==================== block 1
==> block_1/sizing.png <==
Drawn at 8 px/um.
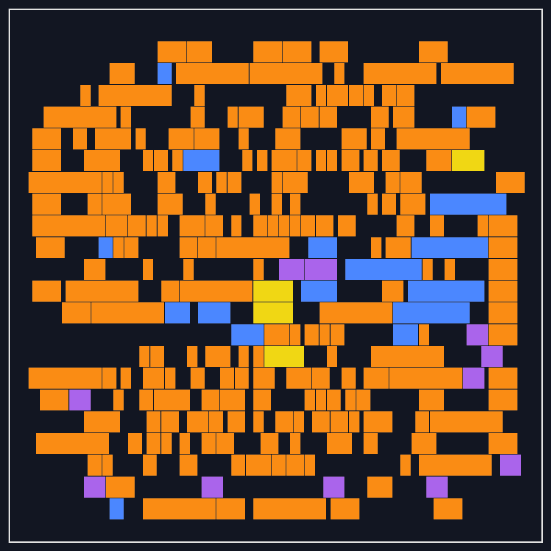

`config.mk`:
```
export PLATFORM = sky130hd
export DESIGN_NAME = vga_timing_gen
export DESIGN_NICKNAME = d
export VERILOG_FILES = /design/src/rtl/vga_timing_gen.sv
export SDC_FILE = /design/constraint.sdc
export NUM_CORES = 1
export LEC_CHECK = 0
export CORE_MARGIN = 2
export CORE_UTILIZATION = 47
export CTS_CLUSTER_DIAMETER = 120
export DETAILED_ROUTE_END_ITERATION = 12
export GPL_TIMING_DRIVEN = 0
export PLACE_DENSITY = 0.68
export SETUP_SLACK_MARGIN = 0.2
export SYNTH_ARGS = -nofsm -noshare
export SYNTH_HDL_FRONTEND = slang
export SYNTH_SLANG_ARGS = --single-unit
```
`constraint.sdc`:
```
create_clock -name clk -period 3.55 [get_ports clk]
set_input_delay 0.5325 -clock clk [delete_from_list [all_inputs] [get_ports clk]]
set_output_delay 0.5325 -clock clk [all_outputs]
set_load 0.01 [all_outputs]
```
`src/rtl/vga_timing_gen.sv`:
```
`default_nettype none
// ============================================================================
// Module      : vga_timing_gen
// Description : Raster timing source. Free-running horizontal/vertical
//               counters gated by a pixel enable. Sync pulses, active flags
//               and line/frame strobes are registered alongside the counters,
//               so every output describes the pixel currently on hpos/vpos.
// Revision    : 1.0 - initial release
// ============================================================================
module vga_timing_gen #(
    parameter int unsigned H_ACTIVE = 640,
    parameter int unsigned H_FP     = 16,
    parameter int unsigned H_SYNC   = 96,
    parameter int unsigned H_BP     = 48,
    parameter int unsigned V_ACTIVE = 480,
    parameter int unsigned V_FP     = 10,
    parameter int unsigned V_SYNC   = 2,
    parameter int unsigned V_BP     = 33,
    parameter bit          SYNC_NEG = 1'b1
) (
    input  logic       clk,
    input  logic       nRst,
    input  logic       ena,
    output logic [9:0] hpos,
    output logic [8:0] vpos,
    output logic       hactive,
    output logic       vactive,
    output logic       display_on,
    output logic       hsync,
    output logic       vsync,
    output logic       line_end,
    output logic       frame_end
);

    localparam int unsigned H_TOTAL = H_ACTIVE + H_FP + H_SYNC + H_BP;
    localparam int unsigned V_TOTAL = V_ACTIVE + V_FP + V_SYNC + V_BP;

    localparam logic [9:0] H_LAST    = 10'(H_TOTAL - 1);
    localparam logic [9:0] H_ACT_END = 10'(H_ACTIVE);
    localparam logic [9:0] HS_START  = 10'(H_ACTIVE + H_FP);
    localparam logic [9:0] HS_END    = 10'(H_ACTIVE + H_FP + H_SYNC);

    localparam logic [9:0] V_LAST    = 10'(V_TOTAL - 1);
    localparam logic [9:0] V_ACT_END = 10'(V_ACTIVE);
    localparam logic [9:0] VS_START  = 10'(V_ACTIVE + V_FP);
    localparam logic [9:0] VS_END    = 10'(V_ACTIVE + V_FP + V_SYNC);

    // Idle level of both sync outputs
    localparam logic SYNC_OFF = SYNC_NEG;

    logic [9:0] hcount;
    logic [9:0] vcount;
    logic [9:0] hcount_next;
    logic [9:0] vcount_next;

    logic hactive_next;
    logic vactive_next;
    logic hsync_next;
    logic vsync_next;
    logic line_end_next;
    logic frame_end_next;

    // Next raster position: horizontal wraps each line, vertical steps on the wrap
    always_comb begin
        hcount_next = hcount + 10'd1;
        vcount_next = vcount;
        if (hcount == H_LAST) begin
            hcount_next = '0;
            vcount_next = (vcount == V_LAST) ? 10'd0 : vcount + 10'd1;
        end
    end

    // Decode flags from the next position so they land in the same register stage
    always_comb begin
        hactive_next   = (hcount_next < H_ACT_END);
        vactive_next   = (vcount_next < V_ACT_END);
        hsync_next     = ((hcount_next >= HS_START) && (hcount_next < HS_END)) ? ~SYNC_OFF : SYNC_OFF;
        vsync_next     = ((vcount_next >= VS_START) && (vcount_next < VS_END)) ? ~SYNC_OFF : SYNC_OFF;
        line_end_next  = (hcount_next == H_LAST);
        frame_end_next = (hcount_next == H_LAST) && (vcount_next == V_LAST);
    end

    // Counters and all outputs advance together, only on enabled pixels
    always_ff @(posedge clk or negedge nRst) begin
        if (!nRst) begin
            hcount     <= '0;
            vcount     <= '0;
            hactive    <= 1'b1;
            vactive    <= 1'b1;
            display_on <= 1'b1;
            hsync      <= SYNC_OFF;
            vsync      <= SYNC_OFF;
            line_end   <= 1'b0;
            frame_end  <= 1'b0;
        end else if (ena) begin
            hcount     <= hcount_next;
            vcount     <= vcount_next;
            hactive    <= hactive_next;
            vactive    <= vactive_next;
            display_on <= hactive_next && vactive_next;
            hsync      <= hsync_next;
            vsync      <= vsync_next;
            line_end   <= line_end_next;
            frame_end  <= frame_end_next;
        end
    end

    // vpos deliberately exposes only the low 9 bits; lines 512..524 alias 0..12
    assign hpos = hcount;
    assign vpos = vcount[8:0];

endmodule
`default_nettype wire

```
==================== block 2
## config.mk

```make
export PLATFORM = sky130hd
export DESIGN_NAME = deserializer
export DESIGN_NICKNAME = d
export VERILOG_FILES = /design/src/rtl/deserializer.sv
export SDC_FILE = /design/constraint.sdc
export NUM_CORES = 1
export LEC_CHECK = 0
export CORE_MARGIN = 3
export CORE_UTILIZATION = 56
export CTS_CLUSTER_DIAMETER = 120
export DETAILED_ROUTE_END_ITERATION = 8
export PLACE_DENSITY = 0.83
export SLEW_MARGIN = 20
export SYNTH_ARGS = -nofsm -noshare
export SYNTH_HDL_FRONTEND = slang
export SYNTH_SLANG_ARGS = --single-unit
```

## constraint.sdc

```tcl
create_clock -name clk_i -period 3.4 [get_ports clk_i]
set_clock_uncertainty 0.05 [all_clocks]
set_input_delay 0.51 -clock clk_i [delete_from_list [all_inputs] [get_ports clk_i]]
set_output_delay 0.51 -clock clk_i [all_outputs]
set_load 0.1 [all_outputs]
```

## src/rtl/deserializer.sv

```systemverilog
// rtl/deserializer.sv - serial-to-parallel frame deserializer
// Collects MSB-first serial bits into a DATA_W word; a gap closes short frames.
module deserializer #(
  parameter int DATA_W  = 16,
  parameter int MIN_LEN = 3
) (
  input  logic              clk_i,
  input  logic              srst_i,
  input  logic              ser_data_i,
  input  logic              ser_data_val_i,
  output logic [DATA_W-1:0] deser_data_o,
  output logic [3:0]        deser_data_mod_o,
  output logic              deser_data_val_o,
  output logic              busy_o
);

  typedef enum logic {IDLE_S, RECV_S} state_t;

  state_t              state_q;
  logic [4:0]          cnt_q;
  logic [DATA_W-1:0]   buf_q;
  logic [DATA_W-1:0]   buf_d;
  logic [4:0]          idx;
  logic [DATA_W-1:0]   data_q;
  logic [3:0]          mod_q;
  logic                val_q;

  // Unreceived positions in buf_q are always 0, so OR-ing in the new bit is enough.
  always_comb begin
    idx   = 5'(DATA_W - 1) - cnt_q;
    buf_d = buf_q | ({{(DATA_W-1){1'b0}}, ser_data_i} << idx);
  end

  always_ff @(posedge clk_i) begin
    if (srst_i) begin
      state_q <= IDLE_S;
      cnt_q   <= '0;
      buf_q   <= '0;
      data_q  <= '0;
      mod_q   <= '0;
      val_q   <= 1'b0;
    end else begin
      val_q <= 1'b0;
      case (state_q)
        IDLE_S: begin
          if (ser_data_val_i) begin
            buf_q   <= {ser_data_i, {(DATA_W-1){1'b0}}};
            cnt_q   <= 5'd1;
            state_q <= RECV_S;
          end
        end
        RECV_S: begin
          if (ser_data_val_i) begin
            if (cnt_q == 5'(DATA_W - 1)) begin
              data_q  <= buf_d;
              mod_q   <= 4'd0;
              val_q   <= 1'b1;
              cnt_q   <= '0;
              state_q <= IDLE_S;
            end else begin
              buf_q <= buf_d;
              cnt_q <= cnt_q + 5'd1;
            end
          end else begin
            // Runt frames below MIN_LEN vanish without touching the outputs.
            if (cnt_q >= 5'(MIN_LEN)) begin
              data_q <= buf_q;
              mod_q  <= cnt_q[3:0];
              val_q  <= 1'b1;
            end
            cnt_q   <= '0;
            state_q <= IDLE_S;
          end
        end
        default: state_q <= IDLE_S;
      endcase
    end
  end

  assign deser_data_o     = data_q;
  assign deser_data_mod_o = mod_q;
  assign deser_data_val_o = val_q;
  assign busy_o           = (state_q == RECV_S);

endmodule

```

==================== block 3
===== src/rtl/seg_tub_pkg.sv =====
// Shared constants for the seven-segment tub scanner: digit count default,
// hex-to-segment table and scan FSM encoding.
package seg_tub_pkg;

  localparam int NUM_DIGITS_DEF = 8;

  // {a,b,c,d,e,f,g}, active-high; entry 0 is the rightmost element.
  localparam logic [15:0][6:0] SEG7_LUT = {
    7'h47, 7'h4F, 7'h3D, 7'h4E, 7'h1F, 7'h77, 7'h7B, 7'h7F,
    7'h70, 7'h5F, 7'h5B, 7'h33, 7'h79, 7'h6D, 7'h30, 7'h7E
  };

  typedef enum logic [1:0] {
    ST_IDLE  = 2'd0,
    ST_BLANK = 2'd1,
    ST_SHOW  = 2'd2
  } scan_state_e;

endpackage


===== src/rtl/seg_hex_decoder.sv =====
// Combinational hex nibble to {a..g} segment pattern.
module seg_hex_decoder
  import seg_tub_pkg::*;
(
  input  logic [3:0] hex_i,
  output logic [6:0] seg_o
);

  assign seg_o = SEG7_LUT[hex_i];

endmodule


===== src/rtl/seg_tub_scanner.sv =====
// Time-multiplexes NUM_DIGITS hex digits onto a shared segment bus, advancing on
// synchronized tub_clk rises with a blank gap between digits and frame-aligned updates.
module seg_tub_scanner
  import seg_tub_pkg::*;
#(
  parameter int NUM_DIGITS   = NUM_DIGITS_DEF,
  parameter int BLANK_CYCLES = 16
) (
  input  logic                    clk,
  input  logic                    rst_n,
  input  logic                    tub_clk,
  input  logic                    disp_en,
  input  logic [4*NUM_DIGITS-1:0] digits,
  input  logic [NUM_DIGITS-1:0]   blank_mask,
  input  logic [NUM_DIGITS-1:0]   dp_mask,
  input  logic                    load,
  output logic [NUM_DIGITS-1:0]   tub_sel,
  output logic [7:0]              tub_seg,
  output logic                    frame_done
);

  localparam int IW = (NUM_DIGITS > 1) ? $clog2(NUM_DIGITS) : 1;
  localparam int CW = (BLANK_CYCLES > 1) ? $clog2(BLANK_CYCLES) : 1;
  localparam logic [IW-1:0] LAST_IDX = IW'(NUM_DIGITS - 1);
  localparam logic [CW-1:0] LAST_CNT = CW'(BLANK_CYCLES - 1);

  logic s1_q, s2_q, s3_q;
  logic tick;

  logic [4*NUM_DIGITS-1:0] shd_dig_q, act_dig_q;
  logic [NUM_DIGITS-1:0]   shd_blk_q, act_blk_q, shd_dp_q, act_dp_q;
  logic                    pend_q;

  scan_state_e           state_q, state_d;
  logic [IW-1:0]         idx_q, idx_d;
  logic [CW-1:0]         cnt_q, cnt_d;
  logic [NUM_DIGITS-1:0] sel_q, sel_d;
  logic [7:0]            seg_q, seg_d;
  logic                  fd_q, fd_d;
  logic                  wrap;

  logic [6:0]            dec;
  logic [NUM_DIGITS-1:0] sel_show;
  logic [7:0]            seg_show;

  // tub_clk is asynchronous data: two sync stages plus a history flop for the edge.
  always_ff @(posedge clk or negedge rst_n) begin
    if (!rst_n) begin
      s1_q <= 1'b0;
      s2_q <= 1'b0;
      s3_q <= 1'b0;
    end else begin
      s1_q <= tub_clk;
      s2_q <= s1_q;
      s3_q <= s2_q;
    end
  end

  assign tick = s2_q & ~s3_q;

  seg_hex_decoder u_dec (
    .hex_i (act_dig_q[{idx_q, 2'b00} +: 4]),
    .seg_o (dec)
  );

  assign sel_show = {{(NUM_DIGITS-1){1'b0}}, 1'b1} << idx_q;
  assign seg_show = act_blk_q[idx_q] ? 8'h00 : {dec, act_dp_q[idx_q]};

  always_comb begin
    state_d = state_q;
    idx_d   = idx_q;
    cnt_d   = cnt_q;
    sel_d   = '0;
    seg_d   = '0;
    fd_d    = 1'b0;
    wrap    = 1'b0;
    if (!disp_en) begin
      state_d = ST_IDLE;
      idx_d   = '0;
      cnt_d   = '0;
    end else begin
      unique case (state_q)
        ST_IDLE: begin
          state_d = ST_BLANK;
          idx_d   = '0;
          cnt_d   = '0;
        end
        ST_BLANK: begin
          if (cnt_q == LAST_CNT) begin
            state_d = ST_SHOW;
            cnt_d   = '0;
            sel_d   = sel_show;
            seg_d   = seg_show;
          end else begin
            cnt_d = cnt_q + CW'(1);
          end
        end
        ST_SHOW: begin
          if (tick) begin
            state_d = ST_BLANK;
            cnt_d   = '0;
            if (idx_q == LAST_IDX) begin
              idx_d = '0;
              fd_d  = 1'b1;
              wrap  = 1'b1;
            end else begin
              idx_d = idx_q + IW'(1);
            end
          end else begin
            sel_d = sel_show;
            seg_d = seg_show;
          end
        end
        default: state_d = ST_IDLE;
      endcase
    end
  end

  always_ff @(posedge clk or negedge rst_n) begin
    if (!rst_n) begin
      state_q <= ST_IDLE;
      idx_q   <= '0;
      cnt_q   <= '0;
      sel_q   <= '0;
      seg_q   <= '0;
      fd_q    <= 1'b0;
    end else begin
      state_q <= state_d;
      idx_q   <= idx_d;
      cnt_q   <= cnt_d;
      sel_q   <= sel_d;
      seg_q   <= seg_d;
      fd_q    <= fd_d;
    end
  end

  // A load coinciding with the wrap bypasses the shadow so it is not deferred a frame.
  always_ff @(posedge clk or negedge rst_n) begin
    if (!rst_n) begin
      shd_dig_q <= '0;
      shd_blk_q <= '0;
      shd_dp_q  <= '0;
      act_dig_q <= '0;
      act_blk_q <= '0;
      act_dp_q  <= '0;
      pend_q    <= 1'b0;
    end else if (load) begin
      if (wrap) begin
        act_dig_q <= digits;
        act_blk_q <= blank_mask;
        act_dp_q  <= dp_mask;
        pend_q    <= 1'b0;
      end else begin
        shd_dig_q <= digits;
        shd_blk_q <= blank_mask;
        shd_dp_q  <= dp_mask;
        pend_q    <= 1'b1;
      end
    end else if (pend_q && (wrap || state_q == ST_IDLE)) begin
      act_dig_q <= shd_dig_q;
      act_blk_q <= shd_blk_q;
      act_dp_q  <= shd_dp_q;
      pend_q    <= 1'b0;
    end
  end

  assign tub_sel    = sel_q;
  assign tub_seg    = seg_q;
  assign frame_done = fd_q;

endmodule


===== config.mk =====
export PLATFORM = sky130hd
export DESIGN_NAME = seg_tub_scanner
export DESIGN_NICKNAME = d
export VERILOG_FILES = /design/src/rtl/seg_tub_pkg.sv /design/src/rtl/seg_hex_decoder.sv /design/src/rtl/seg_tub_scanner.sv
export SDC_FILE = /design/constraint.sdc
export NUM_CORES = 1
export LEC_CHECK = 0
export CORE_ASPECT_RATIO = 0.8
export CORE_MARGIN = 2
export CORE_UTILIZATION = 60
export CTS_BUF_LIST = sky130_fd_sc_hd__clkbuf_4 sky130_fd_sc_hd__clkbuf_8 sky130_fd_sc_hd__clkbuf_16
export CTS_CLUSTER_SIZE = 12
export DETAILED_ROUTE_END_ITERATION = 10
export PLACE_DENSITY = 0.85
export SYNTH_ARGS = -nofsm -noshare
export SYNTH_HDL_FRONTEND = slang
export SYNTH_HIERARCHICAL = 1
export SYNTH_SLANG_ARGS = --single-unit

===== constraint.sdc =====
create_clock -name clk -period 7.6 [get_ports clk]
set_input_delay 1.52 -clock clk [delete_from_list [all_inputs] [get_ports clk]]
set_output_delay 1.52 -clock clk [all_outputs]
set_load 0.02 [all_outputs]

==================== block 4
<file path="config.mk">
export PLATFORM = sky130hd
export DESIGN_NAME = dmem_arbiter_flat
export DESIGN_NICKNAME = d
export VERILOG_FILES = /design/src/rtl/proc_pkg.sv /design/src/rtl/dmem_arbiter_if.sv /design/src/rtl/age_counter.sv /design/src/rtl/dmem_arbiter.sv /design/src/flat_wrapper.sv
export SDC_FILE = /design/constraint.sdc
export NUM_CORES = 1
export LEC_CHECK = 0
export CAP_MARGIN = 5
export CORE_MARGIN = 3
export CORE_UTILIZATION = 31
export DETAILED_ROUTE_END_ITERATION = 16
export PLACE_DENSITY = 0.84
export SYNTH_ARGS = -nofsm -noshare
export SYNTH_HDL_FRONTEND = slang
export SYNTH_HIERARCHICAL = 1
export SYNTH_SLANG_ARGS = --single-unit
</file>
<file path="constraint.sdc">
create_clock -name clk -period 2.3 [get_ports clk]
set_input_delay 0.46 -clock clk [delete_from_list [all_inputs] [get_ports clk]]
set_output_delay 0.46 -clock clk [all_outputs]
set_load 0.03 [all_outputs]
</file>
<file path="src/rtl/proc_pkg.sv">
// Shared processor definitions: bus width and the read-return ownership tag
// used by the data-memory arbiter and its starvation counter.
package proc_pkg;

  localparam int DATA_W = 18;
  localparam int AGE_W  = 4;

  // Which requester owns the read data returning from the RAM this cycle.
  typedef enum logic [1:0] {
    NONE = 2'd0,
    CPU  = 2'd1,
    VID  = 2'd2
  } rd_owner_t;

endpackage

</file>
<file path="src/rtl/dmem_arbiter_if.sv">
// Bundle of the CPU MEM-stage port, the video fetch port and the RAM port.
// slave: the arbiter's view. master: the environment (CPU, video, RAM).
interface dmem_arbiter_if;
  import proc_pkg::*;

  logic              cpu_req;
  logic              cpu_we;
  logic [DATA_W-1:0] cpu_addr;
  logic [DATA_W-1:0] cpu_wdata;
  logic [DATA_W-1:0] cpu_rdata;
  logic              cpu_stall;

  logic              vid_req;
  logic [DATA_W-1:0] vid_addr;
  logic              vid_gnt;
  logic              vid_rvalid;
  logic [DATA_W-1:0] vid_rdata;

  logic              mem_en;
  logic              mem_we;
  logic [DATA_W-1:0] mem_addr;
  logic [DATA_W-1:0] mem_wdata;
  logic [DATA_W-1:0] mem_rdata;

  modport slave (
    input  cpu_req, cpu_we, cpu_addr, cpu_wdata,
    output cpu_rdata, cpu_stall,
    input  vid_req, vid_addr,
    output vid_gnt, vid_rvalid, vid_rdata,
    output mem_en, mem_we, mem_addr, mem_wdata,
    input  mem_rdata
  );

  modport master (
    output cpu_req, cpu_we, cpu_addr, cpu_wdata,
    input  cpu_rdata, cpu_stall,
    output vid_req, vid_addr,
    input  vid_gnt, vid_rvalid, vid_rdata,
    input  mem_en, mem_we, mem_addr, mem_wdata,
    output mem_rdata
  );

endinterface

</file>
<file path="src/rtl/age_counter.sv">
// Saturating starvation counter: counts cycles a requester is denied,
// stops at sat, and clears when the requester is served or goes idle.
module age_counter
  import proc_pkg::*;
(
  input  logic             clk,
  input  logic             rst,
  input  logic             inc,
  input  logic             clr,
  input  logic [AGE_W-1:0] sat,
  output logic [AGE_W-1:0] count
);

  // Count register: clear wins over increment, increment stops at sat.
  always_ff @(posedge clk or negedge rst) begin
    if (!rst) begin
      count <= '0;
    end else if (clr) begin
      count <= '0;
    end else if (inc && (count != sat)) begin
      count <= count + AGE_W'(1);
    end
  end

endmodule

</file>
<file path="src/rtl/dmem_arbiter.sv">
// Data-memory arbiter: shares one single-port synchronous RAM between the
// CPU MEM stage and a read-only video fetcher. The CPU normally wins; the
// video requester takes priority once it has been denied AGE_MAX cycles.
module dmem_arbiter
  import proc_pkg::*;
#(
  parameter int AGE_MAX = 4
)
(
  input  logic           clk,
  input  logic           rst,
  dmem_arbiter_if.slave  bus
);

  localparam logic [AGE_W-1:0] AGE_SAT = AGE_W'(AGE_MAX);

  rd_owner_t         rd_owner;
  rd_owner_t         rd_owner_nxt;
  logic              cpu_ok;
  logic              vid_ok;
  logic              vid_pri;
  logic              grant_cpu;
  logic              grant_vid;
  logic              age_inc;
  logic              age_clr;
  logic [AGE_W-1:0]  age;
  logic [DATA_W-1:0] cpu_rdata_q;

  // Starvation age of the video requester.
  assign age_inc = bus.vid_req & ~grant_vid;
  assign age_clr = grant_vid | ~bus.vid_req;

  age_counter u_age (
    .clk   (clk),
    .rst   (rst),
    .inc   (age_inc),
    .clr   (age_clr),
    .sat   (AGE_SAT),
    .count (age)
  );

  // Grant selection and next read owner; grants are forced off while in reset.
  always_comb begin
    cpu_ok       = bus.cpu_req & (rd_owner != CPU);
    vid_ok       = bus.vid_req;
    vid_pri      = vid_ok & (age == AGE_SAT);
    grant_cpu    = rst & cpu_ok & ~vid_pri;
    grant_vid    = rst & vid_ok & ~grant_cpu;
    rd_owner_nxt = NONE;
    if (grant_cpu && !bus.cpu_we) begin
      rd_owner_nxt = CPU;
    end else if (grant_vid) begin
      rd_owner_nxt = VID;
    end
  end

  // RAM port, requester handshakes and read-data steering.
  always_comb begin
    bus.mem_en     = grant_cpu | grant_vid;
    bus.mem_we     = grant_cpu & bus.cpu_we;
    bus.mem_addr   = '0;
    bus.mem_wdata  = '0;
    if (grant_cpu) begin
      bus.mem_addr  = bus.cpu_addr;
      bus.mem_wdata = bus.cpu_wdata;
    end else if (grant_vid) begin
      bus.mem_addr  = bus.vid_addr;
    end
    bus.vid_gnt    = grant_vid;
    bus.vid_rvalid = (rd_owner == VID);
    bus.vid_rdata  = (rd_owner == VID) ? bus.mem_rdata : '0;
    // Returning CPU data is forwarded in the cycle the stall drops.
    bus.cpu_rdata  = (rd_owner == CPU) ? bus.mem_rdata : cpu_rdata_q;
    bus.cpu_stall  = rst & bus.cpu_req & ~(grant_cpu & bus.cpu_we) & (rd_owner != CPU);
  end

  // Read-return ownership and captured CPU read data.
  always_ff @(posedge clk or negedge rst) begin
    if (!rst) begin
      rd_owner    <= NONE;
      cpu_rdata_q <= '0;
    end else begin
      rd_owner <= rd_owner_nxt;
      if (rd_owner == CPU) begin
        cpu_rdata_q <= bus.mem_rdata;
      end
    end
  end

endmodule
</file>
<file path="src/flat_wrapper.sv">
// flat-port wrapper written by rule: the top's interface ports become plain ports
module dmem_arbiter_flat import proc_pkg::*;
#(
  parameter int AGE_MAX = 4
)
  (clk, rst, bus_cpu_req, bus_cpu_we, bus_cpu_addr, bus_cpu_wdata, bus_cpu_rdata, bus_cpu_stall, bus_vid_req, bus_vid_addr, bus_vid_gnt, bus_vid_rvalid, bus_vid_rdata, bus_mem_en, bus_mem_we, bus_mem_addr, bus_mem_wdata, bus_mem_rdata);
  dmem_arbiter_if bus_i ();
  input  logic clk;
  input  logic rst;
  input wire logic [$bits(bus_i.cpu_req)-1:0] bus_cpu_req;
  input wire logic [$bits(bus_i.cpu_we)-1:0] bus_cpu_we;
  input wire logic [$bits(bus_i.cpu_addr)-1:0] bus_cpu_addr;
  input wire logic [$bits(bus_i.cpu_wdata)-1:0] bus_cpu_wdata;
  output wire logic [$bits(bus_i.cpu_rdata)-1:0] bus_cpu_rdata;
  output wire logic [$bits(bus_i.cpu_stall)-1:0] bus_cpu_stall;
  input wire logic [$bits(bus_i.vid_req)-1:0] bus_vid_req;
  input wire logic [$bits(bus_i.vid_addr)-1:0] bus_vid_addr;
  output wire logic [$bits(bus_i.vid_gnt)-1:0] bus_vid_gnt;
  output wire logic [$bits(bus_i.vid_rvalid)-1:0] bus_vid_rvalid;
  output wire logic [$bits(bus_i.vid_rdata)-1:0] bus_vid_rdata;
  output wire logic [$bits(bus_i.mem_en)-1:0] bus_mem_en;
  output wire logic [$bits(bus_i.mem_we)-1:0] bus_mem_we;
  output wire logic [$bits(bus_i.mem_addr)-1:0] bus_mem_addr;
  output wire logic [$bits(bus_i.mem_wdata)-1:0] bus_mem_wdata;
  input wire logic [$bits(bus_i.mem_rdata)-1:0] bus_mem_rdata;
  assign bus_i.cpu_req = bus_cpu_req;
  assign bus_i.cpu_we = bus_cpu_we;
  assign bus_i.cpu_addr = bus_cpu_addr;
  assign bus_i.cpu_wdata = bus_cpu_wdata;
  assign bus_cpu_rdata = bus_i.cpu_rdata;
  assign bus_cpu_stall = bus_i.cpu_stall;
  assign bus_i.vid_req = bus_vid_req;
  assign bus_i.vid_addr = bus_vid_addr;
  assign bus_vid_gnt = bus_i.vid_gnt;
  assign bus_vid_rvalid = bus_i.vid_rvalid;
  assign bus_vid_rdata = bus_i.vid_rdata;
  assign bus_mem_en = bus_i.mem_en;
  assign bus_mem_we = bus_i.mem_we;
  assign bus_mem_addr = bus_i.mem_addr;
  assign bus_mem_wdata = bus_i.mem_wdata;
  assign bus_i.mem_rdata = bus_mem_rdata;
  dmem_arbiter #(.AGE_MAX(AGE_MAX)) u_core (.clk(clk), .rst(rst), .bus(bus_i));
endmodule
</file>
==================== block 5
## config.mk

```make
export PLATFORM = sky130hd
export DESIGN_NAME = product0_lv_deserializer
export DESIGN_NICKNAME = d
export VERILOG_FILES = /design/src/rtl/product0_lv_deserializer.sv
export SDC_FILE = /design/constraint.sdc
export NUM_CORES = 1
export LEC_CHECK = 0
export ABC_CLOCK_PERIOD_IN_PS = 4400
export CAP_MARGIN = 20
export CORE_MARGIN = 3
export CORE_UTILIZATION = 50
export DETAILED_ROUTE_END_ITERATION = 8
export PLACE_DENSITY = 0.83
export SYNTH_ARGS = -nofsm -noshare
export SYNTH_HDL_FRONTEND = slang
export SYNTH_SLANG_ARGS = --single-unit
```

## constraint.sdc

```tcl
create_clock -name system1000 -period 4.4 [get_ports system1000]
set_clock_uncertainty 0.15 [all_clocks]
set_input_delay 0.88 -clock system1000 [delete_from_list [all_inputs] [get_ports system1000]]
set_output_delay 0.88 -clock system1000 [all_outputs]
set_load 0.01 [all_outputs]
```

## src/rtl/product0_lv_deserializer.sv

```systemverilog
// rtl/product0_lv_deserializer.sv - reassembles two 9-bit beats into one product0 word
// Holds the hi beat separately so it can be taken while the output register is stalled.
module product0_lv_deserializer #(
    parameter int DATA_W = 9,
    parameter int CNT_W  = 16
) (
    input  logic                  system1000,
    input  logic                  system1000_rst,
    input  logic                  in_valid,
    output logic                  in_ready,
    input  logic [DATA_W-1:0]     in_data,
    input  logic                  in_sop,
    output logic                  out_valid,
    input  logic                  out_ready,
    output logic [DATA_W-1:0]     out_sel0,
    output logic [DATA_W-1:0]     out_sel1,
    output logic [2*DATA_W-1:0]   out_lv,
    output logic                  frame_err,
    output logic [CNT_W-1:0]      pair_cnt,
    output logic [CNT_W-1:0]      err_cnt
);

    typedef enum logic {
        WAIT_HI = 1'b0,
        WAIT_LO = 1'b1
    } state_t;

    state_t              r_state;
    logic [DATA_W-1:0]   r_hi_q;
    logic                r_out_valid;
    logic [DATA_W-1:0]   r_sel0;
    logic [DATA_W-1:0]   r_sel1;
    logic                r_frame_err;
    logic [CNT_W-1:0]    r_pair_cnt;
    logic [CNT_W-1:0]    r_err_cnt;

    logic                w_ready;
    logic                w_accept;
    logic                w_load;

    // Only the lo beat needs room in the output register.
    assign w_ready  = (r_state == WAIT_HI) || !r_out_valid || out_ready;
    assign w_accept = in_valid && w_ready;
    assign w_load   = w_accept && (r_state == WAIT_LO) && !in_sop;

    always_ff @(posedge system1000) begin
        if (system1000_rst) begin
            r_state     <= WAIT_HI;
            r_hi_q      <= '0;
            r_out_valid <= 1'b0;
            r_sel0      <= '0;
            r_sel1      <= '0;
            r_frame_err <= 1'b0;
            r_pair_cnt  <= '0;
            r_err_cnt   <= '0;
        end else begin
            r_frame_err <= 1'b0;

            if (w_load) begin
                r_sel0      <= r_hi_q;
                r_sel1      <= in_data;
                r_out_valid <= 1'b1;
                r_pair_cnt  <= r_pair_cnt + CNT_W'(1);
            end else if (out_ready) begin
                r_out_valid <= 1'b0;
            end

            if (w_accept) begin
                if (r_state == WAIT_HI) begin
                    r_hi_q  <= in_data;
                    r_state <= WAIT_LO;
                end else if (in_sop) begin
                    // A new sop while waiting for lo restarts the pair with this beat.
                    r_hi_q      <= in_data;
                    r_frame_err <= 1'b1;
                    if (r_err_cnt != {CNT_W{1'b1}}) begin
                        r_err_cnt <= r_err_cnt + CNT_W'(1);
                    end
                end else begin
                    r_state <= WAIT_HI;
                end
            end
        end
    end

    assign in_ready  = w_ready;
    assign out_valid = r_out_valid;
    assign out_sel0  = r_sel0;
    assign out_sel1  = r_sel1;
    assign out_lv    = {r_sel0, r_sel1};
    assign frame_err = r_frame_err;
    assign pair_cnt  = r_pair_cnt;
    assign err_cnt   = r_err_cnt;

endmodule

```

==> block_4/closeup.png <==
Window x 27 to 52, y 27 to 52 um. Cells in grey, sequential cells in the stronger grey; small squares are vias.
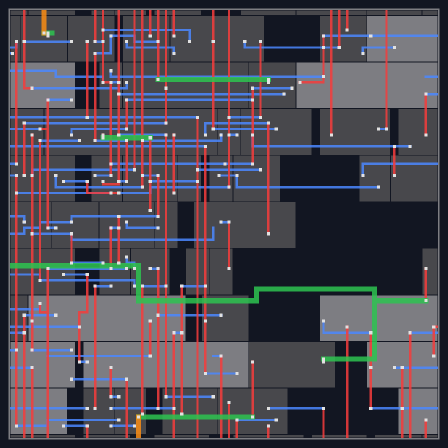
M1 -> blue
M4 -> orange
M2 -> red
M3 -> green
netlist names of flops here include = u_core/cpu_rdata_q (2)
most frequent = buf_4 (6), conb_1 (4)
cells with their middle in the window = 39
sequential cells in the window = 4

==> block_4/sizing.png <==
Drawn at 6 px/um.
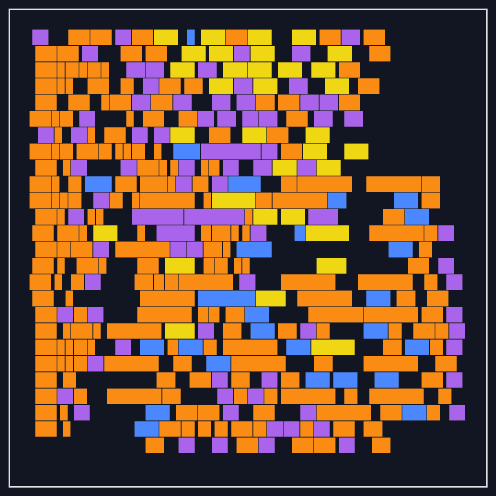
x2 -> blue  # cells 26, share 7.3%
x6 and larger -> yellow  # cells 33, share 9.3%
x3 and x4 -> purple  # cells 80, share 23%
x1 and smaller -> orange  # cells 215, share 61%
Area Growth Syn to Fin: 109.0%
Final WS setup: 0.02029 ns

==> flow_summary_export.csv, block 4 <==
group,metric,value,unit
status,status,"complete, no violations",
global_route,grt_use_met1,0.1888,
worst_hold_path,hold_class,"reg2reg",
synthesis,netlist.area_leader.share,0.3601,
synthesis,synth-compound-area-share,0.1433,
drt,ant_nets,0,
power,seqPwrFrac,0.312,
final_timing,slew_headroom,0.6235,
critical_path,cp_cell_sequence,"nor4b_4, buf_4, a2111oi_4, buf_4, buf_6, and2_4, buf_6",
synthesis,synth.top_cells.by_count,"37 x and2_1, 37 x nand2_1, 24 x dfrtp_1",
finish,diodes,0,
clock_tree,cts_hold_buffers,0,
critical_path,critPathCapture,"bus_mem_wdata[10]",
final_timing,hold_slack,0.4956,ns
power,pg_clk,277,uW
synthesis,synthCells,185,
final_timing,period_used_share,0.9912,
finish,dominant_cells,"buffers",
drt,routed-via-count,1964,
finish,drive_above_1_share,0.3927,
placed_design,routabilityCongestion,0.7729,
clock_tree,clk_latency,0.26,ns
global_route,use_met2,0.3527,
critical_path,rr_endpoint,"u_core/u_age/count[3]$_DFFE_PN0P_",
critical_path,cp_max_fo,5,
finish,regArea,601.8,um2
final_timing,worst_pin_slew,0.5588,ns
drt,first_iter_violations,49,
synthesis,top_area_cell,"dfrtp_1",
finish,instances_no_fill,424,
final_timing,setup_viol,0,
finish,seq_area_frac,0.1726,
worst_hold_path,hold_depth,1,
placed_design,placed_cells,412,
global_route,antenna_found_initial,0,
clock_tree,clockBufferDepth,2,
power,total_power,1.668,mW
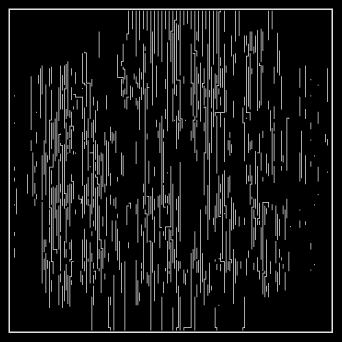
(block_5/m2.png)
Drawn at 4 px/um.
longest straight run = 28.9 um
share of all routed wire = 49%
main direction = vertical
wire length on this layer = 3190 um
M2 GR Usage: 0.3328
via count: 2561
WL final: 6.502 mm

==> flow_summary_export.csv, block 5 <==
group,metric,value,unit
critical_path,rr_endpoint,"err_cnt[6]$_SDFFE_PP0P_",
power,power-top-group,"sequential cells",
synthesis,muxShareOfSynthArea,0.04476,
synthesis,ys_area,2768,um2
critical_path,worstSetupStartpoint,"out_ready",
critical_path,cp_num_cells,3,
clock_tree,cts_root_buf,"clkbuf_8",
finish,instances_no_fill,463,
floorplan,die_w,80.40,um
drt,drc,0,
global_route,antenna_found_initial,0,
worst_hold_path,hold_depth,2,
synthesis,syn_avg_cell_area,8.412,um2
status,status,"complete, no violations",
clock_tree,postCtsResizedCells,0,
finish,dominant_cells,"multi-input combinational cells",
final_timing,worst_pin_slew,0.7789,ns
global_route,use_met3,0.04821,
synthesis,ys_top_logic_family,"simple AND/OR/NAND/NOR gates",
power,pg_clk,548,uW
critical_path,cpMostUsedCell,"clkdlybuf4s50_1",
critical_path,critPathSlowestCell,"clkdlybuf4s50_1",
final_timing,period_used_share,0.7100,
synthesis,synth-seq-cells,62,
power,p_switching,272.9,uW
final_timing,hold_slack,0.3057,ns
global_route,grt_max_degree,66,
critical_path,critPathCaptureType,"output port",
finish,sh_comb_area,0.3491,
worst_hold_path,hold_path_startpoint,"r_hi_q[1]$_SDFFE_PP0P_",
final_timing,fin_crit,3.124,ns
floorplan,die-area,6464,um2
drt,first_pass_iters,4,
finish,layout_top_cell,"clkdlybuf4s50_1",
drt,wl_met3,308,um
clock_tree,clockBufferDepth,2,
critical_path,cp_top_family,"buffers and inverters",
synthesis,yosysCellCount,329,
synthesis,synth-edff-count,0,
clock_tree,htreeDepth,3,
clock_tree,cts_hold_buffers,0,
global_route,grt_pass1_wl,10.52,mm
synthesis,yosys-top-cells-area,"dfxtp_1 45%, a21oi_1 8.1%, nand2_1 6.6%",
synthesis,synthCells,329,
power,powerComb,72.0,uW
final_timing,fin_ws,1.276,ns
synthesis,top_area_cell,"dfxtp_1",
synthesis,async_flop_share,0,
clock_tree,clk_latency,0.33,ns
synthesis,ys_sh_simple,0.2645,
critical_path,start_kind,"input port",
critical_path,slowest_delay,0.56,ns
synthesis,synth.top_cells.by_count,"62 x dfxtp_1, 49 x nand2_1, 45 x a21oi_1",
critical_path,critPathCapture,"in_ready",
drt,wl_per_cell,14.04,um
final_timing,slew_headroom,0.4807,
power,seqPwrFrac,0.483,
power,powerDensity,322.2,nW/um2
finish,fin_area,3724,um2
final_timing,rsz0062_at_grt,"false",
power,p_leak,1.220,nW
floorplan,die_y,80.40,um
clock_tree,numCtsBuffers,9,
drt,route.met2.wl,3.194,mm
finish,fin_nets,404,
final_timing,fmax,0.3201,GHz
synthesis,yosysWarnings,0,
synthesis,synth-compound-area-share,0.1420,
finish,clk_share,0.05914,
==> block_2/closeup.png <==
Window x 18 to 43, y 18 to 43 um. Cells in grey, sequential cells in the stronger grey; small squares are vias.
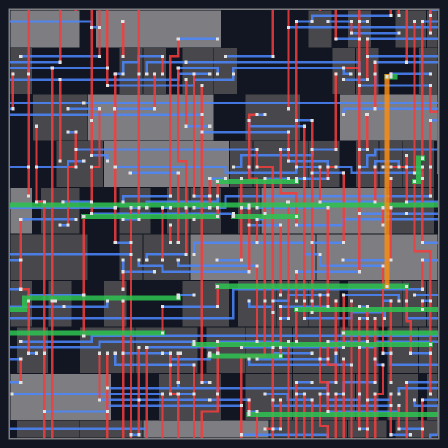
M1 -> blue
M3 -> green
M2 -> red
M4 -> orange
sequential cells in the window = 9
netlist names of flops here include = buf_q (6)
cells with their middle in the window = 59
most frequent = nand2_1 (10), a21oi_1 (10), dfxtp_1 (9)

==> block_2/m2.png <==
Drawn at 6 px/um.
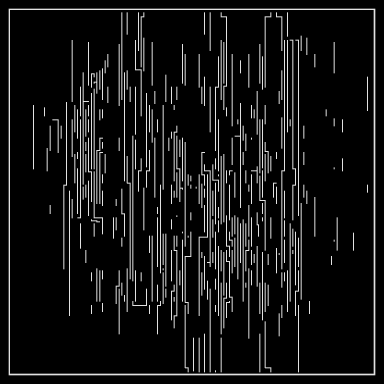
wire length on this layer = 1740 um
main direction = vertical
nets with wire on the layer = 178
via count: 1405
WL final: 3.696 mm
M2 GR Usage: 0.3176

==> flow_summary_export.csv, block 2 <==
group,metric,value,unit
power,powerComb,52.4,uW
drt,first_iter_violations,95,
synthesis,post-synth-top-count-cell,"dfxtp_1",
floorplan,fp_util,0.5959,
power,clkPwrFrac,0.372,
clock_tree,clkSinkCount,43,
flow_run,max_cap_violations,0,
final_timing,slew_headroom,0.3281,
synthesis,syn_avg_cell_area,9.607,um2
power,pg_clk,334,uW
synthesis,synth.top_cells.by_count,"43 x dfxtp_1, 21 x nand2_1, 20 x a21oi_1",
drt,ant_nets,0,
clock_tree,tritoncts,"yes",
critical_path,critPathCapture,"deser_data_mod_o[1]",
clock_tree,clkTransAtPathRegs,0.12,ns
floorplan,die-area,3677,um2
finish,seq_area_frac,0.4341,
critical_path,critPathSlowestCell,"clkdlybuf4s50_1",
final_timing,maxSlewViolCount,0,
finish,lay_top_cells,"43 x dfxtp_1, 24 x clkdlybuf4s50_1, 21 x nand2_1",
clock_tree,post_cts_buffers,0,
finish,fin_nets,198,
synthesis,yosys-top-cells-area,"dfxtp_1 51%, o221a_2 10%, a21oi_1 6.0%",
synthesis,ys_area,1672,um2
finish,final_core_util,0.7070,
critical_path,critPathCaptureType,"output port",
global_route,grt_use_met1,0.3022,
finish,dominant_cells,"registers",
final_timing,setup_viol,0,
synthesis,ys_sh_xor,0,
flow_run,tool_warnings,26,
critical_path,start_kind,"flip-flop",
finish,combGateArea,734.5,um2
placed_design,routabilityCongestion,0.8611,
final_timing,fmax,0.4114,GHz
floorplan,die_y,60.64,um
power,p_sw_frac,0.2249,
clock_tree,cts_root_buf,"clkbuf_4",
placed_design,port_buffers,25,
drt,viasPerCell,6.244,
global_route,top_usage_layer,"met2",
power,p_leak,0.7209,nW
synthesis,top_area_cell,"dfxtp_1",
clock_tree,clockBufferDepth,2,
critical_path,r2r_setup_slack,1.20,ns
synthesis,async_flop_share,0,
critical_path,ff2ff_path_depth,5,
clock_tree,clk_latency,0.35,ns
finish,instances_no_fill,225,
critical_path,crit_type,"reg2out",
power,power-top-group,"sequential cells",
status,status,"complete, no violations",
power,powerDensity,452.5,nW/um2
final_timing,worst_pin_slew,1.005,ns
synthesis,ys_top_logic_family,"AND-OR/OR-AND gates",
finish,diodes,0,
clock_tree,htreeDepth,2,
synthesis,syn_nets,179,
synthesis,netlist.area_leader.share,0.5150,
finish,fillers,217,
global_route,grt_pass1_vias,1274,
worst_hold_path,holdPathEnd,"buf_q[13]$_SDFFE_PP0P_",
synthesis,yosysWarnings,0,
finish,fin_area,1983,um2
synthesis,synth-compound-area-share,0.2485,
final_timing,period_used_share,0.7149,
synthesis,ys_sh_simple,0.1834,
critical_path,cp_num_cells,1,
critical_path,worstSetupStartpoint,"deser_data_mod_o[1]$_SDFFE_PP0P_",
synthesis,synth.cell_area,1672,um2
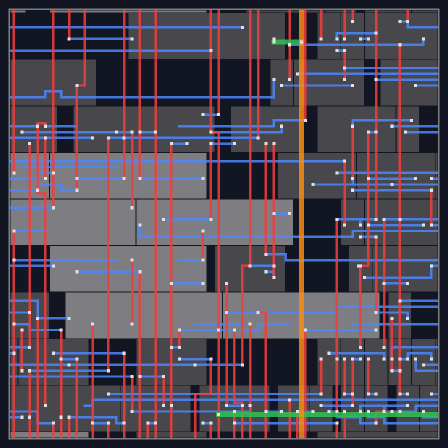
(block_3/closeup.png)
Window x 46 to 71, y 35 to 60 um. Cells in grey, sequential cells in the stronger grey; small squares are vias.
M2 -> red
M1 -> blue
M4 -> orange
M3 -> green
most frequent = nand2_1 (14), mux2_1 (7), ha_1 (7)
cells with their middle in the window = 44
sequential cells in the window = 6
netlist names of flops here include = act_blk_q (3), shd_dig_q (2)

==> block_3/congestion_map.png <==
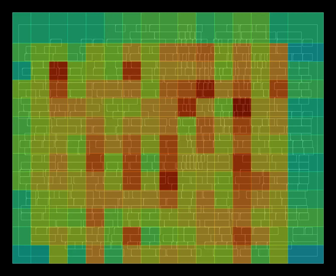
GRT Max-Usage Layer: met2
GRT Total Usage: 0.2420

==> flow_summary_export.csv, block 3 <==
group,metric,value,unit
critical_path,cp_max_fo,48,
synthesis,synth-seq-cells,126,
global_route,grt_use_met1,0.3284,
final_timing,setup_viol,0,
critical_path,critPathCaptureType,"flip-flop",
final_timing,hold_slack,0.3557,ns
clock_tree,postCtsResizedCells,0,
synthesis,synth.top_cells.by_count,"126 x dfrtp_1, 126 x mux2_1, 26 x nand2_1",
drt,route.met2.wl,5.698,mm
finish,clk_share,0.07492,
placed_design,placed_cells,632,
finish,drive_above_1_share,0.1439,
finish,regArea,3153,um2
clock_tree,clockBufferDepth,2,
power,powerDensity,294.7,nW/um2
synthesis,synth.cell_area,6116,um2
synthesis,adder_share,0.03478,
drt,drc,0,
drt,wl_per_cell,17.80,um
final_timing,worst_pin_slew,1.102,ns
finish,fillers,613,
clock_tree,post_cts_buffers,0,
synthesis,yosysWarnings,6,
global_route,grt_pass1_vias,4002,
drt,routedLengthMet1,5.451,mm
finish,diodes,0,
critical_path,crit_buf_inv,2,
global_route,grt_remaining_overflow,0,
finish,inv_count,15,
final_timing,fin_ws,3.996,ns
synthesis,synth_seq_share,0.5155,
clock_tree,htreeDepth,4,
power,p_seq,921,uW
placed_design,routabilityCongestion,0.8858,
synthesis,syn_nets,518,
status,status,"complete, no violations",
finish,areaGrowthSynthToFinish,21.24,%
power,p_leak,3.132,nW
==> block_1/congestion_map.png <==
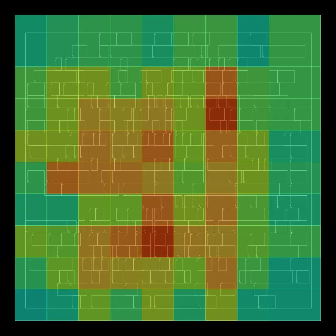
M2 GR Usage: 0.2775
GRT Total Usage: 0.1997
global routing usage on met3: 0.02555

Notes on block_1/sizing.png above:
x3 and x4 -> purple  # cells 11, share 4.4%
x1 and smaller -> orange  # cells 218, share 88%
x6 and larger -> yellow  # cells 4, share 1.6%
x2 -> blue  # cells 16, share 6.4%
nonclk buf count: 50
final instance area: 2212 um2
Final WS setup: 1.032 ns
Area Growth Syn to Fin: 20.76%

==> flow_summary_export.csv, block 1 <==
group,metric,value,unit
status,status,"complete, no violations",
clock_tree,cts_root_buf,"clkbuf_8",
synthesis,post-synth-top-count-cell,"nand2_1",
final_timing,fmax,0.3972,GHz
synthesis,yosysCellCount,217,
flow_run,tool_warnings,28,
clock_tree,cts_hold_buffers,0,
drt,first_pass_iters,4,
floorplan,rows,22,
critical_path,crit_type,"reg2reg",
clock_tree,clockBufferDepth,2,
placed_design,dp_hpwl,2.939,mm
finish,seq_area_frac,0.3083,
power,powerComb,302,uW
final_timing,rsz0062_at_grt,"false",
power,p_leak,0.9004,nW
critical_path,critPathCapture,"vcount[8]$_DFFE_PN0P_",
final_timing,fin_setup_tns,0,ns
clock_tree,htreeDepth,1,
finish,sh_comb_area,0.4502,
clock_tree,postCtsResizedCells,0,
critical_path,cp.required,3.71,ns
drt,drc,0,
clock_tree,clkSinkCount,27,
global_route,grt_pass1_vias,1380,
critical_path,critPathArrivalTime,2.68,ns
clock_tree,tritoncts,"yes",
finish,lay_top_cells,"27 x clkdlybuf4s50_1, 26 x nand2_1, 22 x dfrtp_1",
floorplan,fp_util,0.4929,
global_route,top_usage_layer,"met1",
power,p_switching,294.5,uW
finish,fillers,371,
drt,wl,4.029,mm
final_timing,period_used_share,0.7092,
placed_design,dpl_cell_area,2172,um2
power,p_sw_frac,0.3421,
drt,top_layer_used,"met4",
synthesis,muxShareOfSynthArea,0.01161,
drt,ant_nets,0,
finish,bufAreaShareNonClock,0.1821,
power,pg_clk,180,uW
global_route,antenna_found_initial,0,
global_route,grt_pass1_wl,6.837,mm
power,p_seq,380,uW
placed_design,port_buffers,28,
critical_path,slowest_delay,0.64,ns
flow_run,max_cap_violations,0,
synthesis,synth-compound-area-share,0.1646,
synthesis,yosysWarnings,0,
finish,inv_count,7,
placed_design,placed_cells,293,
synthesis,synth-seq-cells,27,
finish,logic_gates,161,
power,powerDensity,389.2,nW/um2
power,seqPwrFrac,0.441,
power,total_power,861.0,uW
floorplan,die-area,4413,um2
synthesis,synth-edff-count,0,
synthesis,synth.top_cells.by_count,"26 x nand2_1, 22 x dfrtp_1, 18 x nor2_1",
synthesis,synth.cell_area,1832,um2
synthesis,netlist.area_leader.share,0.3005,
placed_design,dp_worst_setup_slack,1.055,ns
finish,dominant_cells,"multi-input combinational cells",
power,p_int,566.5,uW
floorplan,die_w,66.43,um
power,peakVddDrop,0.3039,mV

==================== block 6
==> block_6/closeup.png <==
Window x 42 to 67, y 42 to 67 um. Cells in grey, sequential cells in the stronger grey; small squares are vias.
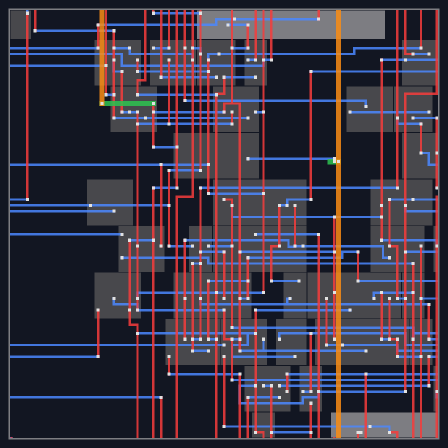

<file path="config.mk">
export PLATFORM = sky130hd
export DESIGN_NAME = operand_stack
export DESIGN_NICKNAME = d
export VERILOG_FILES = /design/src/rtl/operand_stack.sv
export SDC_FILE = /design/constraint.sdc
export NUM_CORES = 1
export LEC_CHECK = 0
export CORE_MARGIN = 4
export CORE_UTILIZATION = 40
export CTS_CLUSTER_DIAMETER = 100
export DETAILED_ROUTE_END_ITERATION = 8
export GPL_TIMING_DRIVEN = 0
export PLACE_DENSITY_LB_ADDON = 0.1
export SYNTH_ARGS = -nofsm -noshare
export SYNTH_HDL_FRONTEND = slang
export SYNTH_SLANG_ARGS = --single-unit
</file>
<file path="constraint.sdc">
create_clock -name clk -period 3.57 [get_ports clk]
set_input_delay 0.714 -clock clk [delete_from_list [all_inputs] [get_ports clk]]
set_output_delay 0.714 -clock clk [all_outputs]
set_load 0.03 [all_outputs]
</file>
<file path="src/rtl/operand_stack.sv">
// LIFO operand stack for the stack CPU: DEPTH registers of WIDTH bits with
// zero-latency TOS/NOS read through 8:1 slot muxes indexed by the occupancy count.
module operand_stack #(
  parameter  int WIDTH = 8,
  parameter  int DEPTH = 8,
  localparam int CW    = $clog2(DEPTH + 1)
) (
  input  logic             clk,
  input  logic             reset,
  input  logic             push,
  input  logic             pop,
  input  logic [WIDTH-1:0] din,
  output logic [WIDTH-1:0] tos,
  output logic [WIDTH-1:0] nos,
  output logic [CW-1:0]    count,
  output logic             empty,
  output logic             full,
  output logic             overflow,
  output logic             underflow
);

  localparam int          IW      = (DEPTH > 1) ? $clog2(DEPTH) : 1;
  localparam logic [CW-1:0] CNT_MAX = CW'(DEPTH);

  logic [WIDTH-1:0] mem [DEPTH];
  logic [WIDTH-1:0] slot [8];
  logic [CW-1:0]    cnt;
  logic [CW-1:0]    cnt_m1;
  logic [CW-1:0]    cnt_m2;
  logic [IW-1:0]    wr_idx;
  logic [IW-1:0]    top_idx;
  logic [2:0]       tos_sel;
  logic [2:0]       nos_sel;

  assign cnt_m1  = cnt - CW'(1);
  assign cnt_m2  = cnt - CW'(2);
  assign wr_idx  = IW'(cnt);
  assign top_idx = IW'(cnt_m1);

  // Storage and occupancy: rejected ops leave every entry untouched.
  always_ff @(posedge clk) begin
    if (reset) begin
      cnt       <= '0;
      overflow  <= 1'b0;
      underflow <= 1'b0;
      for (int i = 0; i < DEPTH; i++) mem[i] <= '0;
    end else begin
      overflow  <= 1'b0;
      underflow <= 1'b0;
      unique case ({push, pop})
        2'b10: begin
          if (cnt < CNT_MAX) begin
            mem[wr_idx] <= din;
            cnt         <= cnt + CW'(1);
          end else begin
            overflow <= 1'b1;
          end
        end
        2'b01: begin
          if (cnt != '0) cnt <= cnt_m1;
          else           underflow <= 1'b1;
        end
        2'b11: begin
          // Replace is the ALU write-back path; from empty it degrades to a push.
          if (cnt != '0) begin
            mem[top_idx] <= din;
          end else begin
            mem[0] <= din;
            cnt    <= CW'(1);
          end
        end
        default: ;
      endcase
    end
  end

  // Read side: fixed 8-input slot array, unused slots tied to zero.
  for (genvar g = 0; g < 8; g++) begin : g_slot
    if (g < DEPTH) begin : g_used
      assign slot[g] = mem[g];
    end else begin : g_tied
      assign slot[g] = '0;
    end
  end

  assign tos_sel = 3'(cnt_m1);
  assign nos_sel = 3'(cnt_m2);

  assign tos   = (cnt != '0)       ? slot[tos_sel] : '0;
  assign nos   = (cnt >= CW'(2))   ? slot[nos_sel] : '0;
  assign count = cnt;
  assign empty = (cnt == '0);
  assign full  = (cnt == CNT_MAX);

endmodule
</file>
==================== block 7
**src/rtl/uart_rx.sv**
```systemverilog
`default_nettype none
// ============================================================================
// Module      : uart_rx
// Description : Oversampling 8N1/8E1 serial receiver. Recovers frames from
//               rx_pin, samples each bit at its middle and reports every
//               completed frame with a one-cycle strobe and error flags.
// Revision    : 1.0 - initial release
// ============================================================================
module uart_rx #(
   parameter int OVERSAMPLE = 16
) (
   input  logic       clk,
   input  logic       reset_n,
   input  logic       baud_tick_os,
   input  logic       rx_pin,
   input  logic       parity_enable,
   output logic [7:0] rx_data,
   output logic       rx_valid,
   output logic       rx_busy,
   output logic       parity_error,
   output logic       framing_error
);

   localparam int CW = $clog2(OVERSAMPLE);
   localparam logic [CW-1:0] MID_START = CW'(OVERSAMPLE / 2 - 1);
   localparam logic [CW-1:0] MID_BIT   = CW'(OVERSAMPLE - 1);

   typedef enum logic [2:0] {
      S_IDLE      = 3'd0,
      S_START     = 3'd1,
      S_DATA      = 3'd2,
      S_PARITY    = 3'd3,
      S_STOP      = 3'd4,
      S_WAIT_IDLE = 3'd5
   } state_t;

   logic          sync_ff1;
   logic          rx_sync;
   state_t        state;
   state_t        state_nxt;
   logic [CW-1:0] cnt;
   logic [CW-1:0] cnt_nxt;
   logic [2:0]    bit_idx;
   logic [2:0]    bit_idx_nxt;
   logic [7:0]    shift_reg;
   logic [7:0]    shift_nxt;
   logic          par_en;
   logic          par_en_nxt;
   logic          par_err_pend;
   logic          par_err_pend_nxt;
   logic          frame_done;
   logic          frame_ferr;

   // Two-flop synchronizer for the asynchronous line; idles high after reset
   always_ff @(posedge clk) begin
      if (!reset_n) begin
         sync_ff1 <= 1'b1;
         rx_sync  <= 1'b1;
      end else begin
         sync_ff1 <= rx_pin;
         rx_sync  <= sync_ff1;
      end
   end

   // Frame state register, sample datapath and registered frame report
   always_ff @(posedge clk) begin
      if (!reset_n) begin
         state         <= S_IDLE;
         cnt           <= '0;
         bit_idx       <= '0;
         shift_reg     <= '0;
         par_en        <= 1'b0;
         par_err_pend  <= 1'b0;
         rx_data       <= '0;
         rx_valid      <= 1'b0;
         parity_error  <= 1'b0;
         framing_error <= 1'b0;
      end else begin
         state        <= state_nxt;
         cnt          <= cnt_nxt;
         bit_idx      <= bit_idx_nxt;
         shift_reg    <= shift_nxt;
         par_en       <= par_en_nxt;
         par_err_pend <= par_err_pend_nxt;
         rx_valid     <= frame_done;
         if (frame_done) begin
            rx_data       <= shift_nxt;
            parity_error  <= par_en & par_err_pend;
            framing_error <= frame_ferr;
         end
      end
   end

   // Next-state logic: every decision is taken on a baud tick at mid-bit
   always_comb begin
      state_nxt        = state;
      cnt_nxt          = cnt;
      bit_idx_nxt      = bit_idx;
      shift_nxt        = shift_reg;
      par_en_nxt       = par_en;
      par_err_pend_nxt = par_err_pend;
      frame_done       = 1'b0;
      frame_ferr       = 1'b0;
      if (baud_tick_os) begin
         case (state)
            S_IDLE: begin
               cnt_nxt = '0;
               if (!rx_sync) begin
                  state_nxt = S_START;
               end
            end
            S_START: begin
               if (cnt == MID_START) begin
                  cnt_nxt = '0;
                  if (rx_sync) begin
                     // Line went back high before mid start bit: glitch
                     state_nxt = S_IDLE;
                  end else begin
                     state_nxt        = S_DATA;
                     bit_idx_nxt      = '0;
                     par_en_nxt       = parity_enable;
                     par_err_pend_nxt = 1'b0;
                  end
               end else begin
                  cnt_nxt = cnt + CW'(1);
               end
            end
            S_DATA: begin
               // Counter wraps to zero exactly at each mid-bit sample
               cnt_nxt = cnt + CW'(1);
               if (cnt == MID_BIT) begin
                  shift_nxt[bit_idx] = rx_sync;
                  bit_idx_nxt        = bit_idx + 3'd1;
                  if (bit_idx == 3'd7) begin
                     state_nxt = par_en ? S_PARITY : S_STOP;
                  end
               end
            end
            S_PARITY: begin
               cnt_nxt = cnt + CW'(1);
               if (cnt == MID_BIT) begin
                  // Even parity: received bit must equal XOR of the data
                  par_err_pend_nxt = rx_sync ^ (^shift_reg);
                  state_nxt        = S_STOP;
               end
            end
            S_STOP: begin
               cnt_nxt = cnt + CW'(1);
               if (cnt == MID_BIT) begin
                  frame_done = 1'b1;
                  frame_ferr = ~rx_sync;
                  state_nxt  = rx_sync ? S_IDLE : S_WAIT_IDLE;
               end
            end
            S_WAIT_IDLE: begin
               // A held-low break is reported once; wait for the line to recover
               cnt_nxt = '0;
               if (rx_sync) begin
                  state_nxt = S_IDLE;
               end
            end
            default: begin
               state_nxt = S_IDLE;
               cnt_nxt   = '0;
            end
         endcase
      end
   end

   // Busy covers the committed part of a frame only
   always_comb begin
      rx_busy = (state == S_DATA) || (state == S_PARITY) || (state == S_STOP);
   end

endmodule
`default_nettype wire

```
**config.mk**
```make
export PLATFORM = sky130hd
export DESIGN_NAME = uart_rx
export DESIGN_NICKNAME = d
export VERILOG_FILES = /design/src/rtl/uart_rx.sv
export SDC_FILE = /design/constraint.sdc
export NUM_CORES = 1
export LEC_CHECK = 0
export CAP_MARGIN = 25
export CORE_ASPECT_RATIO = 2
export CORE_MARGIN = 2
export CORE_UTILIZATION = 45
export CTS_CLUSTER_DIAMETER = 80
export DETAILED_ROUTE_END_ITERATION = 12
export PLACE_DENSITY = 0.79
export SYNTH_ARGS = -nofsm -noshare
export SYNTH_HDL_FRONTEND = slang
export SYNTH_SLANG_ARGS = --single-unit
```
**constraint.sdc**
```tcl
create_clock -name clk -period 1.7 [get_ports clk]
set_input_delay 0.51 -clock clk [delete_from_list [all_inputs] [get_ports clk]]
set_output_delay 0.51 -clock clk [all_outputs]
set_load 0.01 [all_outputs]
```
==================== block 8
<file path="src/rtl/alien_fleet_if.sv">
// rtl/alien_fleet_if.sv - control/status bundle between the alien fleet sequencer and its host
interface alien_fleet_if #(
  parameter int COLS = 8,
  parameter int ROWS = 4
);
  localparam int CW = $clog2(COLS);
  localparam int RW = $clog2(ROWS);
  localparam int N  = ROWS * COLS;
  localparam int AW = $clog2(N + 1);

  logic          vsync;
  logic          start;
  logic          hit_valid;
  logic [CW-1:0] hit_col;
  logic [RW-1:0] hit_row;
  logic          hit_ack;
  logic [9:0]    fleet_x;
  logic [9:0]    fleet_y;
  logic          fleet_dir;
  logic [N-1:0]  alive;
  logic [AW-1:0] alive_count;
  logic          step_pulse;
  logic          cleared;
  logic          landed;

  modport master (
    output vsync, start, hit_valid, hit_col, hit_row,
    input  hit_ack, fleet_x, fleet_y, fleet_dir, alive, alive_count,
           step_pulse, cleared, landed
  );

  modport slave (
    input  vsync, start, hit_valid, hit_col, hit_row,
    output hit_ack, fleet_x, fleet_y, fleet_dir, alive, alive_count,
           step_pulse, cleared, landed
  );
endinterface

</file>
<file path="src/rtl/alien_fleet_ctrl.sv">
// rtl/alien_fleet_ctrl.sv - alien formation sequencer; FLEET_SPEEDUP_EN selects alive-count-driven step period
module alien_fleet_ctrl #(
  parameter int COLS        = 8,
  parameter int ROWS        = 4,
  parameter int ALIEN_W     = 32,
  parameter int ALIEN_H     = 24,
  parameter int START_X     = 64,
  parameter int START_Y     = 40,
  parameter int X_MIN       = 8,
  parameter int X_MAX       = 632,
  parameter int STEP_X      = 8,
  parameter int STEP_Y      = 16,
  parameter int BOTTOM_Y    = 424,
  parameter int MIN_PERIOD  = 2,
  parameter int BASE_PERIOD = 20
) (
  input  logic         clk,
  input  logic         reset,
  alien_fleet_if.slave bus
);
  localparam int N    = ROWS * COLS;
  localparam int CW   = $clog2(COLS);
  localparam int RW   = $clog2(ROWS);
  localparam int IW   = $clog2(N);
  localparam int AW   = $clog2(N + 1);
  localparam int PMAX = (MIN_PERIOD + N > BASE_PERIOD) ? (MIN_PERIOD + N) : BASE_PERIOD;
  localparam int FW   = $clog2(PMAX + 1);

  localparam logic [CW:0] NCOL = (CW + 1)'(COLS);
  localparam logic [RW:0] NROW = (RW + 1)'(ROWS);

  localparam logic [1:0] IDLE    = 2'd0;
  localparam logic [1:0] RUN     = 2'd1;
  localparam logic [1:0] CLEARED = 2'd2;
  localparam logic [1:0] LANDED  = 2'd3;

  logic [1:0]    state;
  logic [9:0]    fx_r, fy_r;
  logic          dir_r;
  logic [N-1:0]  alive_r;
  logic [AW-1:0] count_r;
  logic [FW-1:0] fcnt_r;
  logic          hit_ack_r, step_r, cleared_r, landed_r;
  logic          vsync_q;

  logic          frame_tick;
  logic [FW-1:0] period;
  logic          step_due;
  logic [COLS-1:0] col_any;
  logic [ROWS-1:0] row_any;
  logic [CW-1:0] lcol, rcol;
  logic [RW-1:0] brow;
  logic [11:0]   right_edge, left_edge, land_edge;
  logic [9:0]    fy_down;
  logic          descend, landing;
  logic [IW-1:0] hit_idx;
  logic          hit_in_range, hit_ok, last_kill;

  // previous vsync level for rising-edge detection
  always_ff @(posedge clk or posedge reset) begin
    if (reset) vsync_q <= 1'b0;
    else       vsync_q <= bus.vsync;
  end

  assign frame_tick = bus.vsync & ~vsync_q;

`ifdef FLEET_SPEEDUP_EN
  assign period = FW'(MIN_PERIOD) + FW'(count_r);
`else
  assign period = FW'(BASE_PERIOD);
`endif

  // >= rather than == so the counter catches up if the period shrank below it
  assign step_due = (fcnt_r >= period - FW'(1));

  // which columns and rows still hold at least one alive cell
  always_comb begin
    col_any = '0;
    row_any = '0;
    for (int r = 0; r < ROWS; r++) begin
      for (int c = 0; c < COLS; c++) begin
        if (alive_r[r*COLS+c]) begin
          col_any[c] = 1'b1;
          row_any[r] = 1'b1;
        end
      end
    end
  end

  // leftmost / rightmost occupied column and lowest occupied row
  always_comb begin
    lcol = '0;
    rcol = '0;
    brow = '0;
    for (int c = COLS - 1; c >= 0; c--) if (col_any[c]) lcol = CW'(c);
    for (int c = 0; c < COLS; c++)      if (col_any[c]) rcol = CW'(c);
    for (int r = 0; r < ROWS; r++)      if (row_any[r]) brow = RW'(r);
  end

  // edges are evaluated at 12 bits so the left test cannot wrap below zero
  assign right_edge = 12'(fx_r) + (12'(rcol) + 12'd1) * 12'(ALIEN_W) + 12'(STEP_X);
  assign left_edge  = 12'(fx_r) + 12'(lcol) * 12'(ALIEN_W);
  assign descend    = dir_r ? (left_edge < 12'(X_MIN + STEP_X)) : (right_edge > 12'(X_MAX));
  assign fy_down    = fy_r + 10'(STEP_Y);
  assign land_edge  = 12'(fy_down) + (12'(brow) + 12'd1) * 12'(ALIEN_H);
  assign landing    = (land_edge >= 12'(BOTTOM_Y));

  assign hit_in_range = ({1'b0, bus.hit_col} < NCOL) && ({1'b0, bus.hit_row} < NROW);
  assign hit_idx      = IW'(bus.hit_row) * IW'(COLS) + IW'(bus.hit_col);
  assign hit_ok       = (state == RUN) && bus.hit_valid && hit_in_range && alive_r[hit_idx];
  assign last_kill    = hit_ok && (count_r == AW'(1));

  // fleet state machine: start, hit arbitration and march stepping
  always_ff @(posedge clk or posedge reset) begin
    if (reset) begin
      state     <= IDLE;
      fx_r      <= 10'(START_X);
      fy_r      <= 10'(START_Y);
      dir_r     <= 1'b0;
      alive_r   <= '0;
      count_r   <= '0;
      fcnt_r    <= '0;
      hit_ack_r <= 1'b0;
      step_r    <= 1'b0;
      cleared_r <= 1'b0;
      landed_r  <= 1'b0;
    end else begin
      hit_ack_r <= 1'b0;
      step_r    <= 1'b0;
      if (bus.start) begin
        state     <= RUN;
        fx_r      <= 10'(START_X);
        fy_r      <= 10'(START_Y);
        dir_r     <= 1'b0;
        alive_r   <= '1;
        count_r   <= AW'(N);
        fcnt_r    <= '0;
        cleared_r <= 1'b0;
        landed_r  <= 1'b0;
      end else if (state == RUN) begin
        if (hit_ok) begin
          alive_r[hit_idx] <= 1'b0;
          count_r          <= count_r - AW'(1);
          hit_ack_r        <= 1'b1;
        end
        if (last_kill) begin
          state     <= CLEARED;
          cleared_r <= 1'b1;
        end else if (frame_tick) begin
          if (step_due) begin
            fcnt_r <= '0;
            step_r <= 1'b1;
            if (descend) begin
              fy_r  <= fy_down;
              dir_r <= ~dir_r;
              if (landing) begin
                state    <= LANDED;
                landed_r <= 1'b1;
              end
            end else if (dir_r) begin
              fx_r <= fx_r - 10'(STEP_X);
            end else begin
              fx_r <= fx_r + 10'(STEP_X);
            end
          end else begin
            fcnt_r <= fcnt_r + FW'(1);
          end
        end
      end
    end
  end

  assign bus.hit_ack     = hit_ack_r;
  assign bus.fleet_x     = fx_r;
  assign bus.fleet_y     = fy_r;
  assign bus.fleet_dir   = dir_r;
  assign bus.alive       = alive_r;
  assign bus.alive_count = count_r;
  assign bus.step_pulse  = step_r;
  assign bus.cleared     = cleared_r;
  assign bus.landed      = landed_r;
endmodule
</file>
<file path="src/flat_wrapper.sv">
// flat-port wrapper written by rule: the top's interface ports become plain ports
module alien_fleet_ctrl_flat 
#(
  parameter int COLS        = 8,
  parameter int ROWS        = 4,
  parameter int ALIEN_W     = 32,
  parameter int ALIEN_H     = 24,
  parameter int START_X     = 64,
  parameter int START_Y     = 40,
  parameter int X_MIN       = 8,
  parameter int X_MAX       = 632,
  parameter int STEP_X      = 8,
  parameter int STEP_Y      = 16,
  parameter int BOTTOM_Y    = 424,
  parameter int MIN_PERIOD  = 2,
  parameter int BASE_PERIOD = 20
)
  (clk, reset, bus_vsync, bus_start, bus_hit_valid, bus_hit_col, bus_hit_row, bus_hit_ack, bus_fleet_x, bus_fleet_y, bus_fleet_dir, bus_alive, bus_alive_count, bus_step_pulse, bus_cleared, bus_landed);
  alien_fleet_if #(.COLS(COLS), .ROWS(ROWS)) bus_i ();
  input  logic clk;
  input  logic reset;
  input wire logic [$bits(bus_i.vsync)-1:0] bus_vsync;
  input wire logic [$bits(bus_i.start)-1:0] bus_start;
  input wire logic [$bits(bus_i.hit_valid)-1:0] bus_hit_valid;
  input wire logic [$bits(bus_i.hit_col)-1:0] bus_hit_col;
  input wire logic [$bits(bus_i.hit_row)-1:0] bus_hit_row;
  output wire logic [$bits(bus_i.hit_ack)-1:0] bus_hit_ack;
  output wire logic [$bits(bus_i.fleet_x)-1:0] bus_fleet_x;
  output wire logic [$bits(bus_i.fleet_y)-1:0] bus_fleet_y;
  output wire logic [$bits(bus_i.fleet_dir)-1:0] bus_fleet_dir;
  output wire logic [$bits(bus_i.alive)-1:0] bus_alive;
  output wire logic [$bits(bus_i.alive_count)-1:0] bus_alive_count;
  output wire logic [$bits(bus_i.step_pulse)-1:0] bus_step_pulse;
  output wire logic [$bits(bus_i.cleared)-1:0] bus_cleared;
  output wire logic [$bits(bus_i.landed)-1:0] bus_landed;
  assign bus_i.vsync = bus_vsync;
  assign bus_i.start = bus_start;
  assign bus_i.hit_valid = bus_hit_valid;
  assign bus_i.hit_col = bus_hit_col;
  assign bus_i.hit_row = bus_hit_row;
  assign bus_hit_ack = bus_i.hit_ack;
  assign bus_fleet_x = bus_i.fleet_x;
  assign bus_fleet_y = bus_i.fleet_y;
  assign bus_fleet_dir = bus_i.fleet_dir;
  assign bus_alive = bus_i.alive;
  assign bus_alive_count = bus_i.alive_count;
  assign bus_step_pulse = bus_i.step_pulse;
  assign bus_cleared = bus_i.cleared;
  assign bus_landed = bus_i.landed;
  alien_fleet_ctrl #(.COLS(COLS), .ROWS(ROWS), .ALIEN_W(ALIEN_W), .ALIEN_H(ALIEN_H), .START_X(START_X), .START_Y(START_Y), .X_MIN(X_MIN), .X_MAX(X_MAX), .STEP_X(STEP_X), .STEP_Y(STEP_Y), .BOTTOM_Y(BOTTOM_Y), .MIN_PERIOD(MIN_PERIOD), .BASE_PERIOD(BASE_PERIOD)) u_core (.clk(clk), .reset(reset), .bus(bus_i));
endmodule
</file>
<file path="config.mk">
export PLATFORM = sky130hd
export DESIGN_NAME = alien_fleet_ctrl_flat
export DESIGN_NICKNAME = d
export VERILOG_FILES = /design/src/rtl/alien_fleet_if.sv /design/src/rtl/alien_fleet_ctrl.sv /design/src/flat_wrapper.sv
export SDC_FILE = /design/constraint.sdc
export NUM_CORES = 1
export LEC_CHECK = 0
export ABC_CLOCK_PERIOD_IN_PS = 3800
export CAP_MARGIN = 15
export CORE_MARGIN = 2
export CORE_UTILIZATION = 45
export DETAILED_ROUTE_END_ITERATION = 8
export PLACE_DENSITY = 0.72
export SYNTH_ARGS = -nofsm -noshare
export SYNTH_HDL_FRONTEND = slang
export SYNTH_SLANG_ARGS = --single-unit
</file>
<file path="constraint.sdc">
create_clock -name clk -period 3.8 [get_ports clk]
set_clock_uncertainty 0.15 [all_clocks]
set_input_delay 0.95 -clock clk [delete_from_list [all_inputs] [get_ports clk]]
set_output_delay 0.95 -clock clk [all_outputs]
set_load 0.02 [all_outputs]
</file>
==================== block 9
File: src/rtl/ex_muldiv.sv
// ex_muldiv: iterative MULT/MULTU/DIV/DIVU with HI/LO and MT/MF moves.
// Optional MULDIV_FAST_MULT_EN: single-cycle MULT/MULTU, DONE after issue.
module ex_muldiv (
  input  logic        clk,
  input  logic        reset,
  input  logic [31:0] inst,
  input  logic [31:0] rs_data,
  input  logic [31:0] rt_data,
  input  logic        flush,
  output logic        stall,
  output logic        busy,
  output logic [31:0] hi_o,
  output logic [31:0] lo_o,
  output logic [31:0] mf_data,
  output logic        mf_valid
);

  typedef enum logic [1:0] {IDLE, BUSY, DONE} state_t;

  localparam logic [5:0] F_MFHI  = 6'h10;
  localparam logic [5:0] F_MTHI  = 6'h11;
  localparam logic [5:0] F_MFLO  = 6'h12;
  localparam logic [5:0] F_MTLO  = 6'h13;
  localparam logic [5:0] F_MULT  = 6'h18;
  localparam logic [5:0] F_MULTU = 6'h19;
  localparam logic [5:0] F_DIV   = 6'h1A;
  localparam logic [5:0] F_DIVU  = 6'h1B;

  state_t      state;
  logic [4:0]  cnt;
  logic        op_div;
  logic        neg_q;
  logic        neg_r;
  logic        spec;
  logic [63:0] spec_res;
  logic [63:0] acc;
  logic [63:0] x;
  logic [31:0] y;
  logic [31:0] hi;
  logic [31:0] lo;

  logic [5:0]  funct;
  logic        is_r;
  logic        is_mfhi, is_mflo, is_mthi, is_mtlo;
  logic        is_mul, is_div, sgn;
  logic        issue;
  logic        a_neg, b_neg;
  logic [31:0] a_mag, b_mag;

  logic [63:0] prod_n, mul_res;
  logic [32:0] r_sh, r_n;
  logic        ge;
  logic [31:0] q_n, q_f, r_f;
  logic [63:0] fin_res;

  logic        unused_ok;
  assign unused_ok = ^inst[25:6];

  // decode the instruction held in ID/EX
  always_comb begin
    funct   = inst[5:0];
    is_r    = (inst[31:26] == 6'd0);
    is_mfhi = is_r && (funct == F_MFHI);
    is_mflo = is_r && (funct == F_MFLO);
    is_mthi = is_r && (funct == F_MTHI);
    is_mtlo = is_r && (funct == F_MTLO);
    is_mul  = is_r && (funct == F_MULT || funct == F_MULTU);
    is_div  = is_r && (funct == F_DIV || funct == F_DIVU);
    sgn     = ~funct[0];
    issue   = (state == IDLE) && (is_mul || is_div) && !flush;
    a_neg   = sgn && rs_data[31];
    b_neg   = sgn && rt_data[31];
    a_mag   = a_neg ? (32'd0 - rs_data) : rs_data;
    b_mag   = b_neg ? (32'd0 - rt_data) : rt_data;
  end

  // one shift-add / restoring-divide step plus final sign fixup
  always_comb begin
    prod_n  = y[0] ? (acc + x) : acc;
    mul_res = neg_q ? (64'd0 - prod_n) : prod_n;
    r_sh    = {acc[31:0], y[31]};
    ge      = (r_sh >= {1'b0, x[31:0]});
    r_n     = ge ? (r_sh - {1'b0, x[31:0]}) : r_sh;
    q_n     = {y[30:0], ge};
    q_f     = neg_q ? (32'd0 - q_n) : q_n;
    r_f     = neg_r ? (32'd0 - r_n[31:0]) : r_n[31:0];
    if (!op_div)
      fin_res = mul_res;
    else if (spec)
      fin_res = spec_res;
    else
      fin_res = {r_f, q_f};
  end

  // stall covers the issue cycle and every BUSY cycle unless flushed
  always_comb begin
    stall    = issue || ((state == BUSY) && !flush);
    busy     = (state != IDLE);
    hi_o     = hi;
    lo_o     = lo;
    mf_valid = is_mfhi || is_mflo;
    mf_data  = is_mfhi ? hi : (is_mflo ? lo : 32'd0);
  end

  // FSM, iteration datapath and HI/LO registers
  always_ff @(posedge clk or posedge reset) begin
    if (reset) begin
      state    <= IDLE;
      cnt      <= 5'd0;
      op_div   <= 1'b0;
      neg_q    <= 1'b0;
      neg_r    <= 1'b0;
      spec     <= 1'b0;
      spec_res <= 64'd0;
      acc      <= 64'd0;
      x        <= 64'd0;
      y        <= 32'd0;
      hi       <= 32'd0;
      lo       <= 32'd0;
    end else begin
      unique case (state)
        IDLE: begin
          if (!flush) begin
            if (is_mthi) hi <= rs_data;
            if (is_mtlo) lo <= rs_data;
          end
          if (issue) begin
            cnt    <= 5'd0;
            op_div <= is_div;
            neg_q  <= a_neg ^ b_neg;
            neg_r  <= a_neg;
            acc    <= 64'd0;
            x      <= is_div ? {32'd0, b_mag} : {32'd0, a_mag};
            y      <= is_div ? a_mag : b_mag;
            spec   <= 1'b0;
            if (is_div && rt_data == 32'd0) begin
              spec     <= 1'b1;
              spec_res <= {rs_data, 32'hFFFF_FFFF};
            end else if (is_div && sgn &&
                         rs_data == 32'h8000_0000 &&
                         rt_data == 32'hFFFF_FFFF) begin
              spec     <= 1'b1;
              spec_res <= {32'd0, 32'h8000_0000};
            end
            state <= BUSY;
`ifdef MULDIV_FAST_MULT_EN
            if (is_mul) begin
              {hi, lo} <= $signed({{32{a_neg}}, rs_data}) *
                          $signed({{32{b_neg}}, rt_data});
              state    <= DONE;
            end
`endif
          end
        end
        BUSY: begin
          if (flush) begin
            state <= IDLE;
          end else begin
            if (op_div) begin
              acc <= {31'd0, r_n};
              y   <= q_n;
            end else begin
              acc <= prod_n;
              x   <= x << 1;
              y   <= y >> 1;
            end
            cnt <= cnt + 5'd1;
            if (cnt == 5'd31) begin
              {hi, lo} <= fin_res;
              state    <= DONE;
            end
          end
        end
        DONE: state <= IDLE;
        default: state <= IDLE;
      endcase
    end
  end

endmodule
File: config.mk
export PLATFORM = sky130hd
export DESIGN_NAME = ex_muldiv
export DESIGN_NICKNAME = d
export VERILOG_FILES = /design/src/rtl/ex_muldiv.sv
export SDC_FILE = /design/constraint.sdc
export NUM_CORES = 1
export LEC_CHECK = 0
export ABC_AREA = 1
export CAP_MARGIN = 0
export CELL_PAD_IN_SITES_DETAIL_PLACEMENT = 0
export CELL_PAD_IN_SITES_GLOBAL_PLACEMENT = 1
export CORE_ASPECT_RATIO = 1.25
export CORE_MARGIN = 2
export CORE_UTILIZATION = 46
export CTS_BUF_LIST = sky130_fd_sc_hd__clkbuf_16
export CTS_CLUSTER_DIAMETER = 50
export DETAILED_ROUTE_END_ITERATION = 6
export GPL_TIMING_DRIVEN = 0
export PLACE_DENSITY_LB_ADDON = 0.2
export RECOVER_POWER = 25
export SLEW_MARGIN = 0
export SYNTH_ARGS = -nofsm -noshare
export SYNTH_HDL_FRONTEND = slang
export SYNTH_SLANG_ARGS = --single-unit
File: constraint.sdc
create_clock -name clk -period 16.2 [get_ports clk]
set_clock_uncertainty 0.1 [all_clocks]
set_input_delay 2.43 -clock clk [delete_from_list [all_inputs] [get_ports clk]]
set_output_delay 2.43 -clock clk [all_outputs]
set_load 0.02 [all_outputs]

==> notes/layouts.md <==
Pictures saved along the way, in no particular order.

Congestion heat map.
image #1
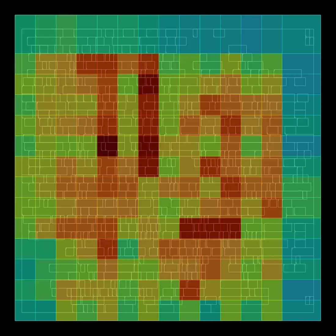
image #2
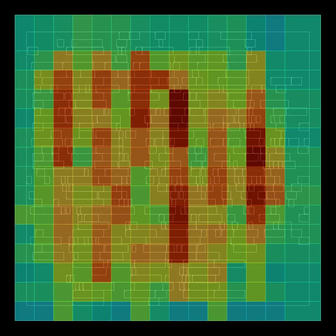
image #3
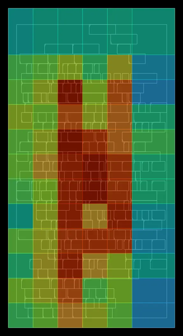
image #4
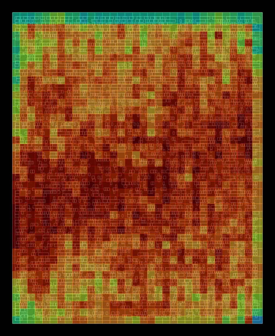
block 9: image #4
block 8: image #1
block 6: image #2
block 7: image #3
The one with the least wire per cell is image #3.

==> block_7/closeup.png <==
Window x 11 to 36, y 32 to 57 um. Cells in grey, sequential cells in the stronger grey; small squares are vias.
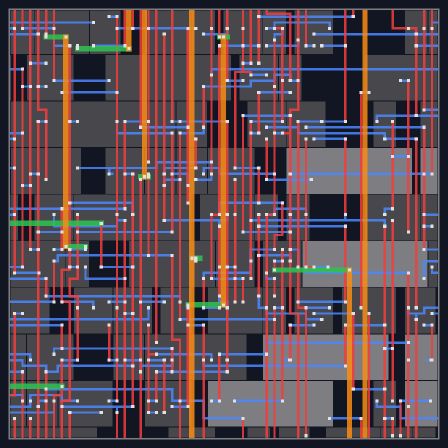
M4 -> orange
M3 -> green
M1 -> blue
M2 -> red
cells with their middle in the window = 57
netlist names of flops here include = shift_reg (4)
sequential cells in the window = 4
most frequent = nor2_1 (6)

==> flow_summary_export.csv, block 7 <==
group,metric,value,unit
clock_tree,clk_latency,0.29,ns
finish,fin_nets,230,
final_timing,setup_viol,1,
power,powerComb,119,uW
critical_path,timing.rr.start,"cnt[1]$_SDFFE_PN0P_",
final_timing,fin_ws,-0.004531,ns
clock_tree,clkSinkCount,33,
status,status,"finished with violations",
finish,bufAreaShareNonClock,0.1944,
final_timing,maxSlewViolCount,0,
critical_path,critPathSlowestCell,"or3b_4",
status,violations,"negative setup slack",
synthesis,synth.distinct_cells,49,
clock_tree,post_cts_buffers,1,
drt,routedLengthMet1,1.339,mm
critical_path,cp_cell_sequence,"or3b_4, nand2_2, buf_6",
final_timing,hold_viol,0,
clock_tree,numCtsBuffers,5,
synthesis,synth-edff-count,0,
global_route,use_met2,0.4066,
placed_design,port_buffers,16,
synthesis,synth-compound-area-share,0.1669,
finish,logic_gates,132,
final_timing,worst_pin_slew,0.3522,ns
floorplan,taps,48,
global_route,antenna_found_initial,0,
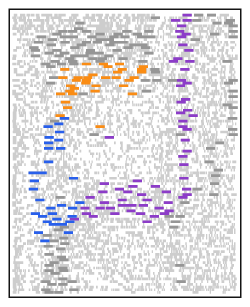
(block_9/ff_map.png)
Drawn at 1 px/um. Other sequential cells in the stronger grey, the rest of the logic in the fainter grey.
acc -> purple  # flops 64
spec_res -> orange  # flops 34
y -> blue  # flops 32
not coloured = 139
storage element area: 6731 um2
Seq/total area: 0.2008

==> flow_summary_export.csv, block 9 <==
group,metric,value,unit
status,status,"finished with violations",
status,violations,"max-capacitance violations, max-slew violations",
final_timing,hold_slack,0.3510,ns
global_route,antenna_found_initial,9,
finish,combGateArea,19030,um2
synthesis,ys_sh_xor,0.02534,
finish,bufAreaShareNonClock,0.07720,
synthesis,synth.top_cells.by_count,"1638 x nand2_1, 726 x inv_1, 578 x nor2_1",
synthesis,synth-seq-cells,269,
finish,sh_comb_area,0.5677,
finish,layout_top_cell,"nand2_1",
critical_path,cp_cell_sequence,"dlygate4sd3_1, clkinvlp_2, clkbuf_1",
floorplan,die_y,286.6,um
synthesis,synth_seq_share,0.2291,
finish,clk_share,0.03845,
synthesis,synth.cell_area,29380,um2
synthesis,yosysCellCount,5126,
clock_tree,clkTransAtPathRegs,0.05,ns
synthesis,syn_avg_cell_area,5.732,um2
floorplan,die_w,230.0,um
worst_hold_path,holdPathEnd,"spec_res[31]$_DFFE_PP0P_",
finish,lay_top_cells,"1638 x nand2_1, 729 x inv_1, 578 x nor2_1",
final_timing,maxSlewViolCount,274,
drt,routed-via-count,36630,
critical_path,cp_top_family,"buffers and inverters",
synthesis,ys.flop_type,"dfrtp_1",
synthesis,netlist.area_leader.share,0.2291,
finish,reg_top3,"acc x64, x x64, spec_res x34",
synthesis,post-synth-top-count-cell,"nand2_1",
synthesis,yosysWarnings,0,
synthesis,top_area_cell,"dfrtp_1",
floorplan,core_area,63150,um2
floorplan,taps,840,
synthesis,ys_area,29380,um2
power,powerComb,1.52,mW
synthesis,synth.distinct_cells,60,
clock_tree,numCtsBuffers,38,
floorplan,die-area,65920,um2
critical_path,r2r_setup_slack,10.02,ns
drt,first_iter_violations,4408,
finish,drive_above_1_share,0.04653,
finish,instances_no_fill,6220,
flow_run,max_cap_violations,3,
drt,first_pass_iters,6,
drt,viasPerCell,5.889,
clock_tree,tritoncts,"yes",
clock_tree,clkSinkCount,269,
floorplan,fp_util,0.4653,
clock_tree,post_cts_buffers,0,
finish,diodes,7,
global_route,grt_max_degree,104,
synthesis,syn_nets,5330,
critical_path,ff2ff_path_depth,27,
finish,dominant_cells,"multi-input combinational cells",
critical_path,critPathCaptureType,"asynchronous set/reset pin",
critical_path,critPathCapture,"hi_o[25]$_DFFE_PP0P_",
critical_path,crit_buf_inv,3,
floorplan,ios,198,
final_timing,period_used_share,0.6436,
global_route,top_usage_layer,"met2",
final_timing,slew_headroom,-2.911,
critical_path,worstSetupStartpoint,"reset",
clock_tree,clockBufferDepth,3,
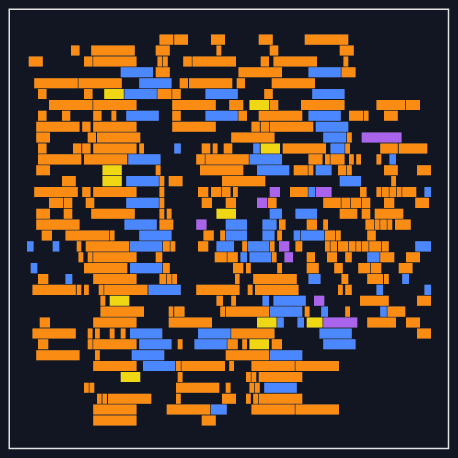
(block_6/sizing.png)
Drawn at 4 px/um.
x2 -> blue  # cells 69, share 19%
x6 and larger -> yellow  # cells 11, share 3.0%
x1 and smaller -> orange  # cells 279, share 76%
x3 and x4 -> purple  # cells 9, share 2.4%
final instance area: 4783 um2
Area Growth Syn to Fin: 16.27%
nonclk buf count: 55

==> block_6/ff_map.png <==
Drawn at 3 px/um. Other sequential cells in the stronger grey, the rest of the logic in the fainter grey.
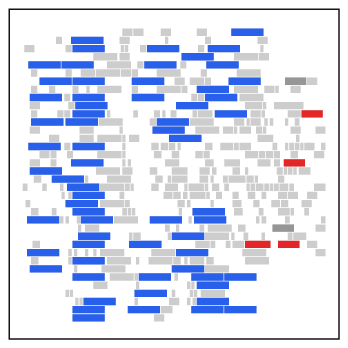
mem -> blue  # flops 64
count -> red  # flops 4
not coloured = 2
Seq group: 977 uW
storage element area: 2046 um2

## Picture notes: block_6/closeup.png
M4 -> orange
M2 -> red
M1 -> blue
M3 -> green
netlist names of flops here include = mem (2)
cells with their middle in the window = 33
sequential cells in the window = 2
most frequent = a21o_1 (7), nand2_1 (4), buf_4 (3)

==> flow_summary_export.csv, block 6 <==
group,metric,value,unit
global_route,grt_pass1_wl,17.64,mm
finish,dominant_cells,"registers",
synthesis,synth_seq_share,0.4964,
status,status,"complete, no violations",
drt,wl_per_cell,22.31,um
drt,wl,11.18,mm
power,p_int,1.551,mW
clock_tree,clkSinkCount,70,
critical_path,critPathSlowestCell,"clkdlybuf4s50_1",
flow_run,max_cap_violations,0,
placed_design,dp_hpwl,7.826,mm
finish,fin_nets,381,
clock_tree,cts_root_buf,"clkbuf_8",
power,peakVddDrop,0.1946,mV
finish,seq_area_frac,0.4277,
finish,drive_above_1_share,0.2418,
synthesis,ys.flop_type,"edfxtp_1",
power,p_sw_frac,0.3476,
clock_tree,cts_hold_buffers,0,
clock_tree,post_cts_buffers,0,
finish,design.seq.count,70,
floorplan,fp_util,0.4152,
placed_design,dpl_cell_area,4611,um2
final_timing,worst_pin_slew,0.7448,ns
power,p_leak,1.799,nW
drt,top_layer_used,"met4",
synthesis,ys_sh_simple,0.1436,
finish,clk_share,0.03400,
final_timing,fin_skew,0.009607,ns
synthesis,adder_share,0.01825,
critical_path,critPathCapture,"empty",
flow_run,tool_warnings,30,
clock_tree,htreeDepth,3,
drt,first_iter_violations,271,
finish,layout_top_cell,"edfxtp_1",
global_route,grt_use_met1,0.2604,
final_timing,period_used_share,0.9570,
==> block_8/closeup.png <==
Window x 39 to 64, y 39 to 64 um. Cells in grey, sequential cells in the stronger grey; small squares are vias.
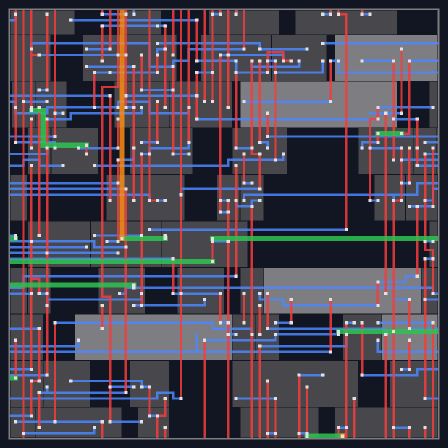
M3 -> green
M4 -> orange
M1 -> blue
M2 -> red
sequential cells in the window = 4
most frequent = nand2_1 (7), buf_4 (5), dfrtp_1 (4)
cells with their middle in the window = 48
netlist names of flops here include = u_core.state (2)

==> flow_summary_export.csv, block 8 <==
group,metric,value,unit
status,status,"complete, no violations",
finish,fin_nets,632,
drt,wl_per_cell,17.28,um
finish,inv_count,15,
power,total_power,1.759,mW
finish,regArea,1662,um2
finish,clk_share,0.04047,
placed_design,port_buffers,66,
drt,route.met2.wl,6.206,mm
finish,areaGrowthSynthToFinish,41.95,%
critical_path,slowest_delay,0.41,ns
finish,logic_gates,361,
critical_path,critPathCapture,"u_core.bus.fleet_x[5]$_DFFE_PP0P_",
placed_design,placed_cells,709,
final_timing,fin_setup_tns,0,ns
clock_tree,clk_latency,0.36,ns
final_timing,worst_pin_slew,0.6080,ns
synthesis,ys_area,4378,um2
power,p_sw_frac,0.2686,

==================== block 10
==> src/rtl/alu_pkg.sv <==
// -----------------------------------------------------------------------------
// alu_pkg
//   Shared definitions for the multicycle_alu block:
//     ALU_OP_W       width of the ALUControl operation code
//     alu_op_e       operation codes (13..15 are reserved/illegal)
//     alu_state_e    control FSM states (IDLE, BUSY, DONE)
//     is_multicycle  1 for the iterative ops (MUL, DIVU, REMU)
// -----------------------------------------------------------------------------
package alu_pkg;

  localparam int ALU_OP_W = 4;

  typedef enum logic [ALU_OP_W-1:0] {
    OP_ADD   = 4'd0,
    OP_SUB   = 4'd1,
    OP_AND   = 4'd2,
    OP_OR    = 4'd3,
    OP_XOR   = 4'd4,
    OP_SLTU  = 4'd5,
    OP_SLT   = 4'd6,
    OP_SLL   = 4'd7,
    OP_SRL   = 4'd8,
    OP_SRA   = 4'd9,
    OP_MUL   = 4'd10,
    OP_DIVU  = 4'd11,
    OP_REMU  = 4'd12,
    OP_RSV13 = 4'd13,
    OP_RSV14 = 4'd14,
    OP_RSV15 = 4'd15
  } alu_op_e;

  typedef enum logic [1:0] {
    ST_IDLE = 2'd0,
    ST_BUSY = 2'd1,
    ST_DONE = 2'd2
  } alu_state_e;

  function automatic logic is_multicycle(alu_op_e op);
    return (op == OP_MUL) || (op == OP_DIVU) || (op == OP_REMU);
  endfunction

endpackage

==> src/rtl/seq_muldiv.sv <==
// -----------------------------------------------------------------------------
// seq_muldiv
//   Iterative datapath for MUL / DIVU / REMU, one bit per i_step cycle.
//   The owning FSM pulses i_start when a request is accepted and asserts
//   i_step for exactly WIDTH cycles. o_result is the value the registers
//   will hold *after* the current step, so the owner can capture the final
//   answer on the same edge as the last step.
//
//   Ports:
//     clk, rst_n    clock, asynchronous active-low reset
//     i_start       load operands and clear the partial registers
//     i_step        perform one iteration
//     i_op          operation code (only MUL/DIVU/REMU are meaningful)
//     i_a, i_b      operands, sampled on i_start
//     o_result      result after the current step
//     o_mul_ovf     (MULTICYCLE_ALU_OVERFLOW_EN only) high half of the
//                   product after the current step is non-zero
// -----------------------------------------------------------------------------
module seq_muldiv
  import alu_pkg::*;
#(
  parameter int WIDTH = 32
) (
  input  logic                clk,
  input  logic                rst_n,
  input  logic                i_start,
  input  logic                i_step,
  input  logic [ALU_OP_W-1:0] i_op,
  input  logic [WIDTH-1:0]    i_a,
  input  logic [WIDTH-1:0]    i_b,
`ifdef MULTICYCLE_ALU_OVERFLOW_EN
  output logic                o_mul_ovf,
`endif
  output logic [WIDTH-1:0]    o_result
);

  // r_hi : high half of the partial product (MUL) / partial remainder (DIV)
  // r_lo : multiplier shifting out + low product bits shifting in (MUL),
  //        dividend shifting out + quotient bits shifting in (DIV)
  // r_opnd : multiplicand (MUL) or divisor (DIV)
  logic             r_mode_mul;
  logic             r_mode_rem;
  logic [WIDTH-1:0] r_opnd;
  logic [WIDTH-1:0] r_hi;
  logic [WIDTH-1:0] r_lo;

  logic [WIDTH:0]   w_sum;
  logic [WIDTH:0]   w_shift;
  logic [WIDTH-1:0] w_diff;
  logic             w_ge;
  logic [WIDTH-1:0] w_hi_nxt;
  logic [WIDTH-1:0] w_lo_nxt;

  always_comb begin
    // Shift-add multiply: add multiplicand into the high half when the
    // current multiplier LSB is set, then shift {hi, lo} right by one.
    w_sum   = {1'b0, r_hi} + (r_lo[0] ? {1'b0, r_opnd} : '0);
    // Restoring divide: bring the next dividend bit into the remainder.
    // The remainder is always below the divisor, so the difference fits
    // in WIDTH bits whenever the subtraction is taken. A zero divisor
    // always "fits", yielding an all-ones quotient and remainder == dividend.
    w_shift = {r_hi, r_lo[WIDTH-1]};
    w_ge    = (w_shift >= {1'b0, r_opnd});
    w_diff  = w_shift[WIDTH-1:0] - r_opnd;
    if (r_mode_mul) begin
      w_hi_nxt = w_sum[WIDTH:1];
      w_lo_nxt = {w_sum[0], r_lo[WIDTH-1:1]};
    end else begin
      w_hi_nxt = w_ge ? w_diff : w_shift[WIDTH-1:0];
      w_lo_nxt = {r_lo[WIDTH-2:0], w_ge};
    end
  end

  always_ff @(posedge clk or negedge rst_n) begin
    if (!rst_n) begin
      r_mode_mul <= 1'b0;
      r_mode_rem <= 1'b0;
      r_opnd     <= '0;
      r_hi       <= '0;
      r_lo       <= '0;
    end else if (i_start) begin
      r_mode_mul <= (i_op == OP_MUL);
      r_mode_rem <= (i_op == OP_REMU);
      r_opnd     <= (i_op == OP_MUL) ? i_a : i_b;
      r_hi       <= '0;
      r_lo       <= (i_op == OP_MUL) ? i_b : i_a;
    end else if (i_step) begin
      r_hi <= w_hi_nxt;
      r_lo <= w_lo_nxt;
    end
  end

  assign o_result = r_mode_rem ? w_hi_nxt : w_lo_nxt;

`ifdef MULTICYCLE_ALU_OVERFLOW_EN
  assign o_mul_ovf = r_mode_mul && (w_hi_nxt != '0);
`endif

endmodule

==> src/rtl/multicycle_alu.sv <==
// -----------------------------------------------------------------------------
// multicycle_alu
//   Registered ALU. Single-cycle ops (ADD..SRA, illegal codes) load the
//   result one cycle after acceptance; MUL/DIVU/REMU iterate WIDTH steps in
//   seq_muldiv and load the result WIDTH+1 cycles after acceptance.
//
//   Optional build macro: MULTICYCLE_ALU_OVERFLOW_EN adds the Overflow output
//   (signed overflow for ADD/SUB, product wider than WIDTH for MUL).
//
//   Ports:
//     clk, rst_n           clock, asynchronous active-low reset
//     InValid / InReady    request handshake (SrcA, SrcB, ALUControl)
//     SrcA, SrcB           operands
//     ALUControl           operation code (alu_op_e)
//     OutValid / OutReady  result handshake (ALUResult, Zero[, Overflow])
//     ALUResult            registered result
//     Zero                 registered (ALUResult == 0)
//     Overflow             optional, registered with ALUResult
//
//   Handshake: a request is taken on a rising edge where InValid && InReady;
//   operands and op are sampled only on that edge. A result is handed over on
//   a rising edge where OutValid && OutReady; until then OutValid, ALUResult
//   and Zero hold. InReady is high only in IDLE and OutValid only in DONE, so
//   requests arriving while busy are dropped, never queued.
// -----------------------------------------------------------------------------
module multicycle_alu
  import alu_pkg::*;
#(
  parameter int WIDTH = 32
) (
  input  logic                clk,
  input  logic                rst_n,
  input  logic                InValid,
  output logic                InReady,
  input  logic [WIDTH-1:0]    SrcA,
  input  logic [WIDTH-1:0]    SrcB,
  input  logic [ALU_OP_W-1:0] ALUControl,
  output logic                OutValid,
  input  logic                OutReady,
  output logic [WIDTH-1:0]    ALUResult,
`ifdef MULTICYCLE_ALU_OVERFLOW_EN
  output logic                Overflow,
`endif
  output logic                Zero
);

  localparam int              CNT_W     = $clog2(WIDTH + 1);
  localparam int              SH_W      = $clog2(WIDTH);
  localparam logic [CNT_W-1:0] LAST_STEP = CNT_W'(WIDTH - 1);

  alu_state_e       r_state;
  alu_state_e       w_state_nxt;
  logic [CNT_W-1:0] r_cnt;
  logic [WIDTH-1:0] r_result;
  logic             r_zero;

  alu_op_e          w_op;
  logic             w_is_mc;
  logic             w_start;
  logic             w_step;
  logic             w_load_sc;
  logic             w_load_md;

  logic [WIDTH-1:0] w_sum;
  logic [WIDTH-1:0] w_diff;
  logic [SH_W-1:0]  w_shamt;
  logic [WIDTH-1:0] w_sc_result;
  logic [WIDTH-1:0] w_md_result;

  assign w_op    = alu_op_e'(ALUControl);
  assign w_is_mc = is_multicycle(w_op);

  // ---------------------------------------------------------------------------
  // Control FSM: next state and handshake outputs
  // ---------------------------------------------------------------------------
  always_comb begin
    w_state_nxt = r_state;
    InReady     = 1'b0;
    OutValid    = 1'b0;
    w_start     = 1'b0;
    w_step      = 1'b0;
    w_load_sc   = 1'b0;
    w_load_md   = 1'b0;
    case (r_state)
      ST_IDLE: begin
        InReady = 1'b1;
        if (InValid) begin
          if (w_is_mc) begin
            w_start     = 1'b1;
            w_state_nxt = ST_BUSY;
          end else begin
            w_load_sc   = 1'b1;
            w_state_nxt = ST_DONE;
          end
        end
      end
      ST_BUSY: begin
        w_step = 1'b1;
        // The WIDTH-th step happens on this edge; capture its result now.
        if (r_cnt == LAST_STEP) begin
          w_load_md   = 1'b1;
          w_state_nxt = ST_DONE;
        end
      end
      ST_DONE: begin
        OutValid = 1'b1;
        if (OutReady) begin
          w_state_nxt = ST_IDLE;
        end
      end
      default: w_state_nxt = ST_IDLE;
    endcase
  end

  always_ff @(posedge clk or negedge rst_n) begin
    if (!rst_n) begin
      r_state <= ST_IDLE;
    end else begin
      r_state <= w_state_nxt;
    end
  end

  // Step counter: cleared on acceptance, counts completed BUSY steps.
  always_ff @(posedge clk or negedge rst_n) begin
    if (!rst_n) begin
      r_cnt <= '0;
    end else if (w_start) begin
      r_cnt <= '0;
    end else if (w_step) begin
      r_cnt <= r_cnt + CNT_W'(1);
    end
  end

  // ---------------------------------------------------------------------------
  // Single-cycle datapath
  // ---------------------------------------------------------------------------
  always_comb begin
    w_sum       = SrcA + SrcB;
    w_diff      = SrcA - SrcB;
    w_shamt     = SrcB[SH_W-1:0];
    w_sc_result = '0;
    case (w_op)
      OP_ADD:  w_sc_result = w_sum;
      OP_SUB:  w_sc_result = w_diff;
      OP_AND:  w_sc_result = SrcA & SrcB;
      OP_OR:   w_sc_result = SrcA | SrcB;
      OP_XOR:  w_sc_result = SrcA ^ SrcB;
      OP_SLTU: w_sc_result = {{(WIDTH-1){1'b0}}, (SrcA < SrcB)};
      OP_SLT:  w_sc_result = {{(WIDTH-1){1'b0}}, ($signed(SrcA) < $signed(SrcB))};
      OP_SLL:  w_sc_result = SrcA << w_shamt;
      OP_SRL:  w_sc_result = SrcA >> w_shamt;
      OP_SRA:  w_sc_result = $signed(SrcA) >>> w_shamt;
      default: w_sc_result = '0;
    endcase
  end

  // ---------------------------------------------------------------------------
  // Iterative datapath
  // ---------------------------------------------------------------------------
`ifdef MULTICYCLE_ALU_OVERFLOW_EN
  logic w_md_ovf;
  logic w_sc_ovf;
  logic r_ovf;

  always_comb begin
    w_sc_ovf = 1'b0;
    // Signed overflow: result sign differs from what the operand signs allow.
    if (w_op == OP_ADD) begin
      w_sc_ovf = (SrcA[WIDTH-1] == SrcB[WIDTH-1]) && (w_sum[WIDTH-1] != SrcA[WIDTH-1]);
    end else if (w_op == OP_SUB) begin
      w_sc_ovf = (SrcA[WIDTH-1] != SrcB[WIDTH-1]) && (w_diff[WIDTH-1] != SrcA[WIDTH-1]);
    end
  end
`endif

  seq_muldiv #(
    .WIDTH (WIDTH)
  ) u_seq_muldiv (
    .clk       (clk),
    .rst_n     (rst_n),
    .i_start   (w_start),
    .i_step    (w_step),
    .i_op      (ALUControl),
    .i_a       (SrcA),
    .i_b       (SrcB),
`ifdef MULTICYCLE_ALU_OVERFLOW_EN
    .o_mul_ovf (w_md_ovf),
`endif
    .o_result  (w_md_result)
  );

  // ---------------------------------------------------------------------------
  // Result registers
  // ---------------------------------------------------------------------------
  always_ff @(posedge clk or negedge rst_n) begin
    if (!rst_n) begin
      r_result <= '0;
      r_zero   <= 1'b0;
    end else if (w_load_sc) begin
      r_result <= w_sc_result;
      r_zero   <= (w_sc_result == '0);
    end else if (w_load_md) begin
      r_result <= w_md_result;
      r_zero   <= (w_md_result == '0);
    end
  end

`ifdef MULTICYCLE_ALU_OVERFLOW_EN
  always_ff @(posedge clk or negedge rst_n) begin
    if (!rst_n) begin
      r_ovf <= 1'b0;
    end else if (w_load_sc) begin
      r_ovf <= w_sc_ovf;
    end else if (w_load_md) begin
      r_ovf <= w_md_ovf;
    end
  end

  assign Overflow = r_ovf;
`endif

  assign ALUResult = r_result;
  assign Zero      = r_zero;

endmodule

==> config.mk <==
export PLATFORM = sky130hd
export DESIGN_NAME = multicycle_alu
export DESIGN_NICKNAME = d
export VERILOG_FILES = /design/src/rtl/alu_pkg.sv /design/src/rtl/seq_muldiv.sv /design/src/rtl/multicycle_alu.sv
export SDC_FILE = /design/constraint.sdc
export NUM_CORES = 1
export LEC_CHECK = 0
export CAP_MARGIN = 40
export CORE_UTILIZATION = 34
export CTS_CLUSTER_DIAMETER = 50
export DETAILED_ROUTE_END_ITERATION = 16
export PLACE_DENSITY = 0.56
export SLEW_MARGIN = 20
export SYNTH_ARGS = -nofsm -noshare
export SYNTH_HDL_FRONTEND = slang
export SYNTH_HIERARCHICAL = 1
export SYNTH_SLANG_ARGS = --single-unit
==> constraint.sdc <==
create_clock -name clk -period 4.6 [get_ports clk]
set_clock_uncertainty 0.05 [all_clocks]
set_input_delay 0.69 -clock clk [delete_from_list [all_inputs] [get_ports clk]]
set_output_delay 0.69 -clock clk [all_outputs]
set_load 0.01 [all_outputs]
==================== block 11
File: src/rtl/noc_out_alloc_pkg.sv
// noc_out_alloc_pkg: shared types and helpers for the wormhole output-port allocator.
//   state_e  : allocator FSM states (IDLE, LOCKED)
//   N_IN_DEF / FLIT_W_DEF / WDOG_CYCLES_DEF : default build parameters
//   oh2idx   : one-hot to index conversion (lowest set bit wins)
package noc_out_alloc_pkg;

  localparam int unsigned N_IN_DEF        = 5;
  localparam int unsigned FLIT_W_DEF      = 34;
  localparam int unsigned WDOG_CYCLES_DEF = 64;

  typedef enum logic [0:0] {
    IDLE   = 1'b0,
    LOCKED = 1'b1
  } state_e;

  // Index of the set bit of a one-hot vector (up to 32 entries); 0 when empty.
  function automatic int unsigned oh2idx(input logic [31:0] oh);
    int unsigned idx;
    idx = 0;
    for (int i = 31; i >= 0; i--) begin
      if (oh[i]) idx = 32'(i);
    end
    return idx;
  endfunction

endpackage

File: src/rtl/noc_rr_pick.sv
// noc_rr_pick: combinational masked priority pick for the round-robin allocator.
//   req_i  [N_IN] : requesting inputs
//   mask_i [N_IN] : priority mask; lowest requester inside the mask wins,
//                   otherwise lowest requester overall (wrap-around)
//   gnt_o  [N_IN] : one-hot winner (zero when no request)
//   any_o         : at least one request present
module noc_rr_pick #(
  parameter int unsigned N_IN = 5
) (
  input  logic [N_IN-1:0] req_i,
  input  logic [N_IN-1:0] mask_i,
  output logic [N_IN-1:0] gnt_o,
  output logic            any_o
);

  logic [N_IN-1:0] masked;
  logic [N_IN-1:0] src;

  // Isolate the lowest set bit of the chosen request vector.
  always_comb begin
    masked = req_i & mask_i;
    src    = (|masked) ? masked : req_i;
    gnt_o  = src & (~src + N_IN'(1));
    any_o  = |req_i;
  end

endmodule

File: src/rtl/noc_out_port_alloc.sv
// noc_out_port_alloc: wormhole output-port allocator for one router output.
// Round-robin arbitration among N_IN inputs; the grant is locked from head
// to tail flit and the winner's stream is forwarded combinationally.
// Optional macro NOC_OUT_ALLOC_WDOG_EN adds a stall watchdog that breaks a
// lock after WDOG_CYCLES stalled cycles and raises sticky err_o.
// Ports:
//   clk, arst (async, active-low)
//   valid_i/flit_i/tail_i/ready_o : per-input flit stream
//   valid_o/flit_o/tail_o/ready_i : output link handshake
//   grant_o : one-hot owner, busy_o : lock held, err_o : sticky watchdog error
module noc_out_port_alloc
  import noc_out_alloc_pkg::*;
#(
  parameter int unsigned N_IN        = N_IN_DEF,
  parameter int unsigned FLIT_W      = FLIT_W_DEF,
  parameter int unsigned WDOG_CYCLES = WDOG_CYCLES_DEF
) (
  input  logic                     clk,
  input  logic                     arst,
  input  logic [N_IN-1:0]          valid_i,
  input  logic [N_IN*FLIT_W-1:0]   flit_i,
  input  logic [N_IN-1:0]          tail_i,
  output logic [N_IN-1:0]          ready_o,
  output logic                     valid_o,
  output logic [FLIT_W-1:0]        flit_o,
  output logic                     tail_o,
  input  logic                     ready_i,
  output logic [N_IN-1:0]          grant_o,
  output logic                     busy_o,
  output logic                     err_o
);

  if (N_IN < 2) begin : g_bad_n_in
    $error("noc_out_port_alloc: N_IN must be at least 2");
  end
  if (WDOG_CYCLES < 2) begin : g_bad_wdog
    $error("noc_out_port_alloc: WDOG_CYCLES must be at least 2");
  end

  state_e          state_q, state_d;
  logic [N_IN-1:0] grant_q, grant_d;
  logic [N_IN-1:0] mask_q,  mask_d;
  logic [N_IN-1:0] pick_gnt;
  logic            pick_any;
  logic [N_IN-1:0] mask_above;
  logic            xfer;
  logic            release_c;

`ifdef NOC_OUT_ALLOC_WDOG_EN
  localparam int unsigned CNT_W = $clog2(WDOG_CYCLES) + 1;
  logic [CNT_W-1:0] cnt_q, cnt_d;
  logic             err_q, err_d;
`endif

  noc_rr_pick #(.N_IN(N_IN)) u_pick (
    .req_i  (valid_i),
    .mask_i (mask_q),
    .gnt_o  (pick_gnt),
    .any_o  (pick_any)
  );

  // Next mask after the current owner finishes: bits strictly above the owner,
  // all ones when the owner is the top input.
  always_comb begin
    int unsigned g;
    g = oh2idx(32'(grant_q));
    mask_above = '1;
    if (g != N_IN - 1) begin
      for (int unsigned k = 0; k < N_IN; k++) begin
        mask_above[k] = (k > g);
      end
    end
  end

  // FSM next state and forwarding mux.
  always_comb begin
    state_d   = state_q;
    grant_d   = grant_q;
    mask_d    = mask_q;
    valid_o   = 1'b0;
    flit_o    = '0;
    tail_o    = 1'b0;
    ready_o   = '0;
    xfer      = 1'b0;
    release_c = 1'b0;
`ifdef NOC_OUT_ALLOC_WDOG_EN
    cnt_d     = '0;
    err_d     = err_q;
`endif

    case (state_q)
      IDLE: begin
        if (pick_any) begin
          grant_d = pick_gnt;
          state_d = LOCKED;
        end
      end
      LOCKED: begin
        for (int unsigned k = 0; k < N_IN; k++) begin
          if (grant_q[k]) begin
            valid_o = valid_i[k];
            flit_o  = flit_i[k*FLIT_W +: FLIT_W];
            tail_o  = tail_i[k];
          end
        end
        ready_o   = grant_q & {N_IN{ready_i}};
        xfer      = valid_o & ready_i;
        release_c = xfer & tail_o;
`ifdef NOC_OUT_ALLOC_WDOG_EN
        // Stall counter: any transfer clears it; the limit breaks the lock.
        if (!xfer) begin
          if (cnt_q == CNT_W'(WDOG_CYCLES - 1)) begin
            release_c = 1'b1;
            err_d     = 1'b1;
          end else begin
            cnt_d = cnt_q + CNT_W'(1);
          end
        end
`endif
        if (release_c) begin
          state_d = IDLE;
          grant_d = '0;
          mask_d  = mask_above;
        end
      end
      default: begin
        state_d = IDLE;
        grant_d = '0;
      end
    endcase
  end

  // State, lock and priority registers.
  always_ff @(posedge clk or negedge arst) begin
    if (!arst) begin
      state_q <= IDLE;
      grant_q <= '0;
      mask_q  <= '1;
`ifdef NOC_OUT_ALLOC_WDOG_EN
      cnt_q   <= '0;
      err_q   <= 1'b0;
`endif
    end else begin
      state_q <= state_d;
      grant_q <= grant_d;
      mask_q  <= mask_d;
`ifdef NOC_OUT_ALLOC_WDOG_EN
      cnt_q   <= cnt_d;
      err_q   <= err_d;
`endif
    end
  end

  assign grant_o = grant_q;
  assign busy_o  = (state_q == LOCKED);
`ifdef NOC_OUT_ALLOC_WDOG_EN
  assign err_o   = err_q;
`else
  assign err_o   = 1'b0;
`endif

endmodule

File: config.mk
export PLATFORM = sky130hd
export DESIGN_NAME = noc_out_port_alloc
export DESIGN_NICKNAME = d
export VERILOG_FILES = /design/src/rtl/noc_out_alloc_pkg.sv /design/src/rtl/noc_rr_pick.sv /design/src/rtl/noc_out_port_alloc.sv
export SDC_FILE = /design/constraint.sdc
export NUM_CORES = 1
export LEC_CHECK = 0
export ABC_AREA = 1
export CORE_AREA = 5 5 71 121
export DETAILED_ROUTE_END_ITERATION = 16
export DIE_AREA = 0 0 76 126
export PLACE_DENSITY = 0.83
export SETUP_SLACK_MARGIN = 0.1
export SLEW_MARGIN = 20
export SYNTH_ARGS = -nofsm -noshare
export SYNTH_HDL_FRONTEND = slang
export SYNTH_SLANG_ARGS = --single-unit
export TNS_END_PERCENT = 50
File: constraint.sdc
create_clock -name clk -period 1.6 [get_ports clk]
set_input_delay 0.24 -clock clk [delete_from_list [all_inputs] [get_ports clk]]
set_output_delay 0.24 -clock clk [all_outputs]
set_load 0.01 [all_outputs]
==================== block 12
===== src/rtl/vmem_pkg.sv =====
// vmem_pkg -- shared types and sizes for the vector memory stage.
// A 128-bit vector is moved as four 32-bit lanes, one lane per RAM beat.
package vmem_pkg;

  localparam int BEATS  = 4;
  localparam int LANE_W = 32;
  localparam int VEC_W  = 128;
  localparam int BEAT_W = 2;

  typedef enum logic [2:0] {
    IDLE,
    LOAD,
    LWAIT,
    STORE,
    DONE
  } state_t;

  // Pick lane idx (0 = least significant) out of a vector.
  function automatic logic [LANE_W-1:0] vec_lane(input logic [VEC_W-1:0]  vec,
                                                 input logic [BEAT_W-1:0] idx);
    return LANE_W'(vec >> (LANE_W * int'(idx)));
  endfunction

endpackage


===== src/rtl/vmem_stage.sv =====
// vmem_stage -- memory-stage sequencer that serialises a 128-bit vector load
// or store into four 32-bit beats on a single-port synchronous RAM, holding
// the pipeline with stall_M while the beats run.
// Build option: define VMEM_ALIGN_CHECK_EN to add align_err and suppress the
// RAM writes / result update of accesses whose address is not 16-byte aligned.
module vmem_stage
  import vmem_pkg::*;
#(
  parameter int ADDR_W = 10
) (
  input  logic              clk,
  input  logic              rst,
  input  logic              regmem_M,
  input  logic              memw_M,
  input  logic [VEC_W-1:0]  ALUrslt_M,
  input  logic [VEC_W-1:0]  writedata_M,
  output logic [VEC_W-1:0]  readdata_M,
  output logic              stall_M,
  output logic [ADDR_W-1:0] mem_addr,
  output logic [LANE_W-1:0] mem_data,
  output logic              mem_wren,
  input  logic [LANE_W-1:0] mem_q
`ifdef VMEM_ALIGN_CHECK_EN
  ,
  output logic              align_err
`endif
);

  state_t                  state;
  state_t                  state_next;
  logic [BEAT_W-1:0]       beat;
  logic [ADDR_W-3:0]       base;
  logic [VEC_W-1:0]        wdata;
  logic [VEC_W-LANE_W-1:0] load_buf;
  logic                    suppress;
  logic                    unused_addr_bits;

  // Only the 16-byte-block index of the byte address selects RAM words.
  assign unused_addr_bits = ^{ALUrslt_M[VEC_W-1:ADDR_W+2], ALUrslt_M[3:0]};

`ifdef VMEM_ALIGN_CHECK_EN
  logic misalign_q;

  // Remember whether the accepted address had nonzero low nibble.
  always_ff @(posedge clk) begin
    if (rst) begin
      misalign_q <= 1'b0;
    end else if (state == IDLE && (regmem_M || memw_M)) begin
      misalign_q <= |ALUrslt_M[3:0];
    end
  end

  assign suppress  = misalign_q;
  assign align_err = (state == DONE) && misalign_q;
`else
  assign suppress = 1'b0;
`endif

  // State register.
  always_ff @(posedge clk) begin
    if (rst) begin
      state <= IDLE;
    end else begin
      state <= state_next;
    end
  end

  // Next state and RAM-side outputs; reset blocks any write in its cycle so an aborted store stops at once.
  always_comb begin
    state_next = state;
    stall_M    = 1'b0;
    mem_wren   = 1'b0;
    mem_addr   = '0;
    mem_data   = '0;
    case (state)
      IDLE: begin
        if (regmem_M) begin
          stall_M    = 1'b1;
          state_next = LOAD;
        end else if (memw_M) begin
          stall_M    = 1'b1;
          state_next = STORE;
        end
      end
      LOAD: begin
        stall_M  = 1'b1;
        mem_addr = {base, beat};
        if (beat == BEAT_W'(BEATS - 1)) begin
          state_next = LWAIT;
        end
      end
      LWAIT: begin
        stall_M    = 1'b1;
        state_next = DONE;
      end
      STORE: begin
        stall_M  = 1'b1;
        mem_addr = {base, beat};
        mem_data = vec_lane(wdata, beat);
        mem_wren = !rst && !suppress;
        if (beat == BEAT_W'(BEATS - 1)) begin
          state_next = DONE;
        end
      end
      DONE: begin
        state_next = IDLE;
      end
      default: begin
        state_next = IDLE;
      end
    endcase
  end

  // Request latching, beat counting and lane assembly; readdata_M only changes when a load completes.
  always_ff @(posedge clk) begin
    if (rst) begin
      beat       <= '0;
      base       <= '0;
      wdata      <= '0;
      load_buf   <= '0;
      readdata_M <= '0;
    end else begin
      case (state)
        IDLE: begin
          beat <= '0;
          if (regmem_M || memw_M) begin
            base  <= ALUrslt_M[ADDR_W+1:4];
            wdata <= writedata_M;
          end
        end
        LOAD: begin
          beat <= beat + 1'b1;
          case (beat)
            2'd1:    load_buf[LANE_W-1:0]          <= mem_q;
            2'd2:    load_buf[2*LANE_W-1:LANE_W]   <= mem_q;
            2'd3:    load_buf[3*LANE_W-1:2*LANE_W] <= mem_q;
            default: ;
          endcase
        end
        LWAIT: begin
          beat <= '0;
          if (!suppress) begin
            readdata_M <= {mem_q, load_buf};
          end
        end
        STORE: begin
          beat <= beat + 1'b1;
        end
        default: begin
          beat <= '0;
        end
      endcase
    end
  end

endmodule

===== config.mk =====
export PLATFORM = sky130hd
export DESIGN_NAME = vmem_stage
export DESIGN_NICKNAME = d
export VERILOG_FILES = /design/src/rtl/vmem_pkg.sv /design/src/rtl/vmem_stage.sv
export SDC_FILE = /design/constraint.sdc
export NUM_CORES = 1
export LEC_CHECK = 0
export CORE_ASPECT_RATIO = 0.7
export CORE_MARGIN = 4
export CORE_UTILIZATION = 45
export CTS_CLUSTER_SIZE = 20
export DETAILED_ROUTE_END_ITERATION = 10
export PLACE_DENSITY = 0.8
export SYNTH_ARGS = -nofsm -noshare
export SYNTH_HDL_FRONTEND = slang
export SYNTH_SLANG_ARGS = --single-unit

===== constraint.sdc =====
create_clock -name clk -period 4.8 [get_ports clk]
set_input_delay 0.48 -clock clk [delete_from_list [all_inputs] [get_ports clk]]
set_output_delay 0.48 -clock clk [all_outputs]
set_load 0.005 [all_outputs]


==> screenshots <==
Congestion heat map.
panel A
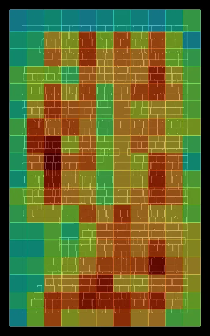
panel B
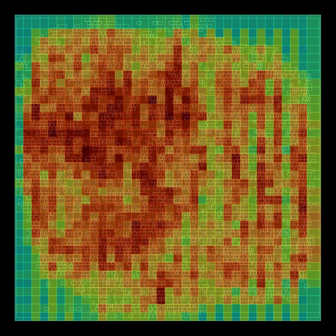
panel C
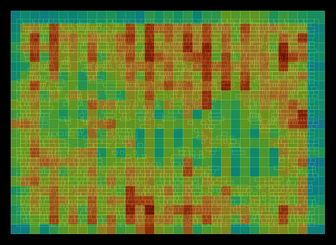
Of these, highest utilization: panel A
Of these, lowest utilization: panel B
block 10: panel B
block 11: panel A
block 12: panel C

==> block_12/closeup.png <==
Window x 101 to 126, y 68 to 93 um. Cells in grey, sequential cells in the stronger grey; small squares are vias.
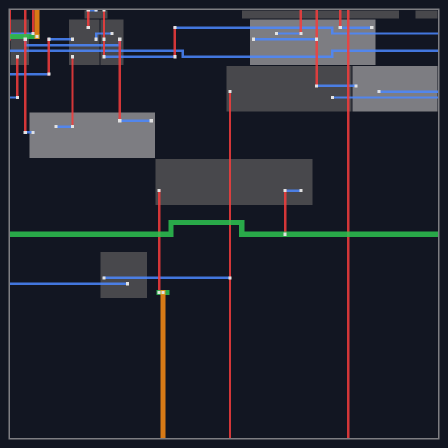
M2 -> red
M1 -> blue
M4 -> orange
M3 -> green
sequential cells in the window = 3
cells with their middle in the window = 9
most frequent = dfxtp_1 (3), nand2_1 (2)
netlist names of flops here include = load_buf (2), readdata_M (1)

==> flow_summary_export.csv, block 12 <==
group,metric,value,unit
status,status,"complete, no violations",
critical_path,critPathCaptureType,"output port",
floorplan,die_y,160.9,um
finish,diodes,3,
synthesis,netlist.area_leader.share,0.4861,
critical_path,cp_num_cells,4,
finish,design.seq.count,365,
drt,ant_nets,0,
worst_hold_path,hold_path_startpoint,"load_buf[93]$_SDFFE_PP0P_",
placed_design,dp_worst_setup_slack,1.791,ns
critical_path,ff2ff_path_depth,4,
finish,combGateArea,7112,um2
power,clkPwrFrac,0.418,
power,powerDensity,357.8,nW/um2
clock_tree,clkTransAtPathRegs,0.06,ns
final_timing,fmax,0.2879,GHz
power,peakVddDrop,0.2276,mV
floorplan,fp_util,0.4608,
worst_hold_path,hold_class,"reg2reg",
synthesis,top_area_cell,"dfxtp_1",
critical_path,cp_top_family,"buffers and inverters",
global_route,grtUsageTotal,0.2198,
power,powerComb,834,uW
clock_tree,cts_root_buf,"clkbuf_16",
synthesis,synth.top_cells.by_count,"448 x nand2_1, 365 x dfxtp_1, 274 x nand2b_1",
worst_hold_path,hold_depth,2,
finish,reg_top3,"readdata_M x128, wdata x128, load_buf x96",
final_timing,worst_pin_slew,1.087,ns
global_route,grt_pass1_vias,11790,
global_route,grt_pass1_wl,64.78,mm
drt,first_iter_violations,1025,
clock_tree,clk_latency,0.54,ns
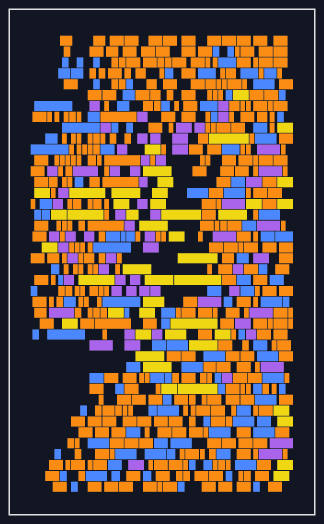
(block_11/sizing.png)
Drawn at 4 px/um.
x3 and x4 -> purple  # cells 64, share 10%
x6 and larger -> yellow  # cells 45, share 7.1%
x2 -> blue  # cells 117, share 19%
x1 and smaller -> orange  # cells 405, share 64%
nonclk buf count: 297
Area Growth Syn to Fin: 175.7%
Final WS setup: -0.3320 ns
final instance area: 5537 um2

==> flow_summary_export.csv, block 11 <==
group,metric,value,unit
status,status,"finished with violations",
status,violations,"negative setup slack",
floorplan,rows,42,
drt,viasPerCell,5.453,
clock_tree,clkTransAtPathRegs,0.04,ns
power,p_comb_frac,0.500,
synthesis,synth.distinct_cells,35,
final_timing,hold_viol,0,
synthesis,netlist.area_leader.share,0.2505,
critical_path,cp_num_cells,10,
drt,ant_nets,0,
flow_run,max_cap_violations,0,
placed_design,dpl_cell_area,4765,um2
synthesis,ys_top_logic_family,"simple AND/OR/NAND/NOR gates",
final_timing,fin_ws,-0.3320,ns
floorplan,die-area,9576,um2
synthesis,yosys-top-cells-area,"nand2_1 25%, o221ai_1 10%, nand3_1 8.5%",
final_timing,rsz0062_at_grt,"true",
power,p_switching,365.4,uW
floorplan,taps,88,
global_route,grt_max_degree,30,
synthesis,ys_sh_xor,0,
drt,first_pass_iters,5,
finish,seq_area_frac,0.05107,
finish,fillers,551,
placed_design,placed_cells,683,
clock_tree,cts_hold_buffers,0,
flow_run,tool_warnings,29,
power,seqPwrFrac,0.191,
clock_tree,numCtsBuffers,3,
finish,final_core_util,0.7368,
drt,routed-via-count,3921,
global_route,grt_pass1_wl,21.67,mm
power,powerComb,745,uW
synthesis,ys_area,2008,um2
final_timing,worst_pin_slew,0.5251,ns
final_timing,setup_viol,48,
critical_path,crit_buf_inv,5,
global_route,use_met3,0.05357,
critical_path,critPathSlowestCell,"dfrtp_1",
synthesis,yosysCellCount,357,
critical_path,ff2ff_path_depth,11,
drt,wl_met3,1.194,mm
floorplan,fp_util,0.2672,
final_timing,hold_slack,0.3508,ns
critical_path,start_kind,"flip-flop",
critical_path,r2r_setup_slack,-0.10,ns
critical_path,timing.rr.start,"grant_o[3]$_DFFE_PN0P_",
critical_path,worstSetupStartpoint,"grant_o[0]$_DFFE_PN0P_",
finish,sh_comb_area,0.3711,
drt,drc,0,
global_route,top_usage_layer,"met2",
power,peakVddDrop,0.5752,mV
finish,regArea,282.8,um2
finish,clkbuf_count,4,
floorplan,die_w,76,um
synthesis,synth.cell_area,2008,um2
floorplan,core_area,7515,um2
critical_path,crit_type,"reg2out",
clock_tree,postCtsResizedCells,237,
finish,instances_no_fill,719,
placed_design,dp_worst_setup_slack,-0.4083,ns
floorplan,ios,231,
synthesis,syn_avg_cell_area,5.625,um2
critical_path,cp_max_fo,6,
clock_tree,clockBufferDepth,2,
critical_path,rr_endpoint,"grant_o[4]$_DFFE_PN0P_",
synthesis,synth-edff-count,0,
global_route,use_met2,0.5283,
==> block_10/ff_map.png <==
Drawn at 1.5 px/um. Other sequential cells in the stronger grey, the rest of the logic in the fainter grey.
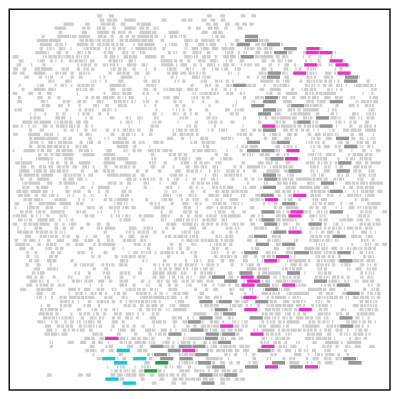
u_seq_muldiv/r_opnd -> magenta  # flops 32, where a column on the right
r_state -> green  # flops 2
r_cnt -> cyan  # flops 6
not coloured = 99
storage element area: 3485 um2
Seq/total area: 0.1209
Core Util, Final: 0.4652

==> block_10/closeup.png <==
Window x 114 to 139, y 114 to 139 um. Cells in grey, sequential cells in the stronger grey; small squares are vias.
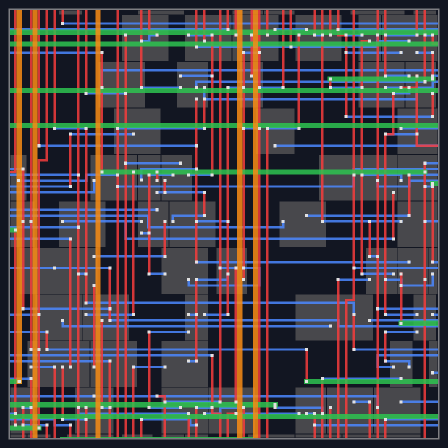
M4 -> orange
M2 -> red
M1 -> blue
M3 -> green
most frequent = buf_4 (20), nor2_1 (4)
sequential cells in the window = 0
cells with their middle in the window = 46

==> flow_summary_export.csv, block 10 <==
group,metric,value,unit
finish,fillers,6269,
synthesis,synth_seq_share,0.1626,
critical_path,cpMostUsedCell,"buf_4",
critical_path,cp_num_cells,19,
global_route,use_met2,0.5560,
clock_tree,clkTransAtPathRegs,0.06,ns
global_route,use_met3,0.04287,
floorplan,taps,837,
drt,drc,0,
drt,wl_met3,7.918,mm
synthesis,syn_avg_cell_area,7.699,um2
critical_path,timing.rr.start,"u_seq_muldiv/r_lo[0]$_DFFE_PN0P_",
status,status,"complete, no violations",
finish,drive_above_1_share,0.2667,
final_timing,fin_setup_tns,0,ns
synthesis,async_flop_share,1.000,
power,powerComb,9.33,mW
critical_path,slowest_delay,0.54,ns
final_timing,fin_crit,4.542,ns
power,powerDensity,454.3,nW/um2
synthesis,yosys-top-cells-area,"dfrtp_1 16%, ha_1 9.6%, mux2i_1 9.2%",


## Gallery

Close-up of the layout.
picture 1
Window x 28 to 53, y 28 to 53 um. Cells in grey, sequential cells in the stronger grey; small squares are vias.
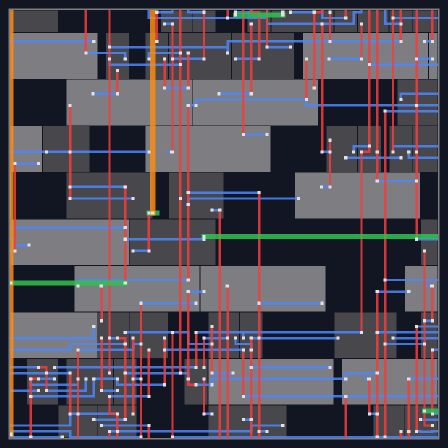
picture 2
Window x 21 to 46, y 21 to 46 um. Cells in grey, sequential cells in the stronger grey; small squares are vias.
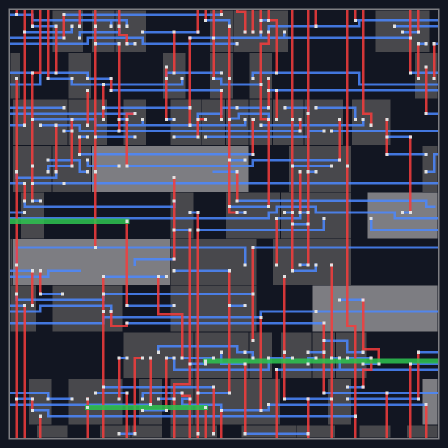
picture 3
Window x 26 to 51, y 50 to 75 um. Cells in grey, sequential cells in the stronger grey; small squares are vias.
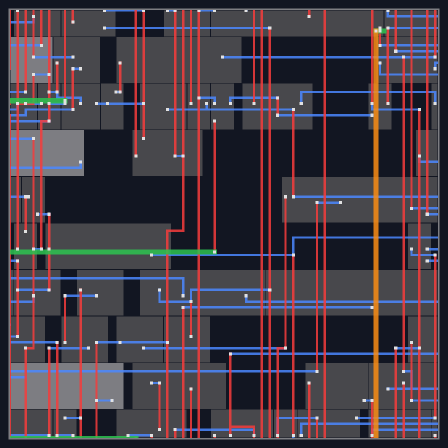
picture 4
Window x 103 to 128, y 131 to 156 um. Cells in grey, sequential cells in the stronger grey; small squares are vias.
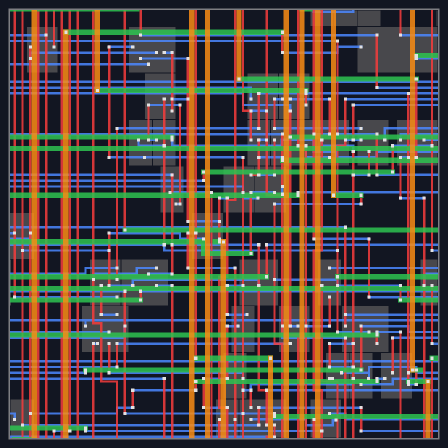
- block 11 = picture 3
- block 1 = picture 2
- block 9 = picture 4
- block 5 = picture 1


==> screenshots <==
Sizing map.
Plate I
Drawn at 6 px/um.
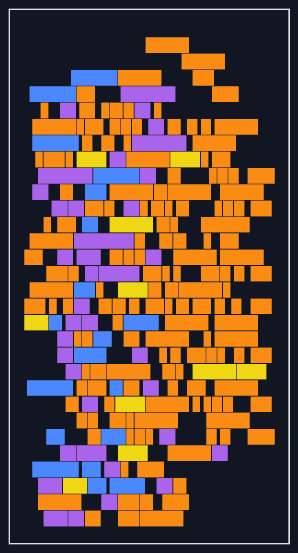
Plate II
Drawn at 4 px/um.
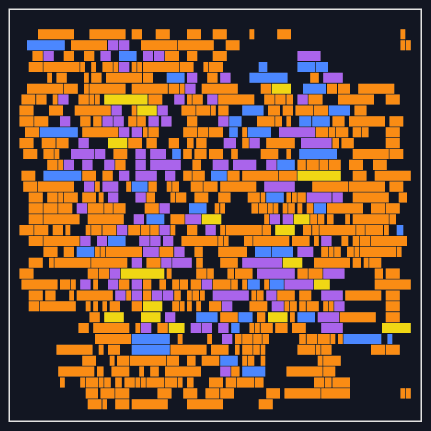
Plate III
Drawn at 8 px/um.
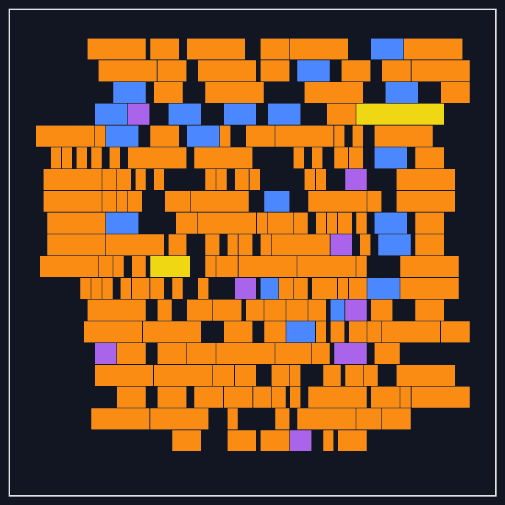
Plate IV
Drawn at 4 px/um.
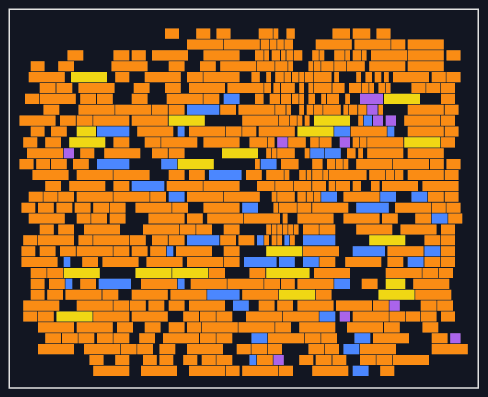
Plate V
Drawn at 2 px/um.
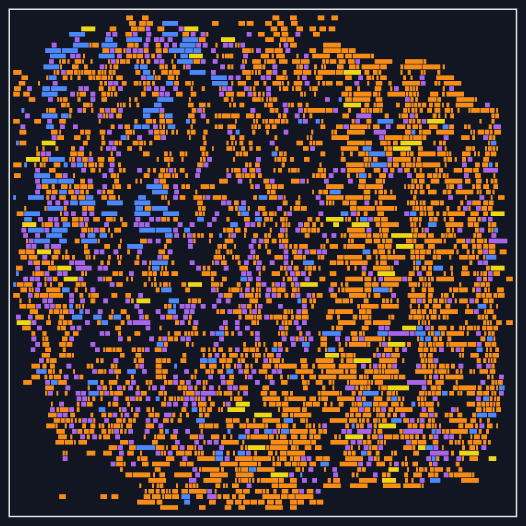
Plate VI
Drawn at 1.5 px/um.
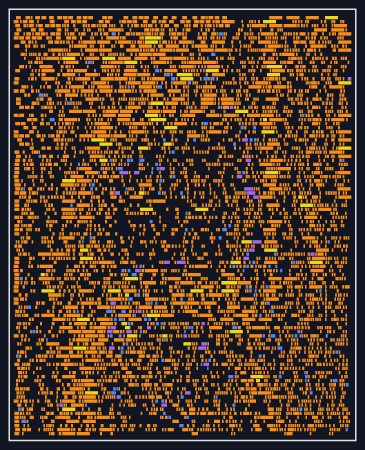
| picture | from |
|---|---|
| Plate I | block 7 |
| Plate VI | block 9 |
| Plate IV | block 3 |
| Plate III | block 2 |
| Plate V | block 10 |
| Plate II | block 8 |

Power and IR drop assume default switching activity.
